######## block 1 ########
**Block 1: routed clock nets over the placement**

Bar = 20 um.
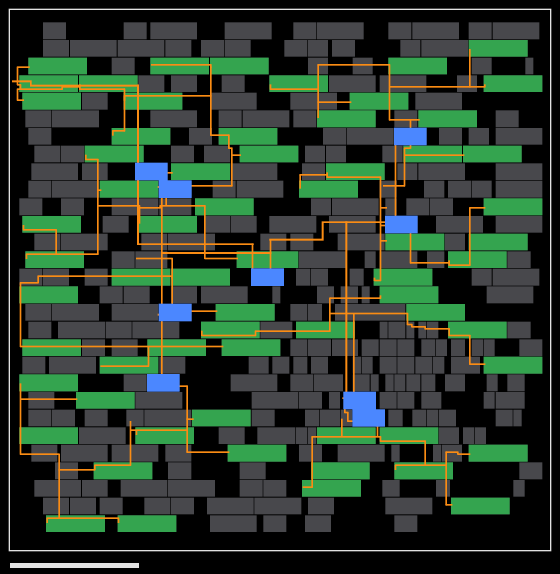

$ cat src/rtl/dmem_bus_bridge.sv
// rtl/dmem_bus_bridge.sv - MEM-stage request to registered Wishbone-classic master cycle bridge
// Holds one bus cycle per request, aborts silently on flush, forces completion on watchdog expiry.
module dmem_bus_bridge #(
   parameter int TIMEOUT_CYCLES = 255,
   parameter int DATA_WIDTH     = 16,
   parameter int ADDR_WIDTH     = 16
) (
   input  logic                    clk,
   input  logic                    reset_n,
   input  logic                    dmem_action_cyc,
   input  logic                    dmem_action_stb,
   input  logic                    dmem_write,
   input  logic [DATA_WIDTH/8-1:0] dmem_byte_enable,
   input  logic [ADDR_WIDTH-1:0]   dmem_address,
   input  logic [DATA_WIDTH-1:0]   dmem_wdata,
   output logic                    dmem_resp,
   output logic [DATA_WIDTH-1:0]   dmem_rdata,
   output logic                    bus_timeout,
   output logic                    wb_cyc_o,
   output logic                    wb_stb_o,
   output logic                    wb_we_o,
   output logic [DATA_WIDTH/8-1:0] wb_sel_o,
   output logic [ADDR_WIDTH-1:0]   wb_adr_o,
   output logic [DATA_WIDTH-1:0]   wb_dat_o,
   input  logic [DATA_WIDTH-1:0]   wb_dat_i,
   input  logic                    wb_ack_i
);
   localparam int SEL_W = DATA_WIDTH / 8;
   localparam int WD_W  = $clog2(TIMEOUT_CYCLES + 1);
   localparam logic [WD_W-1:0] WD_LAST = WD_W'(TIMEOUT_CYCLES - 1);
   localparam logic [WD_W-1:0] WD_SAT  = WD_W'(TIMEOUT_CYCLES);

   typedef enum logic [1:0] {IDLE, BUS, RESP} state_t;

   state_t                state_q, state_d;
   logic                  cyc_q, cyc_d;
   logic                  we_q, we_d;
   logic [SEL_W-1:0]      sel_q, sel_d;
   logic [ADDR_WIDTH-1:0] adr_q, adr_d;
   logic [DATA_WIDTH-1:0] dat_q, dat_d;
   logic [DATA_WIDTH-1:0] rdata_q, rdata_d;
   logic                  resp_q, resp_d;
   logic                  timeout_q, timeout_d;
   logic [WD_W-1:0]       wdog_q, wdog_d;
   logic                  abort_q, abort_d;

   logic request;
   logic kill;
   logic unused_addr_lsb;

   assign request         = dmem_action_cyc & dmem_action_stb;
   assign kill            = abort_q | ~request;
   assign unused_addr_lsb = dmem_address[0];

   always_comb begin
      state_d   = state_q;
      cyc_d     = cyc_q;
      we_d      = we_q;
      sel_d     = sel_q;
      adr_d     = adr_q;
      dat_d     = dat_q;
      rdata_d   = rdata_q;
      resp_d    = 1'b0;
      timeout_d = 1'b0;
      wdog_d    = wdog_q;
      abort_d   = abort_q;
      case (state_q)
         IDLE: begin
            if (request) begin
               we_d    = dmem_write;
               sel_d   = dmem_byte_enable;
               adr_d   = {dmem_address[ADDR_WIDTH-1:1], 1'b0};
               dat_d   = dmem_wdata;
               cyc_d   = 1'b1;
               wdog_d  = '0;
               abort_d = 1'b0;
               state_d = BUS;
            end
         end
         BUS: begin
            // A flushed cycle still runs to ack/expiry; it just reports nothing.
            if (wb_ack_i) begin
               cyc_d = 1'b0;
               if (kill) begin
                  state_d = IDLE;
               end else begin
                  resp_d  = 1'b1;
                  state_d = RESP;
                  if (!we_q) rdata_d = wb_dat_i;
               end
            end else if (wdog_q == WD_LAST) begin
               cyc_d = 1'b0;
               if (kill) begin
                  state_d = IDLE;
               end else begin
                  rdata_d   = '0;
                  resp_d    = 1'b1;
                  timeout_d = 1'b1;
                  state_d   = RESP;
               end
            end else begin
               if (wdog_q != WD_SAT) wdog_d = wdog_q + 1'b1;
               if (!request) abort_d = 1'b1;
            end
         end
         RESP: begin
            wdog_d  = '0;
            abort_d = 1'b0;
            state_d = IDLE;
         end
         default: state_d = IDLE;
      endcase
   end

   always_ff @(posedge clk or negedge reset_n) begin
      if (!reset_n) begin
         state_q   <= IDLE;
         cyc_q     <= 1'b0;
         we_q      <= 1'b0;
         sel_q     <= '0;
         adr_q     <= '0;
         dat_q     <= '0;
         rdata_q   <= '0;
         resp_q    <= 1'b0;
         timeout_q <= 1'b0;
         wdog_q    <= '0;
         abort_q   <= 1'b0;
      end else begin
         state_q   <= state_d;
         cyc_q     <= cyc_d;
         we_q      <= we_d;
         sel_q     <= sel_d;
         adr_q     <= adr_d;
         dat_q     <= dat_d;
         rdata_q   <= rdata_d;
         resp_q    <= resp_d;
         timeout_q <= timeout_d;
         wdog_q    <= wdog_d;
         abort_q   <= abort_d;
      end
   end

   assign dmem_resp   = resp_q;
   assign dmem_rdata  = rdata_q;
   assign bus_timeout = timeout_q;
   assign wb_cyc_o    = cyc_q;
   assign wb_stb_o    = cyc_q;
   assign wb_we_o     = we_q;
   assign wb_sel_o    = sel_q;
   assign wb_adr_o    = adr_q;
   assign wb_dat_o    = dat_q;
endmodule

$ cat config.mk
export PLATFORM = sky130hd
export DESIGN_NAME = dmem_bus_bridge
export DESIGN_NICKNAME = d
export VERILOG_FILES = /design/src/rtl/dmem_bus_bridge.sv
export SDC_FILE = /design/constraint.sdc
export NUM_CORES = 1
export LEC_CHECK = 0
export CAP_MARGIN = 20
export CORE_UTILIZATION = 39
export CTS_BUF_LIST = sky130_fd_sc_hd__clkbuf_4 sky130_fd_sc_hd__clkbuf_8
export DETAILED_ROUTE_END_ITERATION = 7
export GPL_TIMING_DRIVEN = 1
export PLACE_DENSITY_LB_ADDON = 0.05
export SLEW_MARGIN = 5
export SYNTH_ARGS = -nofsm -noshare
export SYNTH_HDL_FRONTEND = slang
export SYNTH_SLANG_ARGS = --single-unit
$ cat constraint.sdc
create_clock -name clk -period 1.7 [get_ports clk]
set_input_delay 0.34 -clock clk [delete_from_list [all_inputs] [get_ports clk]]
set_output_delay 0.34 -clock clk [all_outputs]
set_load 0.1 [all_outputs]
######## block 2 ########
$ cat src/rtl/multicycle_controller_pkg.sv
// -----------------------------------------------------------------------------
// multicycle_pkg
// Shared definitions for the multicycle controller: FSM state encoding,
// opcode/funct constants, ALU control codes, the bundled control-word struct
// and a helper that identifies the states in which an instruction retires.
// -----------------------------------------------------------------------------
package multicycle_pkg;

  typedef enum logic [3:0] {
    S_IDLE   = 4'd0,
    S_FETCH  = 4'd1,
    S_DECODE = 4'd2,
    S_MEMADR = 4'd3,
    S_MEMRD  = 4'd4,
    S_MEMWB  = 4'd5,
    S_MEMWR  = 4'd6,
    S_REXEC  = 4'd7,
    S_RWB    = 4'd8,
    S_BRANCH = 4'd9,
    S_IEXEC  = 4'd10,
    S_IWB    = 4'd11,
    S_HALT   = 4'd12
  } state_t;

  // Opcodes
  localparam logic [5:0] OP_RTYPE = 6'h00;
  localparam logic [5:0] OP_BEQ   = 6'h04;
  localparam logic [5:0] OP_ADDI  = 6'h08;
  localparam logic [5:0] OP_LW    = 6'h23;
  localparam logic [5:0] OP_SW    = 6'h2B;

  // R-type funct codes
  localparam logic [5:0] FN_ADD = 6'h20;
  localparam logic [5:0] FN_SUB = 6'h22;
  localparam logic [5:0] FN_AND = 6'h24;
  localparam logic [5:0] FN_OR  = 6'h25;
  localparam logic [5:0] FN_NOR = 6'h27;
  localparam logic [5:0] FN_SLT = 6'h2A;

  // ALU control codes
  localparam logic [3:0] ALU_AND = 4'b0000;
  localparam logic [3:0] ALU_OR  = 4'b0001;
  localparam logic [3:0] ALU_ADD = 4'b0010;
  localparam logic [3:0] ALU_SUB = 4'b0110;
  localparam logic [3:0] ALU_SLT = 4'b0111;
  localparam logic [3:0] ALU_NOR = 4'b1100;

  // All datapath control lines for one cycle.
  typedef struct packed {
    logic       iord;
    logic       mem_read;
    logic       mem_write;
    logic       mem_to_reg;
    logic       ir_write;
    logic       pc_source;
    logic       alu_src_a;
    logic [1:0] alu_src_b;
    logic       reg_write;
    logic       reg_dst;
    logic       pc_sel;
    logic [3:0] alu_ctrl;
  } ctrl_t;

  // States in which an instruction completes and the retire counter advances.
  function automatic logic is_terminal(input state_t s);
    return (s == S_MEMWB) || (s == S_MEMWR) || (s == S_RWB) ||
           (s == S_IWB)   || (s == S_BRANCH);
  endfunction

endpackage

$ cat src/rtl/multicycle_controller_if.sv
// -----------------------------------------------------------------------------
// multicycle_controller_if
// Controller <-> datapath bundle. The datapath supplies the instruction
// fields (Op, Function) and the ALU Zero flag; the controller drives every
// datapath control line.
//   master : controller side (drives controls, reads Op/Function/Zero)
//   slave  : datapath side
// -----------------------------------------------------------------------------
interface multicycle_controller_if;
  logic [5:0] Op;
  logic [5:0] Function;
  logic       Zero;

  logic       IorD;
  logic       MemRead;
  logic       MemWrite;
  logic       MemtoReg;
  logic       IRWrite;
  logic       PCSource;
  logic       ALUSrcA;
  logic [1:0] ALUSrcB;
  logic       RegWrite;
  logic       RegDst;
  logic       PCSel;
  logic [3:0] ALUCtrl;

  modport master (
    input  Op, Function, Zero,
    output IorD, MemRead, MemWrite, MemtoReg, IRWrite, PCSource,
           ALUSrcA, ALUSrcB, RegWrite, RegDst, PCSel, ALUCtrl
  );

  modport slave (
    output Op, Function, Zero,
    input  IorD, MemRead, MemWrite, MemtoReg, IRWrite, PCSource,
           ALUSrcA, ALUSrcB, RegWrite, RegDst, PCSel, ALUCtrl
  );
endinterface

$ cat src/rtl/multicycle_controller_alu_control.sv
// -----------------------------------------------------------------------------
// alu_control
// Maps an R-type funct field to its ALU control code and flags whether the
// funct is one the controller supports.
//   funct    : instruction funct field
//   alu_ctrl : ALU operation code (0 when funct is not supported)
//   legal    : 1 when funct is supported
// -----------------------------------------------------------------------------
module alu_control
  import multicycle_pkg::*;
(
  input  logic [5:0] funct,
  output logic [3:0] alu_ctrl,
  output logic       legal
);

  // NOTE: every output gets a default before the case so no path leaves a
  // value unassigned, which would otherwise infer a latch.
  always_comb begin
    alu_ctrl = ALU_AND;
    legal    = 1'b1;
    case (funct)
      FN_ADD:  alu_ctrl = ALU_ADD;
      FN_SUB:  alu_ctrl = ALU_SUB;
      FN_AND:  alu_ctrl = ALU_AND;
      FN_OR:   alu_ctrl = ALU_OR;
      FN_SLT:  alu_ctrl = ALU_SLT;
      FN_NOR:  alu_ctrl = ALU_NOR;
      default: legal    = 1'b0;
    endcase
  end

endmodule

$ cat src/rtl/multicycle_controller.sv
// -----------------------------------------------------------------------------
// multicycle_controller
// Control FSM for a multicycle MIPS-style datapath supporting lw, sw,
// R-type (add/sub/and/or/slt/nor), beq and addi. Unknown opcodes or funct
// codes park the FSM in HALT until reset. Controls are decoded from the
// registered state; only PCSel in BRANCH also looks at Zero.
//   clk         : clock, rising-edge
//   reset       : synchronous active-high reset
//   run         : level enable; new instructions start only while high
//   bus         : controller side of multicycle_controller_if
//   halted      : high while in HALT
//   state       : current state encoding (debug)
//   instr_count : saturating retired-instruction counter
// -----------------------------------------------------------------------------
module multicycle_controller
  import multicycle_pkg::*;
#(
  parameter int CNT_W = 16
) (
  input  logic                     clk,
  input  logic                     reset,
  input  logic                     run,
  multicycle_controller_if.master  bus,
  output logic                     halted,
  output logic [3:0]               state,
  output logic [CNT_W-1:0]         instr_count
);

  state_t           state_q, state_d;
  ctrl_t            ctrl;
  logic [3:0]       fn_alu_ctrl;
  logic             fn_legal;
  logic [CNT_W-1:0] count_q;

  alu_control u_alu_control (
    .funct    (bus.Function),
    .alu_ctrl (fn_alu_ctrl),
    .legal    (fn_legal)
  );

  // NOTE: sequential state uses non-blocking assignments so every register
  // samples pre-edge values, independent of block ordering.
  always_ff @(posedge clk) begin
    if (reset) state_q <= S_IDLE;
    else       state_q <= state_d;
  end

  always_comb begin
    state_d = state_q;
    ctrl    = '0;
    halted  = 1'b0;

    case (state_q)
      S_IDLE: begin
        if (run) state_d = S_FETCH;
      end

      // Read instruction at PC, latch it, and write PC+1 back to PC.
      S_FETCH: begin
        ctrl.mem_read  = 1'b1;
        ctrl.ir_write  = 1'b1;
        ctrl.alu_src_b = 2'b01;
        ctrl.alu_ctrl  = ALU_ADD;
        ctrl.pc_sel    = 1'b1;
        state_d        = S_DECODE;
      end

      // PC already holds PC+1, so ALUOut captures the branch target.
      S_DECODE: begin
        ctrl.alu_src_b = 2'b10;
        ctrl.alu_ctrl  = ALU_ADD;
        case (bus.Op)
          OP_LW, OP_SW: state_d = S_MEMADR;
          OP_RTYPE:     state_d = fn_legal ? S_REXEC : S_HALT;
          OP_BEQ:       state_d = S_BRANCH;
          OP_ADDI:      state_d = S_IEXEC;
          default:      state_d = S_HALT;
        endcase
      end

      S_MEMADR: begin
        ctrl.alu_src_a = 1'b1;
        ctrl.alu_src_b = 2'b10;
        ctrl.alu_ctrl  = ALU_ADD;
        state_d        = (bus.Op == OP_LW) ? S_MEMRD : S_MEMWR;
      end

      S_MEMRD: begin
        ctrl.mem_read = 1'b1;
        ctrl.iord     = 1'b1;
        state_d       = S_MEMWB;
      end

      S_MEMWB: begin
        ctrl.reg_write  = 1'b1;
        ctrl.mem_to_reg = 1'b1;
        state_d         = run ? S_FETCH : S_IDLE;
      end

      S_MEMWR: begin
        ctrl.mem_write = 1'b1;
        ctrl.iord      = 1'b1;
        state_d        = run ? S_FETCH : S_IDLE;
      end

      S_REXEC: begin
        ctrl.alu_src_a = 1'b1;
        ctrl.alu_ctrl  = fn_alu_ctrl;
        state_d        = S_RWB;
      end

      S_RWB: begin
        ctrl.reg_write = 1'b1;
        ctrl.reg_dst   = 1'b1;
        state_d        = run ? S_FETCH : S_IDLE;
      end

      // Compare A and B; take the branch target held in ALUOut when equal.
      S_BRANCH: begin
        ctrl.alu_src_a = 1'b1;
        ctrl.alu_ctrl  = ALU_SUB;
        ctrl.pc_source = 1'b1;
        ctrl.pc_sel    = bus.Zero;
        state_d        = run ? S_FETCH : S_IDLE;
      end

      S_IEXEC: begin
        ctrl.alu_src_a = 1'b1;
        ctrl.alu_src_b = 2'b10;
        ctrl.alu_ctrl  = ALU_ADD;
        state_d        = S_IWB;
      end

      S_IWB: begin
        ctrl.reg_write = 1'b1;
        state_d        = run ? S_FETCH : S_IDLE;
      end

      // Only reset leaves HALT.
      S_HALT: begin
        halted = 1'b1;
      end

      default: state_d = S_IDLE;
    endcase
  end

  // Retire counter: one count per terminal-state cycle, sticks at all-ones.
  always_ff @(posedge clk) begin
    if (reset)
      count_q <= '0;
    else if (is_terminal(state_q) && (count_q != '1))
      count_q <= count_q + CNT_W'(1);
  end

  assign state       = state_q;
  assign instr_count = count_q;

  assign bus.IorD     = ctrl.iord;
  assign bus.MemRead  = ctrl.mem_read;
  assign bus.MemWrite = ctrl.mem_write;
  assign bus.MemtoReg = ctrl.mem_to_reg;
  assign bus.IRWrite  = ctrl.ir_write;
  assign bus.PCSource = ctrl.pc_source;
  assign bus.ALUSrcA  = ctrl.alu_src_a;
  assign bus.ALUSrcB  = ctrl.alu_src_b;
  assign bus.RegWrite = ctrl.reg_write;
  assign bus.RegDst   = ctrl.reg_dst;
  assign bus.PCSel    = ctrl.pc_sel;
  assign bus.ALUCtrl  = ctrl.alu_ctrl;

endmodule

$ cat src/flat_wrapper.sv
// flat-port wrapper written by rule: the top's interface ports become plain ports
module multicycle_controller_flat import multicycle_pkg::*;
#(
  parameter int CNT_W = 16
)
  (clk, reset, run, halted, state, instr_count, bus_Op, bus_Function, bus_Zero, bus_IorD, bus_MemRead, bus_MemWrite, bus_MemtoReg, bus_IRWrite, bus_PCSource, bus_ALUSrcA, bus_ALUSrcB, bus_RegWrite, bus_RegDst, bus_PCSel, bus_ALUCtrl);
  multicycle_controller_if bus_i ();
  input  logic clk;
  input  logic reset;
  input  logic run;
  output logic halted;
  output logic [3:0] state;
  output logic [CNT_W-1:0] instr_count;
  input wire logic [$bits(bus_i.Op)-1:0] bus_Op;
  input wire logic [$bits(bus_i.Function)-1:0] bus_Function;
  input wire logic [$bits(bus_i.Zero)-1:0] bus_Zero;
  output wire logic [$bits(bus_i.IorD)-1:0] bus_IorD;
  output wire logic [$bits(bus_i.MemRead)-1:0] bus_MemRead;
  output wire logic [$bits(bus_i.MemWrite)-1:0] bus_MemWrite;
  output wire logic [$bits(bus_i.MemtoReg)-1:0] bus_MemtoReg;
  output wire logic [$bits(bus_i.IRWrite)-1:0] bus_IRWrite;
  output wire logic [$bits(bus_i.PCSource)-1:0] bus_PCSource;
  output wire logic [$bits(bus_i.ALUSrcA)-1:0] bus_ALUSrcA;
  output wire logic [$bits(bus_i.ALUSrcB)-1:0] bus_ALUSrcB;
  output wire logic [$bits(bus_i.RegWrite)-1:0] bus_RegWrite;
  output wire logic [$bits(bus_i.RegDst)-1:0] bus_RegDst;
  output wire logic [$bits(bus_i.PCSel)-1:0] bus_PCSel;
  output wire logic [$bits(bus_i.ALUCtrl)-1:0] bus_ALUCtrl;
  assign bus_i.Op = bus_Op;
  assign bus_i.Function = bus_Function;
  assign bus_i.Zero = bus_Zero;
  assign bus_IorD = bus_i.IorD;
  assign bus_MemRead = bus_i.MemRead;
  assign bus_MemWrite = bus_i.MemWrite;
  assign bus_MemtoReg = bus_i.MemtoReg;
  assign bus_IRWrite = bus_i.IRWrite;
  assign bus_PCSource = bus_i.PCSource;
  assign bus_ALUSrcA = bus_i.ALUSrcA;
  assign bus_ALUSrcB = bus_i.ALUSrcB;
  assign bus_RegWrite = bus_i.RegWrite;
  assign bus_RegDst = bus_i.RegDst;
  assign bus_PCSel = bus_i.PCSel;
  assign bus_ALUCtrl = bus_i.ALUCtrl;
  multicycle_controller #(.CNT_W(CNT_W)) u_core (.clk(clk), .reset(reset), .run(run), .bus(bus_i), .halted(halted), .state(state), .instr_count(instr_count));
endmodule
$ cat config.mk
export PLATFORM = sky130hd
export DESIGN_NAME = multicycle_controller_flat
export DESIGN_NICKNAME = d
export VERILOG_FILES = /design/src/rtl/multicycle_controller_pkg.sv /design/src/rtl/multicycle_controller_if.sv /design/src/rtl/multicycle_controller_alu_control.sv /design/src/rtl/multicycle_controller.sv /design/src/flat_wrapper.sv
export SDC_FILE = /design/constraint.sdc
export NUM_CORES = 1
export LEC_CHECK = 0
export CORE_ASPECT_RATIO = 1.1
export CORE_MARGIN = 2
export CORE_UTILIZATION = 30
export DETAILED_ROUTE_END_ITERATION = 10
export GPL_ROUTABILITY_DRIVEN = 0
export SLEW_MARGIN = 5
export SYNTH_ARGS = -nofsm -noshare
export SYNTH_HDL_FRONTEND = slang
export SYNTH_SLANG_ARGS = --single-unit
export TNS_END_PERCENT = 20
$ cat constraint.sdc
create_clock -name clk -period 1.82 [get_ports clk]
set_clock_uncertainty 0.15 [all_clocks]
set_input_delay 0.273 -clock clk [delete_from_list [all_inputs] [get_ports clk]]
set_output_delay 0.273 -clock clk [all_outputs]
set_load 0.01 [all_outputs]
######## block 3 ########
==> src/rtl/block_tile_sequencer.sv <==
// block_tile_sequencer
//   Walks a row-major (or column-major) matrix in JxK tiles. For each tile it
//   pulses bg_start to block_get and waits for bg_done. It then presents the
//   tile origin to the downstream consumer over a valid/ready handshake. One
//   sequence is run per accepted go.
//   Optional feature macro: TILE_SEQ_COLMAJOR_EN selects column-major tile order.
//   All outputs are registered. bg_start_row/col and tile_row/col share the
//   origin registers, which hold steady from the issue through the handshake.
module block_tile_sequencer #(
    parameter int J     = 2,
    parameter int K     = 2,
    parameter int DIM_W = 10
) (
    input  logic             clk,
    input  logic             rst,
    input  logic             go,
    input  logic [DIM_W-1:0] num_rows,
    input  logic [DIM_W-1:0] num_cols,
    output logic             busy,
    output logic             bg_start,
    output logic [DIM_W-1:0] bg_start_row,
    output logic [DIM_W-1:0] bg_start_col,
    input  logic             bg_done,
    output logic             tile_valid,
    input  logic             tile_ready,
    output logic [DIM_W-1:0] tile_row,
    output logic [DIM_W-1:0] tile_col,
    output logic             tile_last,
    output logic             seq_done
);

    localparam logic [DIM_W:0] J_W = (DIM_W+1)'(J);
    localparam logic [DIM_W:0] K_W = (DIM_W+1)'(K);

    typedef enum logic [2:0] {
        S_IDLE    = 3'd0,
        S_ISSUE   = 3'd1,
        S_WAIT    = 3'd2,
        S_PRESENT = 3'd3,
        S_FIN     = 3'd4
    } state_t;

    state_t           state_q, state_d;
    logic [DIM_W-1:0] nrows_q, nrows_d;
    logic [DIM_W-1:0] ncols_q, ncols_d;
    logic [DIM_W-1:0] row_q, row_d;
    logic [DIM_W-1:0] col_q, col_d;
    logic             busy_q, busy_d;
    logic             bg_start_q, bg_start_d;
    logic             tile_valid_q, tile_valid_d;
    logic             tile_last_q, tile_last_d;
    logic             seq_done_q, seq_done_d;

    // Origin arithmetic is one bit wider so a step past the matrix edge can never wrap
    logic [DIM_W:0]   row_sum, col_sum;
    logic             row_end, col_end, last_tile;
    logic [DIM_W-1:0] next_row, next_col;

    // Edge detection and next-origin selection for the configured walk order
    always_comb begin
        row_sum   = {1'b0, row_q} + J_W;
        col_sum   = {1'b0, col_q} + K_W;
        row_end   = row_sum >= {1'b0, nrows_q};
        col_end   = col_sum >= {1'b0, ncols_q};
        last_tile = row_end && col_end;
`ifdef TILE_SEQ_COLMAJOR_EN
        // Down the column first, then step right to the next tile column
        if (row_end) begin
            next_row = '0;
            next_col = col_sum[DIM_W-1:0];
        end else begin
            next_row = row_sum[DIM_W-1:0];
            next_col = col_q;
        end
`else
        // Across the row first, then step down to the next tile row
        if (col_end) begin
            next_col = '0;
            next_row = row_sum[DIM_W-1:0];
        end else begin
            next_col = col_sum[DIM_W-1:0];
            next_row = row_q;
        end
`endif
    end

    // Sequencer next-state and registered-output computation
    always_comb begin
        state_d      = state_q;
        nrows_d      = nrows_q;
        ncols_d      = ncols_q;
        row_d        = row_q;
        col_d        = col_q;
        busy_d       = busy_q;
        bg_start_d   = 1'b0;
        tile_valid_d = tile_valid_q;
        tile_last_d  = tile_last_q;
        seq_done_d   = 1'b0;
        case (state_q)
            S_IDLE: begin
                if (go) begin
                    busy_d = 1'b1;
                    if (num_rows != '0 && num_cols != '0) begin
                        nrows_d    = num_rows;
                        ncols_d    = num_cols;
                        row_d      = '0;
                        col_d      = '0;
                        bg_start_d = 1'b1;
                        state_d    = S_ISSUE;
                    end else begin
                        // Empty matrix: finish straight away without touching block_get
                        seq_done_d = 1'b1;
                        state_d    = S_FIN;
                    end
                end
            end
            S_ISSUE: begin
                // bg_done in this cycle belongs to an earlier request and is not looked at
                state_d = S_WAIT;
            end
            S_WAIT: begin
                if (bg_done) begin
                    tile_valid_d = 1'b1;
                    tile_last_d  = last_tile;
                    state_d      = S_PRESENT;
                end
            end
            S_PRESENT: begin
                if (tile_ready) begin
                    tile_valid_d = 1'b0;
                    tile_last_d  = 1'b0;
                    if (tile_last_q) begin
                        seq_done_d = 1'b1;
                        state_d    = S_FIN;
                    end else begin
                        row_d      = next_row;
                        col_d      = next_col;
                        bg_start_d = 1'b1;
                        state_d    = S_ISSUE;
                    end
                end
            end
            S_FIN: begin
                // go is not looked at here; busy falls on this edge
                busy_d  = 1'b0;
                row_d   = '0;
                col_d   = '0;
                state_d = S_IDLE;
            end
            default: begin
                state_d = S_IDLE;
                busy_d  = 1'b0;
            end
        endcase
    end

    // State and output registers; reset overrides every input
    always_ff @(posedge clk) begin
        if (rst) begin
            state_q      <= S_IDLE;
            nrows_q      <= '0;
            ncols_q      <= '0;
            row_q        <= '0;
            col_q        <= '0;
            busy_q       <= 1'b0;
            bg_start_q   <= 1'b0;
            tile_valid_q <= 1'b0;
            tile_last_q  <= 1'b0;
            seq_done_q   <= 1'b0;
        end else begin
            state_q      <= state_d;
            nrows_q      <= nrows_d;
            ncols_q      <= ncols_d;
            row_q        <= row_d;
            col_q        <= col_d;
            busy_q       <= busy_d;
            bg_start_q   <= bg_start_d;
            tile_valid_q <= tile_valid_d;
            tile_last_q  <= tile_last_d;
            seq_done_q   <= seq_done_d;
        end
    end

    assign busy         = busy_q;
    assign bg_start     = bg_start_q;
    assign bg_start_row = row_q;
    assign bg_start_col = col_q;
    assign tile_valid   = tile_valid_q;
    assign tile_row     = row_q;
    assign tile_col     = col_q;
    assign tile_last    = tile_last_q;
    assign seq_done     = seq_done_q;

endmodule

==> config.mk <==
export PLATFORM = sky130hd
export DESIGN_NAME = block_tile_sequencer
export DESIGN_NICKNAME = d
export VERILOG_FILES = /design/src/rtl/block_tile_sequencer.sv
export SDC_FILE = /design/constraint.sdc
export NUM_CORES = 1
export LEC_CHECK = 0
export CAP_MARGIN = 20
export CORE_MARGIN = 2
export CORE_UTILIZATION = 50
export CTS_CLUSTER_DIAMETER = 30
export DETAILED_ROUTE_END_ITERATION = 6
export PLACE_DENSITY = 0.79
export SKIP_CTS_REPAIR_TIMING = 1
export SLEW_MARGIN = 20
export SYNTH_ARGS = -nofsm -noshare
export SYNTH_HDL_FRONTEND = slang
export SYNTH_SLANG_ARGS = --single-unit
==> constraint.sdc <==
create_clock -name clk -period 3.13 [get_ports clk]
set_clock_uncertainty 0.1 [all_clocks]
set_input_delay 0.939 -clock clk [delete_from_list [all_inputs] [get_ports clk]]
set_output_delay 0.939 -clock clk [all_outputs]
set_load 0.02 [all_outputs]
######## block 4 ########
===== config.mk =====
export PLATFORM = sky130hd
export DESIGN_NAME = read_first_fifo_ctrl
export DESIGN_NICKNAME = d
export VERILOG_FILES = /design/src/rtl/read_first_fifo_ctrl.sv
export SDC_FILE = /design/constraint.sdc
export NUM_CORES = 1
export LEC_CHECK = 0
export CAP_MARGIN = 10
export CORE_MARGIN = 2
export CORE_UTILIZATION = 65
export DETAILED_ROUTE_END_ITERATION = 7
export DONT_BUFFER_PORTS = 1
export PLACE_DENSITY_LB_ADDON = 0.05
export SLEW_MARGIN = 30
export SYNTH_ARGS = -nofsm -noshare
export SYNTH_HDL_FRONTEND = slang
export SYNTH_SLANG_ARGS = --single-unit
export TNS_END_PERCENT = 10

===== constraint.sdc =====
create_clock -name clock -period 6.5 [get_ports clock]
set_input_delay 0.975 -clock clock [delete_from_list [all_inputs] [get_ports clock]]
set_output_delay 0.975 -clock clock [all_outputs]
set_load 0.02 [all_outputs]

===== src/rtl/read_first_fifo_ctrl.sv =====
`default_nettype none
// ============================================================================
// read_first_fifo_ctrl : valid/ready FIFO around an external 1-cycle registered
//                        read-first dual-port RAM, with a 2-entry output buffer
// Revision: 1.0
// ============================================================================
module read_first_fifo_ctrl #(
  parameter int ADDRESS_WIDTH = 4,
  parameter int DATA_WIDTH    = 8
) (
  input  logic                     clock,
  input  logic                     reset,
  input  logic                     in_valid,
  output logic                     in_ready,
  input  logic [DATA_WIDTH-1:0]    in_data,
  output logic                     out_valid,
  input  logic                     out_ready,
  output logic [DATA_WIDTH-1:0]    out_data,
  output logic [ADDRESS_WIDTH+1:0] level,
  output logic                     ram_we,
  output logic [ADDRESS_WIDTH-1:0] ram_addr_a,
  output logic [DATA_WIDTH-1:0]    ram_din,
  output logic [ADDRESS_WIDTH-1:0] ram_addr_b,
  input  logic [DATA_WIDTH-1:0]    ram_dout
);

  logic [ADDRESS_WIDTH-1:0] r_wr_ptr;
  logic [ADDRESS_WIDTH-1:0] r_rd_ptr;
  logic [ADDRESS_WIDTH:0]   r_ram_count;
  logic                     r_rd_pend;
  logic [DATA_WIDTH-1:0]    r_obuf0;
  logic [DATA_WIDTH-1:0]    r_obuf1;
  logic [1:0]               r_obuf_count;
  logic [ADDRESS_WIDTH+1:0] r_level;
  logic                     r_in_ready;
  logic                     r_out_valid;

  logic                     w_push;
  logic                     w_pop;
  logic                     w_issue;
  logic [2:0]               w_obuf_load;
  logic [ADDRESS_WIDTH:0]   w_ram_count_next;
  logic [DATA_WIDTH-1:0]    w_obuf0_next;
  logic [DATA_WIDTH-1:0]    w_obuf1_next;
  logic [1:0]               w_obuf_count_next;

  assign w_push = in_valid & r_in_ready;
  assign w_pop  = r_out_valid & out_ready;

  // Occupancy the output buffer will have once the pending read lands and
  // this cycle's pop leaves; a new read may only be issued if a slot remains.
  assign w_obuf_load      = {1'b0, r_obuf_count} + {2'b00, r_rd_pend} - {2'b00, w_pop};
  assign w_issue          = (r_ram_count != '0) && (w_obuf_load <= 3'd1);
  assign w_ram_count_next = r_ram_count + (ADDRESS_WIDTH+1)'(w_push)
                                        - (ADDRESS_WIDTH+1)'(w_issue);

  always_comb begin
    w_obuf0_next      = r_obuf0;
    w_obuf1_next      = r_obuf1;
    w_obuf_count_next = r_obuf_count;
    case ({w_pop, r_rd_pend})
      2'b10: begin
        w_obuf0_next      = r_obuf1;
        w_obuf_count_next = r_obuf_count - 2'd1;
      end
      2'b01: begin
        if (r_obuf_count == 2'd0) w_obuf0_next = ram_dout;
        else                      w_obuf1_next = ram_dout;
        w_obuf_count_next = r_obuf_count + 2'd1;
      end
      2'b11: begin
        if (r_obuf_count == 2'd1) begin
          w_obuf0_next = ram_dout;
        end else begin
          w_obuf0_next = r_obuf1;
          w_obuf1_next = ram_dout;
        end
      end
      default: ;
    endcase
  end

  always_ff @(posedge clock) begin
    if (reset) begin
      r_wr_ptr     <= '0;
      r_rd_ptr     <= '0;
      r_ram_count  <= '0;
      r_rd_pend    <= 1'b0;
      r_obuf0      <= '0;
      r_obuf1      <= '0;
      r_obuf_count <= 2'd0;
      r_level      <= '0;
      r_in_ready   <= 1'b0;
      r_out_valid  <= 1'b0;
    end else begin
      if (w_push)  r_wr_ptr <= r_wr_ptr + ADDRESS_WIDTH'(1);
      if (w_issue) r_rd_ptr <= r_rd_ptr + ADDRESS_WIDTH'(1);
      r_ram_count  <= w_ram_count_next;
      r_rd_pend    <= w_issue;
      r_obuf0      <= w_obuf0_next;
      r_obuf1      <= w_obuf1_next;
      r_obuf_count <= w_obuf_count_next;
      r_level      <= r_level + (ADDRESS_WIDTH+2)'(w_push) - (ADDRESS_WIDTH+2)'(w_pop);
      // The count never exceeds DEPTH, so its MSB alone flags a full RAM.
      r_in_ready   <= ~w_ram_count_next[ADDRESS_WIDTH];
      r_out_valid  <= (w_obuf_count_next != 2'd0);
    end
  end

  assign in_ready   = r_in_ready;
  assign out_valid  = r_out_valid;
  assign out_data   = r_obuf0;
  assign level      = r_level;
  assign ram_we     = w_push;
  assign ram_addr_a = r_wr_ptr;
  assign ram_din    = in_data;
  assign ram_addr_b = r_rd_ptr;

endmodule
`default_nettype wire


**Block 3: placed cells, one color a class**

Bar = 20 um.
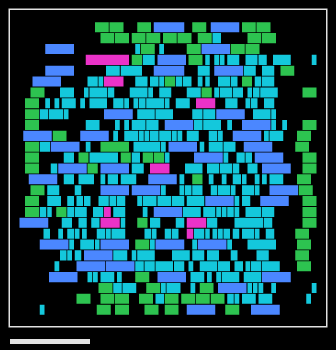
[remaining buffers and delay cells] green | cells: 78
[remaining logic cells] cyan | cells: 252
[clock drivers and dummy loads] magenta | cells: 8
[registers] blue | cells: 46

**Block 3: sequential cells grouped by signal name**

Bar = 20 um.
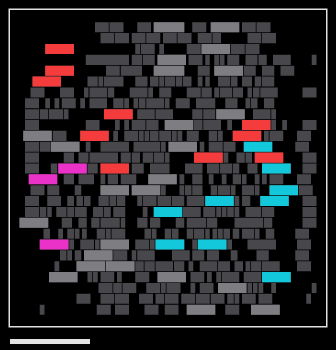
[`state_q`] magenta | sequential cells: 3
[`bg_start_row`] cyan | sequential cells: 9
[`ncols_q`] red | sequential cells: 10

==> results.txt, block 3 <==
Update from the flow run.

Multi-input gates account for 45.1% of the area. The final report lists the setup-violating endpoint count as 0. The synthesis area per yosys is 0.00282 mm^2. The area of combinational cells with multiple inputs is 0.00162 mm^2. The clock network burns 28.1% of the power. The flow ran to the end, and the final reports show no timing, DRC or antenna violations. Measured on the final layout, buffering overhead outside the clock network stands at 21.2%. The die is 79.1 um tall. By area the synthesized netlist is led by sky130_fd_sc_hd__dfxtp_1, sky130_fd_sc_hd__ha_1, sky130_fd_sc_hd__mux2i_1, sky130_fd_sc_hd__buf_4, sky130_fd_sc_hd__nor2_1. The sequential share of power is 42.4%. The critical path is of the reg -> reg type. The synthesized netlist devotes 20.7% of its cell area to simple gates.

The post-synthesis cell type with the largest instance count is sky130_fd_sc_hd__dfxtp_1. The global-route usage over all layers is 20.3%. According to the report, the first pass of detailed routing completed in 4 iterations. Per the synthesis report, the dominant area consumer among library cells is sky130_fd_sc_hd__dfxtp_1.

Counting every instance in the synthesized netlist gives 328. Measured on the final layout, the clock distribution area share stands at 3.03%. In this run the worst hold path is classified as reg -> reg. The clock period could shrink to 2.90 ns. The top cell type by area accounts for 32.6% of the synthesized area. The clock network power reported by the tool is 0.442 mW.

The proportion of register bits with asynchronous set or reset after synthesis is 0%. The count of instantiated cells in the yosys netlist is 328. Routing resource usage on met2 recorded by global route was 32.2%. Note, the detailed placer reported a final HPWL of 4600 um. The largest registers in the layout are ncols_q: 10 flops, nrows_q: 10 flops. The number of signal-net buffers in the layout is 78.

CTS added clock buffers totalling 5. The area used by sequential logic in the layout is 923 um^2. The timing report attributes the biggest portion of critical-path delay to simple AND/OR/NAND/NOR gates.

The count of buffering cells on the critical path with inverters included is 0. The number of synthesized register bits is 46. The cell-mix breakdown from Yosys lists the adder-cell area share as 8.87%. The detailed router reports a met2 wire length of 2900 um. Of all power groups, the one with the highest power is registers. For the completed layout, the total cell area is recorded as 0.00359 mm^2. Among all flip-flop cells after synthesis, the most frequent one is sky130_fd_sc_hd__dfxtp_1. The part of the total power dissipated in combinational logic is 29.4%.
==> block 3: tightest hold or removal path: cells and delay by family, from the launching register on <==
kind             cells  cell delay, ns
muxes                1            0.07
DFF                  1            0.33
and+or+nand+nor      1            0.07
==> block 3: final timing paths <==
check                           cells past startpoint               to
worst max-delay path                               11  bg_start_row[7]
worst min-delay path                                2       nrows_q[0]
worst max register to register                     11  bg_start_row[7]
worst min register to register                      2       nrows_q[0]
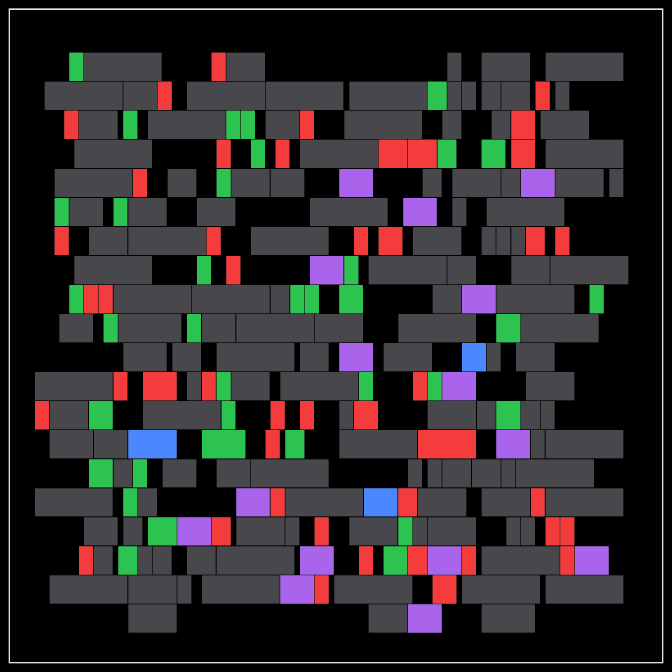
**Above:** block 4 (selected gate families).
[nor cells] red | cells: 45 | most used: nor2_1 | where: widely spread
[and/or cells] blue | cells: 3
[nand cells] green | cells: 36 | most used: nand2_1
[xor and xnor cells] purple | cells: 15 | most used: xor2_1

==> results.txt, block 4 <==
Update from the flow run.

In this run the static leakage power is 0.934 nW. The critical path launch point is out_valid. Setup repair after global routing left no endpoint under its margin. The average detailed-routed wire length per instance is 14.3 um. In the final report, the number of pins over their slew limit comes to 0. The final cell count without fillers is 272. Post-route period utilization is reported as 61.9%. The global route total overflow is 0.

In this run the clock root is driven by a sky130_fd_sc_hd__clkbuf_4. The count of inserted tapcells is 44. The first global-routing pass estimated 6190 um of wire. For this run, the detailed router reports a per-instance via density of 5.49. Across the run, the number of max-cap violations was 0.

The setup path with the least slack is of type reg -> reg. The fraction of final layout cells sized beyond drive strength 1 is 7.02%. For the worst min-delay path, the startpoint reported by OpenROAD is r_obuf1[5]. The proportion of register bits with asynchronous set or reset after synthesis is 0%.

The final estimated routing congestion in global placement is 0.787. The deepest level of the CTS H-tree is 2. The most numerous logic cell after layout is sky130_fd_sc_hd__dfxtp_1. Per the placement report, the placed cell count is 264. The maximum number of buffers from clock root to sink is 2. The synthesis report lists the most area-consuming cells as sky130_fd_sc_hd__dfxtp_1, sky130_fd_sc_hd__ha_1, sky130_fd_sc_hd__nor2_1, sky130_fd_sc_hd__mux2i_1, sky130_fd_sc_hd__nand2_1. The sort of element at the end of the critical path is a register. Global routing consumed, on the met2 layer, 38.0% of the routing resources. Sequential cells burn 40.8% of the power.

The global-route usage over all layers is 22.5%. The compound-cell area share of the yosys netlist is 9.39%. The routed wirelength on the met1 layer is recorded as 1640 um. The first routing iteration left 73 violations. In this run the cell area of the synthesized design comes to 0.00212 mm^2.

Per the detailed-route log, wirelength across all metal layers totals 3890 um. Warnings reported by Yosys during synthesis add up to 0. The kind of cell adding the most delay to the critical path is adder cells. The area of combinational cells with multiple inputs is 0.00113 mm^2.

The xor and xnor area share after synthesis is 6.20%. The capture point of the worst register-to-register path is recorded as in_ready. The kind of path behind the tightest hold check is reg -> reg. The worst flop-to-flop path startpoint is out_valid.

The fraction of cell area in multi-input combinational cells is reported as 53.2%. The core outline area is 0.00308 mm^2. The buffering overhead is 0%. The run finished with clean final reports.

IR analysis of the VDD net gives a maximum drop of 0.000324 V. The normalized max-slew margin is 63.3%.
## block 4: state kept, by name, summed over array words and instances, names as in the netlist
signal and cells:
in_ready 1, level 6, out_data 8, out_valid 1, r_obuf1 8, r_obuf_count 2
r_ram_count 5, r_rd_pend 1, ram_addr_a 4, ram_addr_b 4
## block 4: power groups by stage
stage                     registers, mW  logic, mW  clock network [mW]
final                             0.473      0.556               0.132
after global routing              0.484      0.637               0.142
after CTS                         0.473      0.562               0.133
after detailed placement          0.478      0.557                   0
after global placement            0.474      0.517                   0
after floorplan                   0.445      0.500                   0
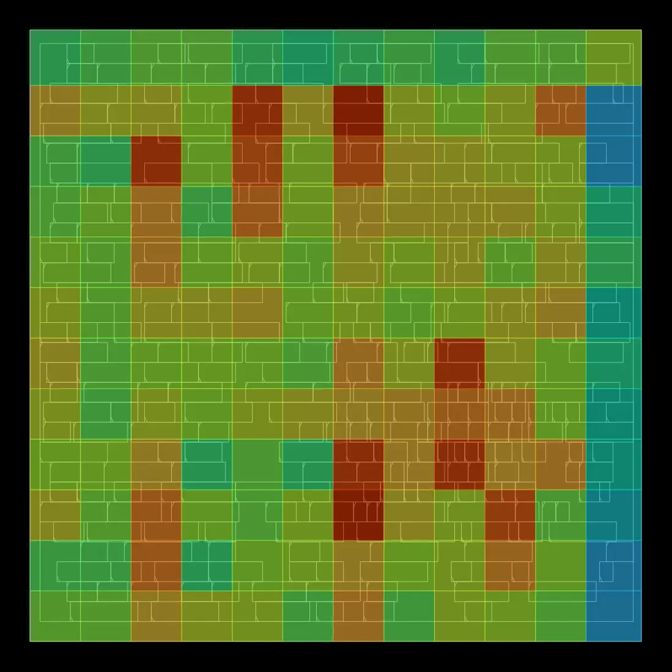
**Above:** block 1 (congestion heat map).
mean routed wirelength per cell: 16.0 um
global-route total usage across every layer: 19.3%
GR Layer Usage met3: 6.03%

**Block 1: sequential cells grouped by signal name**

Bar = 20 um.
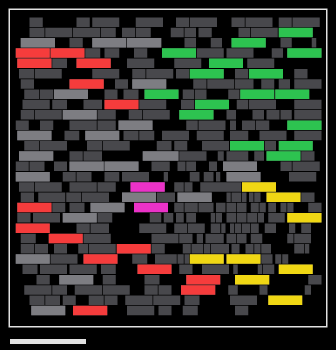
[`state_q`] magenta | sequential cells: 2
[`dmem_rdata`] green | sequential cells: 16
[`wb_adr_o`] red | sequential cells: 15
[`wdog_q`] yellow | sequential cells: 8 | where: lower right

About 'routed clock nets over the placement' of block 1:
[clock wires] orange | length: 853 um
[clock-net drivers] blue | count: 9
[flip-flops] green | count: 64
routed clock nets: 10

==> results.txt, block 1 <==
Update from the flow run.

The first global-routing pass estimated 10500 um of wire. The instance count of the mapped netlist is 186. The final worst-path setup slack is 0.0894 ns. After Yosys synthesis, full adders, half adders and majority gates account for 0.967% of the synthesized area.

The flip-flop and latch share of the layout cell area is 34.3%. The area added between synthesis and finish is 80.8%. The die width is 83.5 um. The run finished with clean final reports.

Sequential elements use 61.9% of the synthesized area. TritonCTS built the clock tree. The setup TNS after final layout is 0 ns. The area used by sequential logic in the layout is 0.00160 mm^2.

The final estimated routing congestion in global placement is 0.837. The number of pins with negative max-slew slack in the final report is 0. In the layout the commonest cells are sky130_fd_sc_hd__dfrtp_1, sky130_fd_sc_hd__buf_12, sky130_fd_sc_hd__clkdlybuf4s50_1. Of the combinational cells, the family taking the most area is multiplexers.
-- block 1: critical path, cell delays in order --
cell	delay, ns
sky130_fd_sc_hd__clkdlybuf4s50_1	0.48
sky130_fd_sc_hd__nand2_1	0.08
sky130_fd_sc_hd__buf_4	0.15
sky130_fd_sc_hd__nor3_4	0.15
sky130_fd_sc_hd__buf_12	0.25
sky130_fd_sc_hd__mux2_2	0.37
-- block 1: logic make-up after synthesis --
logic type / count (synthesis)
other: 1
XOR/XNOR: 1
adder cells (fa/ha/maj): 2
flip-flops: 64
multiplexers: 35
buffers and inverters: 15
AND/OR/NAND/NOR: 29
AND-OR/OR-AND: 39
**Block 2: sequential cells grouped by signal name**

Bar = 20 um.
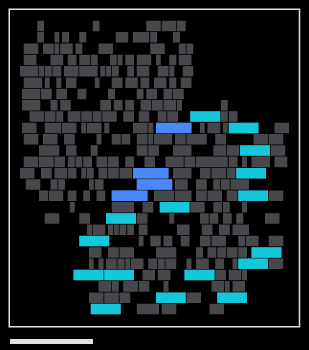
[`u_core.instr_count`] cyan | sequential cells: 16
[`u_core.state`] blue | sequential cells: 4 | where: center

**Block 2: congestion heat map**

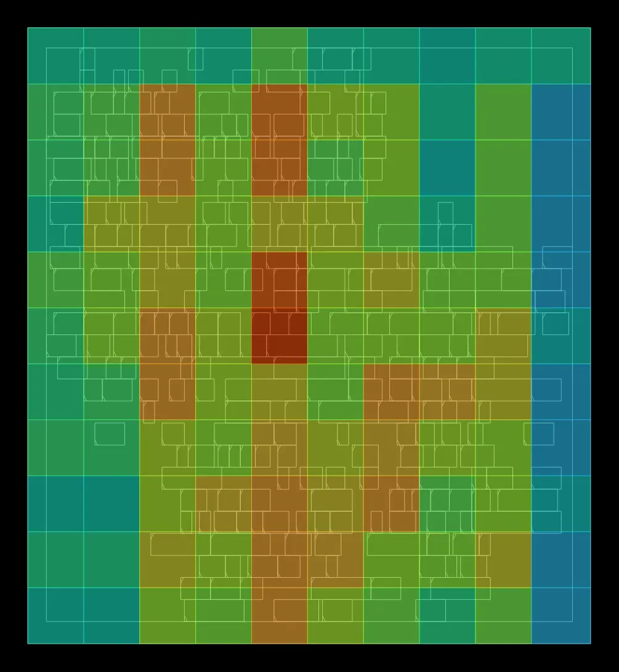
end-of-flow core utilization: 52.1%
met2 Use GR: 27.6%
met1 track demand over resource: 20.0%

==> results.txt, block 2 <==
Update from the flow run.

The standard-cell row count is 26. The checks that failed: setup timing. The post-synthesis area per instance is 7.59 um^2.

In this run the biggest area consumer among cell types represents 28.4% of the synthesized area. The DRC violation count after routing is 0. The final timing report counts setup violations totalling 6. The clock transition at the registers of the reported paths is 0.07 ns.

The run finished, with violations left. The highest layer touched by signal routing is met4. Setup slack on the critical path of the routed design comes to -0.0734 ns. The core region is 0.00459 mm^2.

Once layout is done, the placed cells without fillers occupy 0.00239 mm^2. The report puts the cell count of the worst reg-to-reg path at 6. The area fraction of clock buffers and clock inverters is 1.73%. Total global-route track usage over all layers is 15.7%.
-- block 2: worst register-to-register path, stage by stage (launching register included) --
cell and delay (ns):
sky130_fd_sc_hd__dfxtp_4 0.39, sky130_fd_sc_hd__and4bb_1 0.23, sky130_fd_sc_hd__o41a_1 0.54, sky130_fd_sc_hd__buf_4 0.19, sky130_fd_sc_hd__nand4_1 0.07, sky130_fd_sc_hd__xor2_1 0.16, sky130_fd_sc_hd__nor2_1 0.05
-- block 2: what timing repair did --
action | 4_1_cts | 5_1_grt
pin swaps | 7 | 15
setup buffers | 1 | 3
gates resized | 50 | 39
setup endpoints to repair | 31 | 35

######## block 5 ########
**Block 5: congestion heat map**

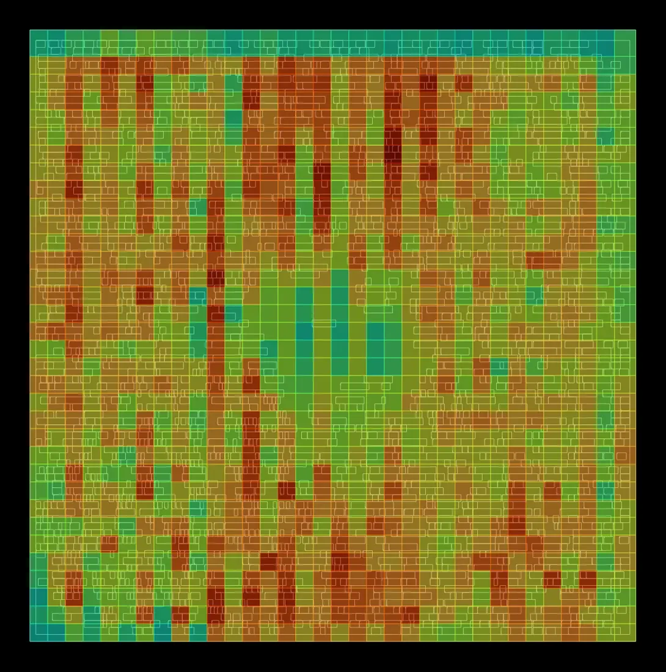

`src/rtl/host_pkg.sv`:
```
// Shared definitions for the host pipe-in word decoder.
// Holds register-file sizing, the command word layout, the packet beat
// layout and the decoder state encoding.
package host_pkg;

  localparam int NUM_REGS = 32;
  localparam int REG_W = 16;
  localparam int REG_ID_W = $clog2(NUM_REGS);
  localparam int ROUTE_W = 10;
  localparam logic [REG_W-1:0] RESET_REG_DEFAULT = 16'h0003;

  localparam logic [1:0] CMD_TAG = 2'b10;
  localparam logic [31:0] NOP_WORD = 32'hBF000001;
  localparam logic [REG_ID_W-1:0] RESET_REG_ID = 5'd31;

  typedef struct packed {
    logic [1:0] tag;
    logic is_nop;
    logic [REG_ID_W-1:0] reg_id;
    logic [7:0] rsvd;
    logic [REG_W-1:0] data;
  } cmd_word_t;

  typedef struct packed {
    logic [ROUTE_W-1:0] route;
    logic [31:0] payload;
  } pkt_t;

  typedef enum logic {
    IDLE,
    WAIT_ROUTE
  } state_t;

endpackage

```
`src/rtl/pipe_in_word_decoder_if.sv`:
```
// Stream bundle around the decoder.
//   in_data/in_valid/in_ready : word stream from the pipe-in FIFO
//   pkt_valid/pkt_ready/pkt_route/pkt_payload : reassembled packet beats
// slave = decoder side, master = FIFO/router (or testbench) side.
interface pipe_in_word_decoder_if;
  import host_pkg::*;

  logic [31:0] in_data;
  logic in_valid;
  logic in_ready;
  logic pkt_valid;
  logic pkt_ready;
  logic [ROUTE_W-1:0] pkt_route;
  logic [31:0] pkt_payload;

  modport master (
    output in_data, in_valid, pkt_ready,
    input in_ready, pkt_valid, pkt_route, pkt_payload
  );

  modport slave (
    input in_data, in_valid, pkt_ready,
    output in_ready, pkt_valid, pkt_route, pkt_payload
  );

endinterface

```
`src/rtl/pipe_in_word_decoder_conf_reg_file.sv`:
```
// Configuration register file, NUM_REGS x REG_W.
//   clk, reset_n : clock, synchronous active-low reset
//   wr_en, wr_id, wr_data : single write port, takes effect at the clock edge
//   conf_regs : flattened contents, reg k at [k*REG_W +: REG_W]
// Register RESET_REG_ID resets to RESET_REG_DEFAULT, all others to zero.
module conf_reg_file
  import host_pkg::*;
(
  input  logic clk,
  input  logic reset_n,
  input  logic wr_en,
  input  logic [REG_ID_W-1:0] wr_id,
  input  logic [REG_W-1:0] wr_data,
  output logic [NUM_REGS*REG_W-1:0] conf_regs
);

  logic [REG_W-1:0] regs_q [NUM_REGS];

  always_ff @(posedge clk) begin
    if (!reset_n) begin
      for (int k = 0; k < NUM_REGS; k++) begin
        regs_q[k] <= (k == int'(RESET_REG_ID)) ? RESET_REG_DEFAULT : '0;
      end
    end else if (wr_en) begin
      regs_q[wr_id] <= wr_data;
    end
  end

  always_comb begin
    conf_regs = '0;
    for (int k = 0; k < NUM_REGS; k++) begin
      conf_regs[k*REG_W +: REG_W] = regs_q[k];
    end
  end

endmodule

```
`src/rtl/pipe_in_word_decoder.sv`:
```
// Pipe-in word decoder: classifies downstream words as register writes,
// NOPs or packet words and reassembles packets into {route, payload} beats.
//   clk, reset_n : clock, synchronous active-low reset
//   bus (slave) : input word stream and output packet beat stream
//   conf_regs : flattened configuration register file
//   conf_wr, conf_wr_id : one-cycle pulse and id of a register write
//   route_err_cnt : saturating count of route words with bits [31:10] set
//
// state      | meaning
// IDLE       | expecting a command or the payload word of a packet
// WAIT_ROUTE | payload held, next accepted word is its route word
module pipe_in_word_decoder
  import host_pkg::*;
(
  input  logic clk,
  input  logic reset_n,
  pipe_in_word_decoder_if.slave bus,
  output logic [NUM_REGS*REG_W-1:0] conf_regs,
  output logic conf_wr,
  output logic [REG_ID_W-1:0] conf_wr_id,
  output logic [7:0] route_err_cnt
);

  state_t state_q, state_d;
  cmd_word_t cmd;
  logic [31:0] payload_q;
  pkt_t pkt_q;
  logic pkt_valid_q;
  logic in_ready;
  logic accept;
  logic wr_en;
  logic load_payload;
  logic load_pkt;
  logic route_err;

  assign cmd = cmd_word_t'(bus.in_data);
  assign route_err = |bus.in_data[31:ROUTE_W];

  // Only the route word can be blocked: it needs the output register, which
  // frees up in the same cycle the held beat is taken.
  assign in_ready = (state_q == IDLE) || !pkt_valid_q || bus.pkt_ready;
  assign accept = bus.in_valid && in_ready;

  always_comb begin
    state_d = state_q;
    wr_en = 1'b0;
    load_payload = 1'b0;
    load_pkt = 1'b0;
    case (state_q)
      IDLE: begin
        if (accept) begin
          if (cmd.tag == CMD_TAG) begin
            wr_en = !cmd.is_nop;
          end else begin
            load_payload = 1'b1;
            state_d = WAIT_ROUTE;
          end
        end
      end
      WAIT_ROUTE: begin
        if (accept) begin
          load_pkt = 1'b1;
          state_d = IDLE;
        end
      end
      default: state_d = IDLE;
    endcase
  end

  always_ff @(posedge clk) begin
    if (!reset_n) begin
      state_q <= IDLE;
      payload_q <= '0;
      pkt_q <= '0;
      pkt_valid_q <= 1'b0;
      conf_wr <= 1'b0;
      conf_wr_id <= '0;
      route_err_cnt <= '0;
    end else begin
      state_q <= state_d;
      conf_wr <= wr_en;
      if (wr_en) begin
        conf_wr_id <= cmd.reg_id;
      end
      if (load_payload) begin
        payload_q <= bus.in_data;
      end
      if (load_pkt) begin
        pkt_q <= '{route: bus.in_data[ROUTE_W-1:0], payload: payload_q};
        pkt_valid_q <= 1'b1;
        if (route_err && route_err_cnt != 8'hFF) begin
          route_err_cnt <= route_err_cnt + 8'd1;
        end
      end else if (bus.pkt_ready) begin
        pkt_valid_q <= 1'b0;
      end
    end
  end

  conf_reg_file u_conf_reg_file (
    .clk      (clk),
    .reset_n  (reset_n),
    .wr_en    (wr_en),
    .wr_id    (cmd.reg_id),
    .wr_data  (cmd.data),
    .conf_regs(conf_regs)
  );

  assign bus.in_ready = in_ready;
  assign bus.pkt_valid = pkt_valid_q;
  assign bus.pkt_route = pkt_q.route;
  assign bus.pkt_payload = pkt_q.payload;

endmodule

```
`src/flat_wrapper.sv`:
```
// flat-port wrapper written by rule: the top's interface ports become plain ports
module pipe_in_word_decoder_flat import host_pkg::*;
  (clk, reset_n, conf_regs, conf_wr, conf_wr_id, route_err_cnt, bus_in_data, bus_in_valid, bus_pkt_ready, bus_in_ready, bus_pkt_valid, bus_pkt_route, bus_pkt_payload);
  pipe_in_word_decoder_if bus_i ();
  input  logic clk;
  input  logic reset_n;
  output logic [NUM_REGS*REG_W-1:0] conf_regs;
  output logic conf_wr;
  output logic [REG_ID_W-1:0] conf_wr_id;
  output logic [7:0] route_err_cnt;
  input wire logic [$bits(bus_i.in_data)-1:0] bus_in_data;
  input wire logic [$bits(bus_i.in_valid)-1:0] bus_in_valid;
  input wire logic [$bits(bus_i.pkt_ready)-1:0] bus_pkt_ready;
  output wire logic [$bits(bus_i.in_ready)-1:0] bus_in_ready;
  output wire logic [$bits(bus_i.pkt_valid)-1:0] bus_pkt_valid;
  output wire logic [$bits(bus_i.pkt_route)-1:0] bus_pkt_route;
  output wire logic [$bits(bus_i.pkt_payload)-1:0] bus_pkt_payload;
  assign bus_i.in_data = bus_in_data;
  assign bus_i.in_valid = bus_in_valid;
  assign bus_i.pkt_ready = bus_pkt_ready;
  assign bus_in_ready = bus_i.in_ready;
  assign bus_pkt_valid = bus_i.pkt_valid;
  assign bus_pkt_route = bus_i.pkt_route;
  assign bus_pkt_payload = bus_i.pkt_payload;
  pipe_in_word_decoder u_core (.clk(clk), .reset_n(reset_n), .bus(bus_i), .conf_regs(conf_regs), .conf_wr(conf_wr), .conf_wr_id(conf_wr_id), .route_err_cnt(route_err_cnt));
endmodule
```
`config.mk`:
```
export PLATFORM = sky130hd
export DESIGN_NAME = pipe_in_word_decoder_flat
export DESIGN_NICKNAME = d
export VERILOG_FILES = /design/src/rtl/host_pkg.sv /design/src/rtl/pipe_in_word_decoder_if.sv /design/src/rtl/pipe_in_word_decoder_conf_reg_file.sv /design/src/rtl/pipe_in_word_decoder.sv /design/src/flat_wrapper.sv
export SDC_FILE = /design/constraint.sdc
export NUM_CORES = 1
export LEC_CHECK = 0
export CORE_AREA = 2 2 234 236
export CTS_CLUSTER_SIZE = 20
export DETAILED_ROUTE_END_ITERATION = 16
export DIE_AREA = 0 0 236 238
export PLACE_DENSITY_LB_ADDON = 0.05
export SETUP_SLACK_MARGIN = 0.3
export SYNTH_ARGS = -nofsm -noshare
export SYNTH_HDL_FRONTEND = slang
export SYNTH_SLANG_ARGS = --single-unit
```
`constraint.sdc`:
```
create_clock -name clk -period 8.5 [get_ports clk]
set_input_delay 1.275 -clock clk [delete_from_list [all_inputs] [get_ports clk]]
set_output_delay 1.275 -clock clk [all_outputs]
set_load 0.005 [all_outputs]
```
######## block 6 ########
File: src/rtl/alu_operand_loader.sv
// alu_operand_loader: debounced three-step A/B/op operand entry for the 4-bit ALU
module alu_operand_loader_btn #(
  parameter int DEBOUNCE_CYCLES = 1000000
) (
  input  logic clk,
  input  logic rst_n,
  input  logic btn,
  output logic pulse
);
  localparam int CW = $clog2(DEBOUNCE_CYCLES) + 1;
  logic [1:0]    sync_q, sync_d;
  logic [CW-1:0] cnt_q, cnt_d;
  logic          stable_q, stable_d, prev_q, prev_d, pulse_q, pulse_d, diff, done;
  always_comb begin
    sync_d   = {sync_q[0], btn};
    diff     = sync_q[1] != stable_q;
    done     = diff && cnt_q == CW'(DEBOUNCE_CYCLES - 1);
    cnt_d    = (!diff || done) ? '0 : cnt_q + CW'(1);
    stable_d = done ? ~stable_q : stable_q;
    prev_d   = stable_q;
    pulse_d  = stable_q & ~prev_q;
  end
  always_ff @(posedge clk or negedge rst_n)
    if (!rst_n) begin
      sync_q   <= '0;
      cnt_q    <= '0;
      stable_q <= 1'b0;
      prev_q   <= 1'b0;
      pulse_q  <= 1'b0;
    end else begin
      sync_q   <= sync_d;
      cnt_q    <= cnt_d;
      stable_q <= stable_d;
      prev_q   <= prev_d;
      pulse_q  <= pulse_d;
    end
  assign pulse = pulse_q;
endmodule

module alu_operand_loader #(
  parameter int DEBOUNCE_CYCLES = 1000000,
  parameter int W = 4
) (
  input  logic         CLK100MHZ,
  input  logic         CPU_RESETN,
  input  logic [W-1:0] SW,
  input  logic         BTNC,
  input  logic         BTNU,
  output logic [W-1:0] A,
  output logic [W-1:0] B,
  output logic [1:0]   op,
  output logic         valid,
  output logic [3:0]   LED
);
  typedef enum logic [1:0] {S_A, S_B, S_OP, S_RUN} state_t;
  state_t       state_q, state_d;
  logic [W-1:0] a_q, a_d, b_q, b_d;
  logic [1:0]   op_q, op_d;
  logic         valid_q, valid_d, enter_p, cancel_p;
  alu_operand_loader_btn #(.DEBOUNCE_CYCLES(DEBOUNCE_CYCLES)) u_enter (
    .clk(CLK100MHZ), .rst_n(CPU_RESETN), .btn(BTNC), .pulse(enter_p)
  );
  alu_operand_loader_btn #(.DEBOUNCE_CYCLES(DEBOUNCE_CYCLES)) u_cancel (
    .clk(CLK100MHZ), .rst_n(CPU_RESETN), .btn(BTNU), .pulse(cancel_p)
  );
  always_comb begin
    state_d = state_q;
    a_d     = a_q;
    b_d     = b_q;
    op_d    = op_q;
    valid_d = valid_q;
    if (cancel_p) begin
      state_d = S_A;
      a_d     = '0;
      b_d     = '0;
      op_d    = '0;
      valid_d = 1'b0;
    end else if (enter_p) begin
      case (state_q)
        S_A: begin
          a_d     = SW;
          state_d = S_B;
        end
        S_B: begin
          b_d     = SW;
          state_d = S_OP;
        end
        S_OP: begin
          op_d    = SW[1:0];
          valid_d = 1'b1;
          state_d = S_RUN;
        end
        default: begin
          a_d     = SW;
          valid_d = 1'b0;
          state_d = S_B;
        end
      endcase
    end
  end
  always_ff @(posedge CLK100MHZ or negedge CPU_RESETN)
    if (!CPU_RESETN) begin
      state_q <= S_A;
      a_q     <= '0;
      b_q     <= '0;
      op_q    <= '0;
      valid_q <= 1'b0;
    end else begin
      state_q <= state_d;
      a_q     <= a_d;
      b_q     <= b_d;
      op_q    <= op_d;
      valid_q <= valid_d;
    end
  assign A     = a_q;
  assign B     = b_q;
  assign op    = op_q;
  assign valid = valid_q;
  assign LED   = 4'b0001 << state_q;
endmodule
File: config.mk
export PLATFORM = sky130hd
export DESIGN_NAME = alu_operand_loader
export DESIGN_NICKNAME = d
export VERILOG_FILES = /design/src/rtl/alu_operand_loader.sv
export SDC_FILE = /design/constraint.sdc
export NUM_CORES = 1
export LEC_CHECK = 0
export CORE_MARGIN = 2
export CORE_UTILIZATION = 30
export DETAILED_ROUTE_END_ITERATION = 16
export PLACE_DENSITY = 0.45
export SLEW_MARGIN = 20
export SYNTH_ARGS = -nofsm -noshare
export SYNTH_HDL_FRONTEND = slang
export SYNTH_SLANG_ARGS = --single-unit
File: constraint.sdc
create_clock -name CLK100MHZ -period 5.73 [get_ports CLK100MHZ]
set_clock_uncertainty 0.05 [all_clocks]
set_input_delay 0.8595 -clock CLK100MHZ [delete_from_list [all_inputs] [get_ports CLK100MHZ]]
set_output_delay 0.8595 -clock CLK100MHZ [all_outputs]
set_load 0.01 [all_outputs]
######## block 7 ########
==> src/rtl/rf_arb_pkg.sv <==
// rf_arb_pkg: shared types and default constants for the register-file write arbiter
package rf_arb_pkg;
  localparam int XLEN = 64;
  localparam int DEF_FIFO_DEPTH = 4;
  localparam int DEF_STARVE_LIMIT = 8;
  typedef struct packed {
    logic [4:0]      rd;
    logic [XLEN-1:0] data;
  } rf_wr_t;
endpackage

==> src/rtl/rf_write_arbiter_if.sv <==
// rf_write_arbiter_if: pipeline writeback, late-unit, issue, decode-query and register-file signals
interface rf_write_arbiter_if #(
  parameter int XLEN = 64,
  parameter int FIFO_DEPTH = 4
);
  logic                         wb_we;
  logic [4:0]                   wb_rd;
  logic [XLEN-1:0]              wb_data;
  logic                         wb_stall;
  logic                         lu_valid;
  logic                         lu_ready;
  logic [4:0]                   lu_rd;
  logic [XLEN-1:0]              lu_data;
  logic                         iss_valid;
  logic [4:0]                   iss_rd;
  logic [4:0]                   rs1;
  logic [4:0]                   rs2;
  logic                         rs1_busy;
  logic                         rs2_busy;
  logic                         rf_we;
  logic [4:0]                   rf_a3;
  logic [XLEN-1:0]              rf_wd;
  logic [$clog2(FIFO_DEPTH):0]  fifo_count;
  modport master (
    output wb_we, wb_rd, wb_data, lu_valid, lu_rd, lu_data, iss_valid, iss_rd, rs1, rs2,
    input  wb_stall, lu_ready, rs1_busy, rs2_busy, rf_we, rf_a3, rf_wd, fifo_count
  );
  modport slave (
    input  wb_we, wb_rd, wb_data, lu_valid, lu_rd, lu_data, iss_valid, iss_rd, rs1, rs2,
    output wb_stall, lu_ready, rs1_busy, rs2_busy, rf_we, rf_a3, rf_wd, fifo_count
  );
endinterface

==> src/rtl/rf_wb_fifo.sv <==
// rf_wb_fifo: synchronous FIFO buffering late-unit writes, with occupancy count
module rf_wb_fifo #(
  parameter int W = 69,
  parameter int DEPTH = 4
) (
  input  logic                     clk,
  input  logic                     rst,
  input  logic                     push,
  input  logic                     pop,
  input  logic [W-1:0]             din,
  output logic [W-1:0]             dout,
  output logic [$clog2(DEPTH):0]   count
);
  localparam int AW = $clog2(DEPTH);
  logic [W-1:0]  mem [DEPTH];
  logic [AW-1:0] wp;
  logic [AW-1:0] rp;
  assign dout = mem[rp];
  // storage write; contents need no reset since count gates validity
  always_ff @(posedge clk)
    if (push) mem[wp] <= din;
  // pointers wrap naturally at DEPTH; caller never pushes when full or pops when empty
  always_ff @(posedge clk)
    if (rst) begin
      wp    <= '0;
      rp    <= '0;
      count <= '0;
    end else begin
      if (push) wp <= wp + 1'b1;
      if (pop) rp <= rp + 1'b1;
      count <= count + {{AW{1'b0}}, push} - {{AW{1'b0}}, pop};
    end
endmodule

==> src/rtl/rf_write_arbiter.sv <==
// rf_write_arbiter: arbitrates pipeline and buffered late-unit writes onto one register-file port
module rf_write_arbiter #(
  parameter int XLEN = rf_arb_pkg::XLEN,
  parameter int FIFO_DEPTH = rf_arb_pkg::DEF_FIFO_DEPTH,
  parameter int STARVE_LIMIT = rf_arb_pkg::DEF_STARVE_LIMIT
) (
  input logic               clk,
  input logic               rst,
  rf_write_arbiter_if.slave bus
);
  import rf_arb_pkg::*;
  localparam int CW  = $clog2(FIFO_DEPTH) + 1;
  localparam int AGW = $clog2(STARVE_LIMIT + 1);
  logic [XLEN+4:0] head;
  logic [CW-1:0]   count;
  logic [AGW-1:0]  age;
  logic [31:0]     busy;
  logic [31:0]     busy_nxt;
  logic [4:0]      head_rd;
  logic            head_valid;
  logic            starved;
  logic            use_lu;
  logic            pop;
  logic            push;
  assign head_rd = head[XLEN+4:XLEN];
  rf_wb_fifo #(.W(XLEN + 5), .DEPTH(FIFO_DEPTH)) u_fifo (
    .clk   (clk),
    .rst   (rst),
    .push  (push),
    .pop   (pop),
    .din   ({bus.lu_rd, bus.lu_data}),
    .dout  (head),
    .count (count)
  );
  // grant: starved head beats the pipeline, pipeline beats an ordinary head
  always_comb begin
    head_valid      = count != '0;
    starved         = head_valid && age == AGW'(STARVE_LIMIT);
    use_lu          = head_valid && (starved || !bus.wb_we);
    pop             = use_lu && !rst;
    bus.lu_ready    = !rst && count < CW'(FIFO_DEPTH);
    push            = bus.lu_valid && bus.lu_ready;
    bus.wb_stall    = !rst && starved && bus.wb_we;
    bus.rf_a3       = use_lu ? head_rd : bus.wb_rd;
    bus.rf_wd       = use_lu ? head[XLEN-1:0] : bus.wb_data;
    bus.rf_we       = !rst && (use_lu || bus.wb_we) && bus.rf_a3 != 5'd0;
    bus.fifo_count  = count;
    bus.rs1_busy    = busy[bus.rs1];
    bus.rs2_busy    = busy[bus.rs2];
    busy_nxt        = busy & ~(pop ? 32'd1 << head_rd : 32'd0);
    busy_nxt        = (busy_nxt | (bus.iss_valid ? 32'd1 << bus.iss_rd : 32'd0)) & ~32'd1;
  end
  // head age: restarts for each new head, saturates at the starvation limit
  always_ff @(posedge clk)
    if (rst || pop || !head_valid) age <= '0;
    else if (age != AGW'(STARVE_LIMIT)) age <= age + 1'b1;
  // pending-write scoreboard; a new issue outranks the clear of the same rd
  always_ff @(posedge clk)
    if (rst) busy <= '0;
    else busy <= busy_nxt;
  // scoreboard misuse: reissuing a pending rd, or a late result nobody is waiting for
  always_ff @(posedge clk)
    if (!rst) begin
      assert (!(bus.iss_valid && bus.iss_rd != 5'd0 && busy[bus.iss_rd] && !(pop && head_rd == bus.iss_rd)));
      assert (!(push && bus.lu_rd != 5'd0 && !busy[bus.lu_rd]));
    end
endmodule

==> src/flat_wrapper.sv <==
// flat-port wrapper written by rule: the top's interface ports become plain ports
module rf_write_arbiter_flat import rf_arb_pkg::*;
#(
  parameter int XLEN = rf_arb_pkg::XLEN,
  parameter int FIFO_DEPTH = rf_arb_pkg::DEF_FIFO_DEPTH,
  parameter int STARVE_LIMIT = rf_arb_pkg::DEF_STARVE_LIMIT
)
  (clk, rst, bus_wb_we, bus_wb_rd, bus_wb_data, bus_lu_valid, bus_lu_rd, bus_lu_data, bus_iss_valid, bus_iss_rd, bus_rs1, bus_rs2, bus_wb_stall, bus_lu_ready, bus_rs1_busy, bus_rs2_busy, bus_rf_we, bus_rf_a3, bus_rf_wd, bus_fifo_count);
  rf_write_arbiter_if #(.XLEN(XLEN), .FIFO_DEPTH(FIFO_DEPTH)) bus_i ();
  input logic clk;
  input logic rst;
  input wire logic [$bits(bus_i.wb_we)-1:0] bus_wb_we;
  input wire logic [$bits(bus_i.wb_rd)-1:0] bus_wb_rd;
  input wire logic [$bits(bus_i.wb_data)-1:0] bus_wb_data;
  input wire logic [$bits(bus_i.lu_valid)-1:0] bus_lu_valid;
  input wire logic [$bits(bus_i.lu_rd)-1:0] bus_lu_rd;
  input wire logic [$bits(bus_i.lu_data)-1:0] bus_lu_data;
  input wire logic [$bits(bus_i.iss_valid)-1:0] bus_iss_valid;
  input wire logic [$bits(bus_i.iss_rd)-1:0] bus_iss_rd;
  input wire logic [$bits(bus_i.rs1)-1:0] bus_rs1;
  input wire logic [$bits(bus_i.rs2)-1:0] bus_rs2;
  output wire logic [$bits(bus_i.wb_stall)-1:0] bus_wb_stall;
  output wire logic [$bits(bus_i.lu_ready)-1:0] bus_lu_ready;
  output wire logic [$bits(bus_i.rs1_busy)-1:0] bus_rs1_busy;
  output wire logic [$bits(bus_i.rs2_busy)-1:0] bus_rs2_busy;
  output wire logic [$bits(bus_i.rf_we)-1:0] bus_rf_we;
  output wire logic [$bits(bus_i.rf_a3)-1:0] bus_rf_a3;
  output wire logic [$bits(bus_i.rf_wd)-1:0] bus_rf_wd;
  output wire logic [$bits(bus_i.fifo_count)-1:0] bus_fifo_count;
  assign bus_i.wb_we = bus_wb_we;
  assign bus_i.wb_rd = bus_wb_rd;
  assign bus_i.wb_data = bus_wb_data;
  assign bus_i.lu_valid = bus_lu_valid;
  assign bus_i.lu_rd = bus_lu_rd;
  assign bus_i.lu_data = bus_lu_data;
  assign bus_i.iss_valid = bus_iss_valid;
  assign bus_i.iss_rd = bus_iss_rd;
  assign bus_i.rs1 = bus_rs1;
  assign bus_i.rs2 = bus_rs2;
  assign bus_wb_stall = bus_i.wb_stall;
  assign bus_lu_ready = bus_i.lu_ready;
  assign bus_rs1_busy = bus_i.rs1_busy;
  assign bus_rs2_busy = bus_i.rs2_busy;
  assign bus_rf_we = bus_i.rf_we;
  assign bus_rf_a3 = bus_i.rf_a3;
  assign bus_rf_wd = bus_i.rf_wd;
  assign bus_fifo_count = bus_i.fifo_count;
  rf_write_arbiter #(.XLEN(XLEN), .FIFO_DEPTH(FIFO_DEPTH), .STARVE_LIMIT(STARVE_LIMIT)) u_core (.clk(clk), .rst(rst), .bus(bus_i));
endmodule
==> config.mk <==
export PLATFORM = sky130hd
export DESIGN_NAME = rf_write_arbiter_flat
export DESIGN_NICKNAME = d
export VERILOG_FILES = /design/src/rtl/rf_arb_pkg.sv /design/src/rtl/rf_write_arbiter_if.sv /design/src/rtl/rf_wb_fifo.sv /design/src/rtl/rf_write_arbiter.sv /design/src/flat_wrapper.sv
export SDC_FILE = /design/constraint.sdc
export NUM_CORES = 1
export LEC_CHECK = 0
export CAP_MARGIN = 20
export CELL_PAD_IN_SITES_DETAIL_PLACEMENT = 1
export CELL_PAD_IN_SITES_GLOBAL_PLACEMENT = 2
export CORE_UTILIZATION = 39
export DETAILED_ROUTE_END_ITERATION = 8
export GPL_TIMING_DRIVEN = 0
export PLACE_DENSITY = 0.78
export SETUP_SLACK_MARGIN = 0.15
export SLEW_MARGIN = 20
export SYNTH_ARGS = -nofsm -noshare
export SYNTH_HDL_FRONTEND = slang
export SYNTH_HIERARCHICAL = 1
export SYNTH_SLANG_ARGS = --single-unit
==> constraint.sdc <==
create_clock -name clk -period 3.75 [get_ports clk]
set_clock_uncertainty 0.1 [all_clocks]
set_input_delay 0.375 -clock clk [delete_from_list [all_inputs] [get_ports clk]]
set_output_delay 0.375 -clock clk [all_outputs]
set_load 0.03 [all_outputs]
######## block 8 ########
**src/rtl/dest_reg_pipe.sv**
```systemverilog
// dest_reg_pipe: picks the write destination of the instruction leaving decode and
// carries it, with a valid bit, through DEPTH post-decode stages. Per-source RAW
// hits are reported one-hot on the youngest in-flight writer.
// Optional feature macro: STALL_CNT_EN (saturating 16-bit stall-cycle counter).
module dest_reg_pipe #(
  parameter int unsigned ADDR_W   = 5,
  parameter int unsigned DEPTH    = 3,
  parameter int unsigned LINK_REG = 31
) (
  input  logic                      clk,
  input  logic                      rst_n,
  input  logic [ADDR_W-1:0]         rt,
  input  logic [ADDR_W-1:0]         rd,
  input  logic [1:0]                selectCode,
  input  logic                      regWrite,
  input  logic                      stall,
  input  logic                      flush,
  input  logic [ADDR_W-1:0]         rsQ,
  input  logic [ADDR_W-1:0]         rtQ,
  output logic [ADDR_W-1:0]         destOut,
  output logic [DEPTH*ADDR_W-1:0]   stageDest,
  output logic [DEPTH-1:0]          stageValid,
  output logic [DEPTH-1:0]          rsHit,
  output logic [DEPTH-1:0]          rtHit,
  output logic                      hazard,
  output logic [15:0]               stallCnt
);

  localparam logic [ADDR_W-1:0] LinkIdx = ADDR_W'(LINK_REG);

  logic              w_bubble;
  logic              w_entry_valid;
  logic [ADDR_W-1:0] w_entry_dest;
  logic [DEPTH-1:0]  w_rs_match;
  logic [DEPTH-1:0]  w_rt_match;

  logic [ADDR_W-1:0] r_dest [DEPTH];
  logic [DEPTH-1:0]  r_valid;

  // Destination select for the decode instruction; 11 means no destination.
  always_comb begin
    destOut = '0;
    unique case (selectCode)
      2'b00:   destOut = rt;
      2'b01:   destOut = rd;
      2'b10:   destOut = LinkIdx;
      default: destOut = '0;
    endcase
  end

  // Stage-0 entry; register 0 is never tracked, bubbles carry a zeroed dest.
  always_comb begin
    w_bubble      = stall | flush;
    w_entry_valid = regWrite & (destOut != '0) & (selectCode != 2'b11) & ~w_bubble;
    w_entry_dest  = w_bubble ? '0 : destOut;
  end

  // Pipe always advances; the oldest entry falls off the end.
  always_ff @(posedge clk or negedge rst_n) begin
    if (!rst_n) begin
      for (int i = 0; i < DEPTH; i++) r_dest[i] <= '0;
      r_valid <= '0;
    end else begin
      r_dest[0]  <= w_entry_dest;
      r_valid[0] <= w_entry_valid;
      for (int i = 1; i < DEPTH; i++) begin
        r_dest[i]  <= r_dest[i-1];
        r_valid[i] <= r_valid[i-1];
      end
    end
  end

  // Flatten stage destinations onto the output bus, stage i at [i*ADDR_W +: ADDR_W].
  for (genvar g = 0; g < DEPTH; g++) begin : g_flat
    assign stageDest[g*ADDR_W +: ADDR_W] = r_dest[g];
  end
  assign stageValid = r_valid;

  // Raw per-stage matches; a zero query never matches.
  always_comb begin
    w_rs_match = '0;
    w_rt_match = '0;
    for (int i = 0; i < DEPTH; i++) begin
      w_rs_match[i] = r_valid[i] & (r_dest[i] == rsQ) & (rsQ != '0);
      w_rt_match[i] = r_valid[i] & (r_dest[i] == rtQ) & (rtQ != '0);
    end
  end

  // Keep only the lowest set bit (youngest writer): x & -x.
  always_comb begin
    rsHit  = w_rs_match & (~w_rs_match + DEPTH'(1));
    rtHit  = w_rt_match & (~w_rt_match + DEPTH'(1));
    hazard = (|rsHit) | (|rtHit);
  end

`ifdef STALL_CNT_EN
  logic [15:0] r_stall_cnt;

  // Saturating stall-cycle counter, cleared only by reset.
  always_ff @(posedge clk or negedge rst_n) begin
    if (!rst_n) begin
      r_stall_cnt <= '0;
    end else if (stall && (r_stall_cnt != 16'hFFFF)) begin
      r_stall_cnt <= r_stall_cnt + 16'd1;
    end
  end

  assign stallCnt = r_stall_cnt;
`else
  assign stallCnt = 16'h0000;
`endif

endmodule

```
**config.mk**
```make
export PLATFORM = sky130hd
export DESIGN_NAME = dest_reg_pipe
export DESIGN_NICKNAME = d
export VERILOG_FILES = /design/src/rtl/dest_reg_pipe.sv
export SDC_FILE = /design/constraint.sdc
export NUM_CORES = 1
export LEC_CHECK = 0
export ABC_AREA = 1
export CELL_PAD_IN_SITES_DETAIL_PLACEMENT = 0
export CELL_PAD_IN_SITES_GLOBAL_PLACEMENT = 1
export CORE_ASPECT_RATIO = 0.8
export CORE_MARGIN = 5
export CORE_UTILIZATION = 25
export DETAILED_ROUTE_END_ITERATION = 10
export GPL_TIMING_DRIVEN = 0
export PLACE_DENSITY = 0.84
export SYNTH_ARGS = -nofsm -noshare
export SYNTH_HDL_FRONTEND = slang
export SYNTH_SLANG_ARGS = --single-unit
```
**constraint.sdc**
```tcl
create_clock -name clk -period 1.1 [get_ports clk]
set_input_delay 0.165 -clock clk [delete_from_list [all_inputs] [get_ports clk]]
set_output_delay 0.165 -clock clk [all_outputs]
set_load 0.03 [all_outputs]
```
**Block 8: sequential cells grouped by signal name**

Bar = 20 um.
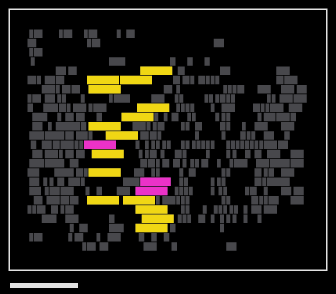
[`stageValid`] magenta | sequential cells: 3
[`stageDest`] yellow | sequential cells: 15

==> results.txt, block 8 <==
Update from the flow run.

The flow ran to the end, but the final reports show violations. The final reports fail on hold timing, setup timing. The post-synthesis share of cell area spent on and, or, nand and nor gates is 44.1%. The height of the die is 76.3 um. Adding up every negative setup slack in the final design gives -4.03 ns. The cell area power density is 789 mW/mm^2. After Yosys synthesis, AND-OR and OR-AND compound gates account for 3.46% of the synthesized area. Summed over all routing layers, the global router reports a total usage of 13.1%. Counting stages on the worst path, the most repeated cell is sky130_fd_sc_hd__nand2_2. The worst setup path endpoint is rtHit[2]. Looking at area per cell type in the netlist, the leader is sky130_fd_sc_hd__dfrtp_1.

The fraction of the mapped netlist area in adder cells is 0%. In this run the top signal layer used is met4. The final hold slack is -0.0184 ns.

The summed instance area of the synthesized netlist is 0.00138 mm^2. The total of endpoints with negative setup slack in the final report is 11. Overall power consumption after layout is estimated at 1.98 mW.

The clock buffer count from CTS is 3. For this design the top-level I/O count stands at 73. The clock tree root buffer cell is sky130_fd_sc_hd__clkbuf_8. The final count of hold timing violations is 18.

The final worst-path setup slack is -0.604 ns.
## block 8: sequential cells by signal, indices dropped and copies added, names as in the netlist
signal / count
stageDest: 15
stageValid: 3
## block 8: report_power, final
part / total [mW] / leakage [nW] / switching, mW / internal [mW]
clock: 0.448 / 0.0228 / 0.192 / 0.257
sequential: 0.743 / 0.216 / 0.0449 / 0.698
combinational: 0.792 / 1.15 / 0.460 / 0.332
## block 8: layout make-up
class	instances	area [um^2]
Buffer	16	120
Clock buffer	4	45.0
Fill cell	549	2890
Inverter	36	143
Multi-Input combinational cell	177	893
Sequential cell	18	472
Tap cell	65	81.3
Timing Repair Buffer	84	759
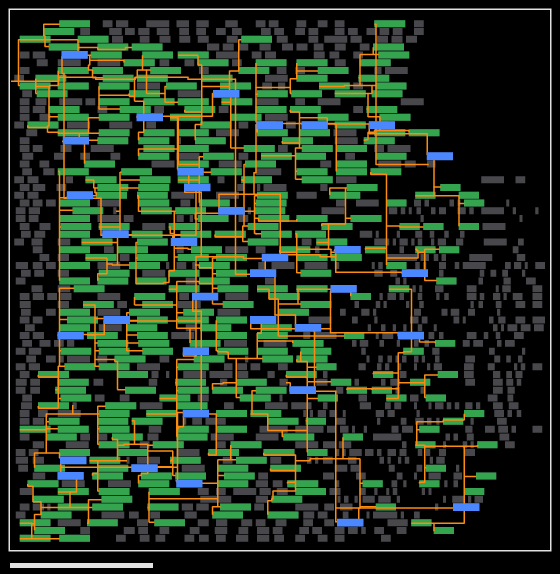
**Above:** block 7 (routed clock nets over the placement).
Bar = 50 um.
[clock-net drivers] blue | count: 34
[flip-flops] green | count: 320
[clock wires] orange | length: 3750 um
routed clock nets: 35

==> results.txt, block 7 <==
Update from the flow run.

The flow ran to the end, and the final reports show no timing, DRC or antenna violations. Setup repair after global routing could not meet its margin everywhere. For the sequential group, total power comes out at 4.06 mW. Summing internal, switching and leakage power gives 9.59 mW. The highest clock rate this design can be run at is 285 MHz. The routed layout reports a DRC error count of 0.

The part of the cycle the worst path needs is 93.7%. The gate-level netlist out of Yosys references 55 unique cell types. The via density per instance is 5.29. STA lists the endpoint of the worst register-to-register path as u_core/u_fifo/count[2]. After floorplanning, the core was divided into 67 placement rows.

The power report shows net switching accounting for 27.3% of the total. Once layout is complete, the utilization of the core stands at 52.0%. The number of antenna violations at the first check in global routing is 8. Per the detail_route report, routed wire per instance is 22.3 um. The synthesized instance count is 764. Per Yosys stat, the portion of area used by sequential elements is 67.7%.

The global-route usage over all layers is 18.9%. The portion of netlist area occupied by mux cells is 19.4%. After Yosys synthesis, AND-OR and OR-AND compound gates account for 4.79% of the synthesized area. Per the post-run analysis, buffers plus inverters along the critical path come to 5. The met3 capacity usage during global routing is 5.05%.

The post-detailed-placement half-perimeter wirelength is 23500 um. In this run, CTS created clock tree buffers numbering 34. The critical path is of the reg -> out type.

Per the synthesis report, the simple-gate share of the synthesized area is 4.41%. The placement-stage cell area is 0.0165 mm^2. The maximum number of pins on one net before global-route repair is 47.

The detailed router finished its first iteration with 461 violations. The kind of path behind the tightest hold check is in -> reg. The normalized max-slew margin is 43.2%. The area of combinational cells with multiple inputs is 0.00407 mm^2. The clock transition at the registers of the reported paths is 0.06 ns. The synthesis log from Yosys contains 6 warnings. Looking at the power breakdown, sequential logic takes 42.3% of the total.

The floorplan core density is 40.0%. The combinational logic power is 2.41 mW.
-- block 7: state kept, by name, summed over array words and instances (netlist names), named ones only --
| signal | count |
|---|---|
| u_core/age | 4 |
| u_core/busy | 31 |
| u_core/u_fifo/count | 3 |
| u_core/u_fifo/mem | 276 |
| u_core/u_fifo/rp | 2 |
| u_core/u_fifo/wp | 2 |
-- block 7: stage by stage --
step                      TNS (ns)  worst slack, ns  cells
after floorplan                  0            0.225    764
after global placement     -470.24            -1.72   1441
after detailed placement    -0.279           -0.170   1445
after CTS                        0            0.120   1499
after global routing             0           0.0402   1500
final                            0            0.237   1501
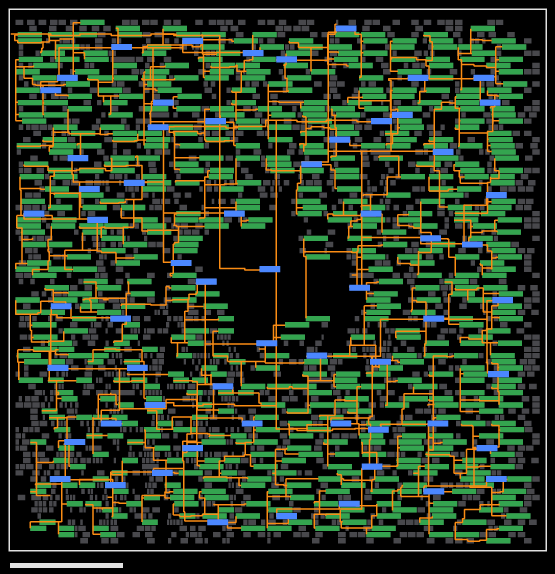
**Above:** block 5 (routed clock nets over the placement).
Bar = 50 um.
[flip-flops] green | count: 602
[clock-net drivers] blue | count: 61
[clock wires] orange | length: 7210 um
flops lie: widely spread

**Block 5: selected gate families**

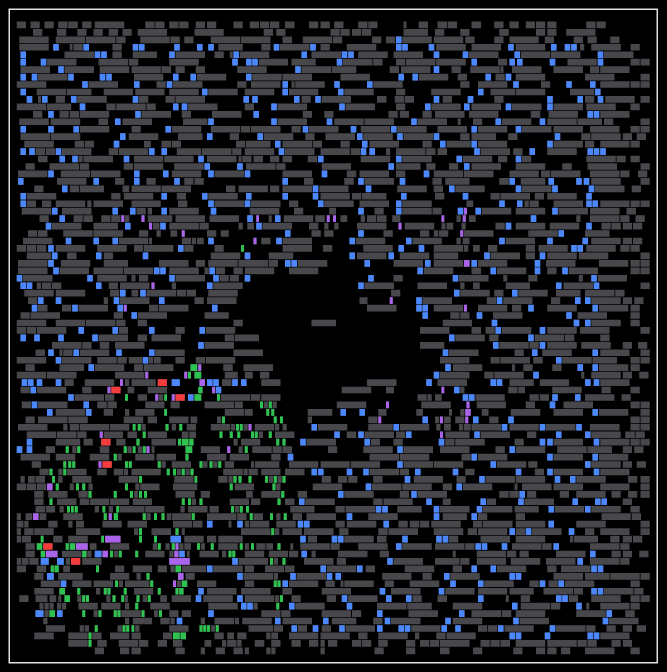
[nand cells] green | cells: 176 | most used: nand2_1 | where: lower left
[and/or cells] blue | cells: 524 | most used: and2_1 | where: widely spread
[mux cells] red | cells: 7 | most used: mux2i_1
[nor cells] purple | cells: 52 | most used: nor2_1

## Picture notes: 'congestion heat map' of block 5
met1 track demand over resource: 32.9%
mean routed wirelength per cell: 25.9 um

==> results.txt, block 5 <==
Update from the flow run.

The final standard cell utilization of the core is 58.5%. The critical path in this run is classified as in -> out. The origin of the worst min-delay path is u_core.payload_q[10]. The commonest cells after synthesis are sky130_fd_sc_hd__edfxtp_1, sky130_fd_sc_hd__and2_1, sky130_fd_sc_hd__nand2_1. Detailed routing placed a total of 37800 um of wire on met2.

The area added between synthesis and finish is 38.2%. The final antenna-violating net count is 0. The buffering overhead is 20.0%.

The design has 602 sequential cells. The placed cell count is 2825. The number of cells traversed by the worst register-to-register path is 6. The routed wirelength on the met1 layer is recorded as 29800 um.

The run reported a max-capacitance violation count of 0. The number of synthesized register bits is 602. Along the worst hold path, the cell count comes to 2.

The measured slew at the worst slew-check pin is 1.30 ns. The cell sitting at the root of the clock tree is a sky130_fd_sc_hd__clkbuf_16. Summed over all sequential cells, the power is 3.34 mW.

For this block, the initial DRC count from the detailed router was 1175. TritonCTS built the clock tree. The flow ran to the end, and the final reports show no timing, DRC or antenna violations. When the netlist entered floorplanning its net count stood at 1642. The flip-flop and latch share of the layout cell area is 54.9%.
==> block 5: worst register-to-register path: stages, from the launching register on <==
cell and delay (ns):
sky130_fd_sc_hd__dfxtp_1 0.35, sky130_fd_sc_hd__nand2b_1 0.24, sky130_fd_sc_hd__nor4_4 0.28, sky130_fd_sc_hd__nand3b_1 0.37
sky130_fd_sc_hd__buf_4 0.34, sky130_fd_sc_hd__nor2_1 0.70, sky130_fd_sc_hd__and2_1 0.24
==> block 5: layer usage <==
layer / vias to the layer above / global-route usage (%)
li1: 6663 / -
met1: 7401 / 32.9
met2: 545 / 45.4
met3: 92 / 9.53
met4: 0 / 6.85
met5: - / 0
**Block 6: selected gate families**

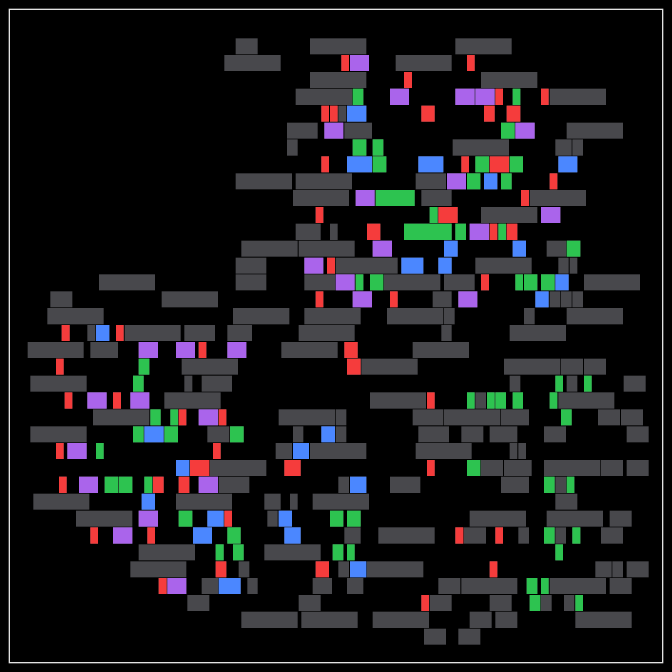
[and/or cells] blue | cells: 24 | most used: or3_1
[xor and xnor cells] purple | cells: 27 | most used: xor2_1
[nand cells] green | cells: 58 | most used: nand2_1
[nor cells] red | cells: 53 | most used: nor2_1 | where: widely spread

==> results.txt, block 6 <==
Update from the flow run.

The global-route usage over all layers is 12.3%. The count of inverters not on the clock network in the layout is 7. The cell area that synthesis handed to floorplanning was 0.00307 mm^2. The leakage component of the power was reported as 1.51 nW. The number of cells traversed by the worst register-to-register path is 5. The post-route report lists met1 wire length as 3140 um.

TritonCTS built the clock tree. In the Yosys report, the sequential cells make up 53.0% of the chip area. The combinational logic power is 0.0330 mW.

The switching component of the power is 0.198 mW. Per the synthesis report, the AND-OR/OR-AND share of the synthesized area is 7.95%. Yosys reported a register bit count of 65. The number of global-route vias before repair came to 2239.

After detailed routing, the number of vias per cell comes to 4.86. The flow ran to the end, and the final reports show no timing, DRC or antenna violations. The script logs the mean routed wire length per placed instance as 13.6 um. The measured slew at the worst slew-check pin is 1.07 ns. The biggest slice of the total power is consumed by registers. Per the detail_route report, DRC violations left total 0.

The stage delay of the slowest cell on the critical path is 0.57 ns. According to the timing report, the data required time at the worst endpoint equals 4.82 ns. After the flow finishes, the layout carries non-filler instances totaling 455. Sorting the synthesized cells by how often they occur yields sky130_fd_sc_hd__dfrtp_1, sky130_fd_sc_hd__nor2_1, sky130_fd_sc_hd__nand2_1. The layout summary lists the proportion of cells stronger than drive strength 1 as 9.63%. Per the final timing report, the hold violations number 0. The placed cell count is 439. The worst setup path is captured at an output port. The instance count of the mapped netlist is 292. The sequential share of power is 53.5%. The path class of the tightest hold or removal check is reg -> reg. The flip-flop and latch share of the layout cell area is 45.1%. The data arrival time reported for the critical path is 1.70 ns. The deepest level of the CTS H-tree is 3.
block 6: worst min path at each step:
stage,start,end,cells past startpoint
2_1_floorplan,u_cancel.sync_q[0],u_cancel.sync_q[1],0
3_3_place_gp,u_cancel.sync_q[0],u_cancel.sync_q[1],0
4_1_cts,u_cancel.sync_q[0],u_cancel.sync_q[1],0
3_5_place_dp,u_cancel.sync_q[0],u_cancel.sync_q[1],0
5_1_grt,u_cancel.sync_q[0],u_cancel.sync_q[1],0
6_report,u_cancel.sync_q[0],u_cancel.sync_q[1],0


==> layout pictures side by side <==
Selected gate families.
panel A
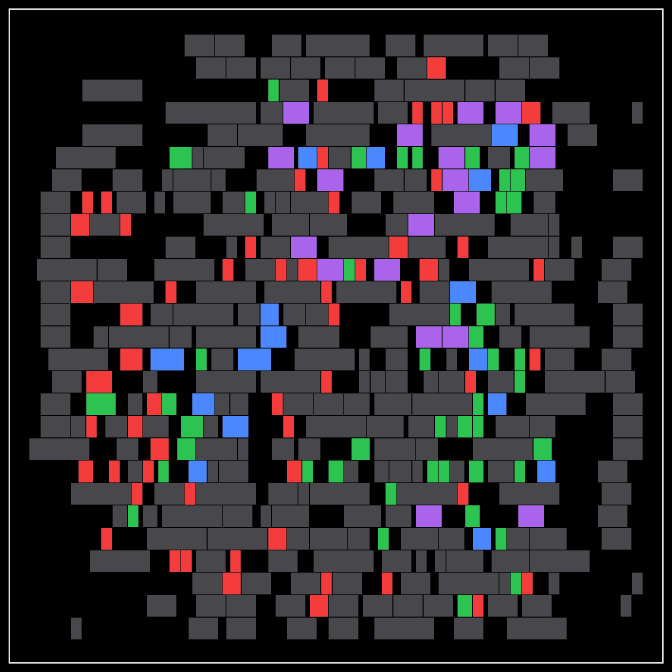
panel B
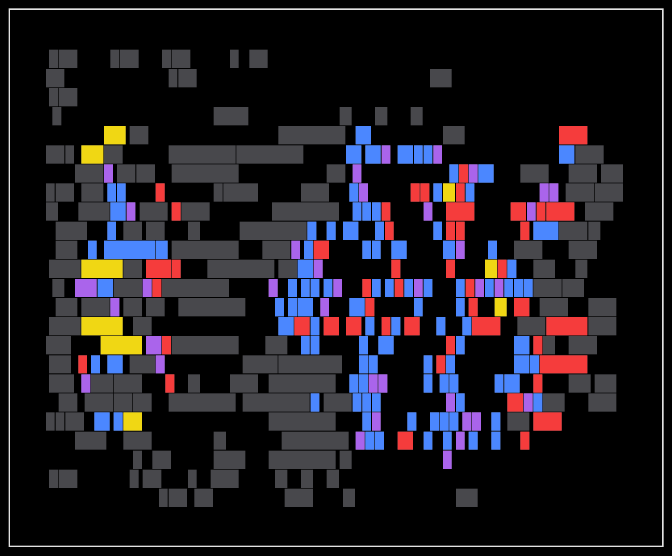
panel C
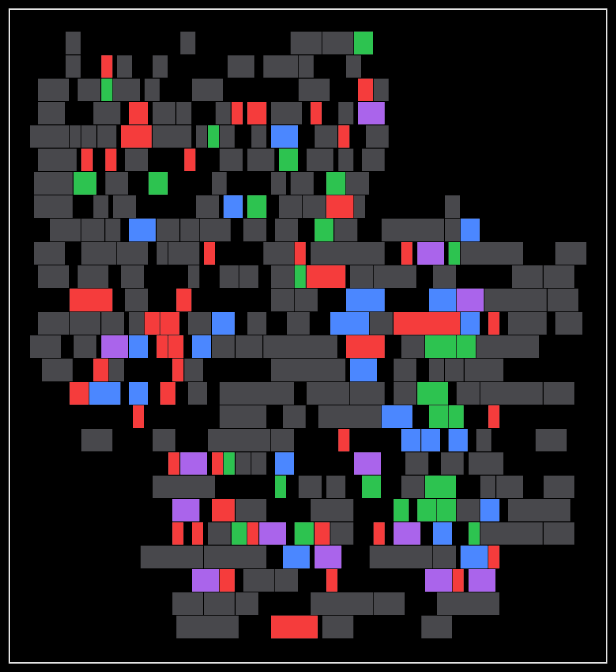
panel D
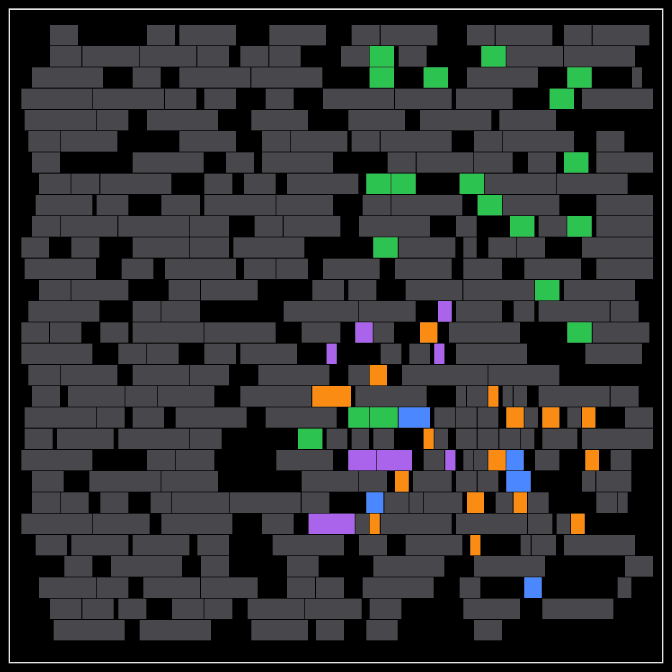
panel E
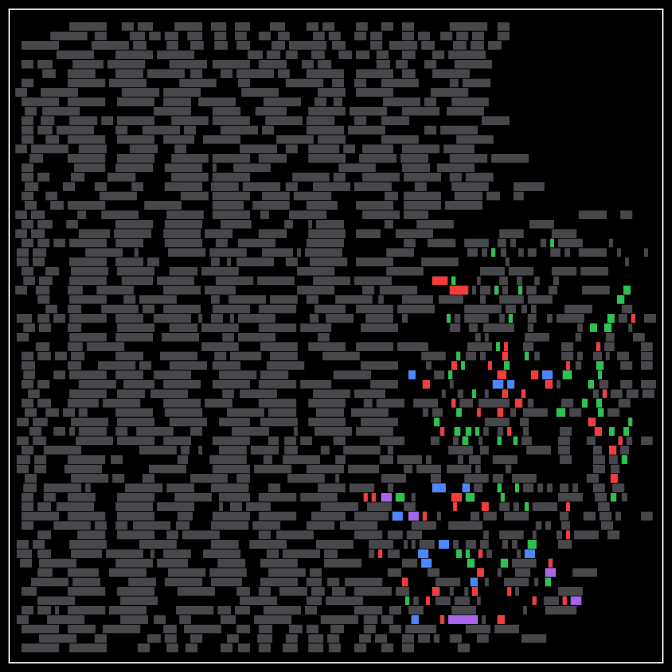
| from | picture |
|---|---|
| block 7 | panel E |
| block 3 | panel A |
| block 2 | panel C |
| block 8 | panel B |
| block 1 | panel D |
Of these, fewest cells: panel C

Key to panel A:
[and/or cells] blue | cells: 16 | most used: and3_1
[nand cells] green | cells: 45 | most used: nand2_1
[nor cells] red | cells: 58 | most used: nor2_1
[xor and xnor cells] purple | cells: 19 | most used: xor2_1


==> layout pictures side by side <==
Routed clock nets over the placement.
Bar = 20 um.
Plate I
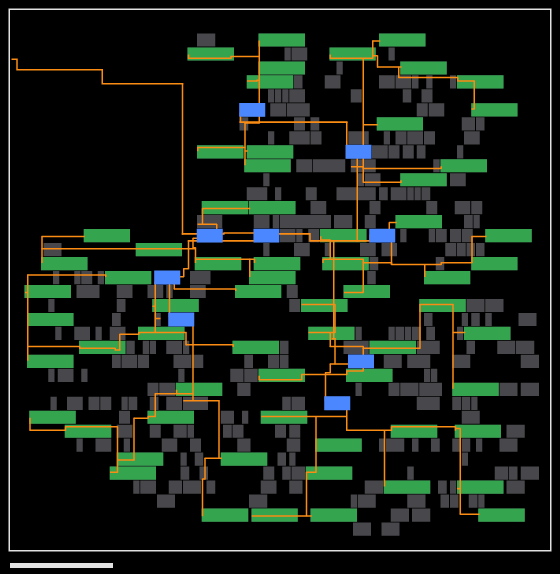
Plate II
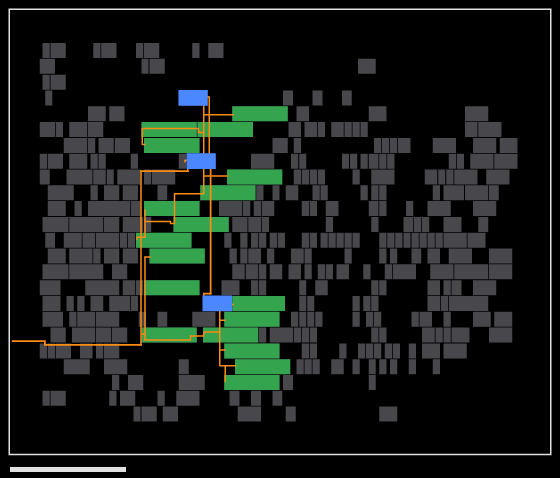
Plate III
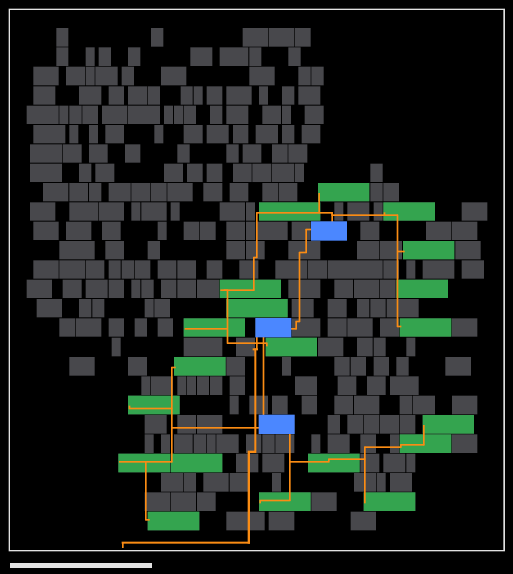
Plate IV
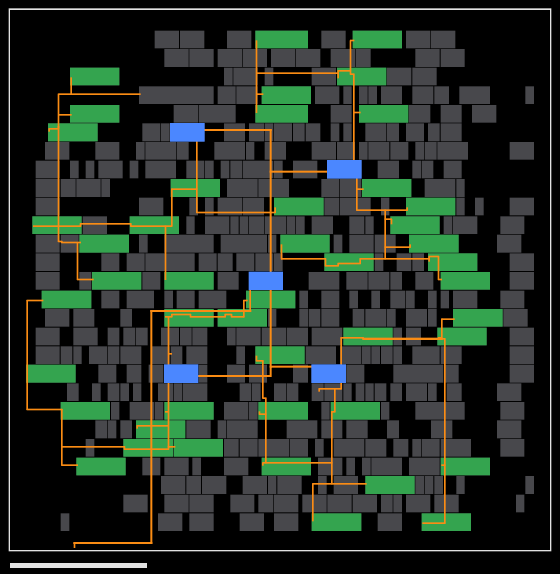
Plate V
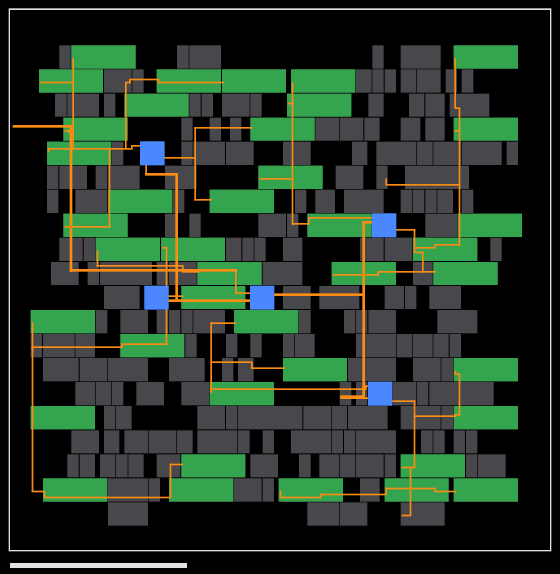
Plate II is block 8.
Plate V is block 4.
Plate I is block 6.
Plate IV is block 3.
Plate III is block 2.
- largest die: Plate I
- smallest die: Plate V

Power figures rest on the tool's default switching activity, not on a simulated workload.
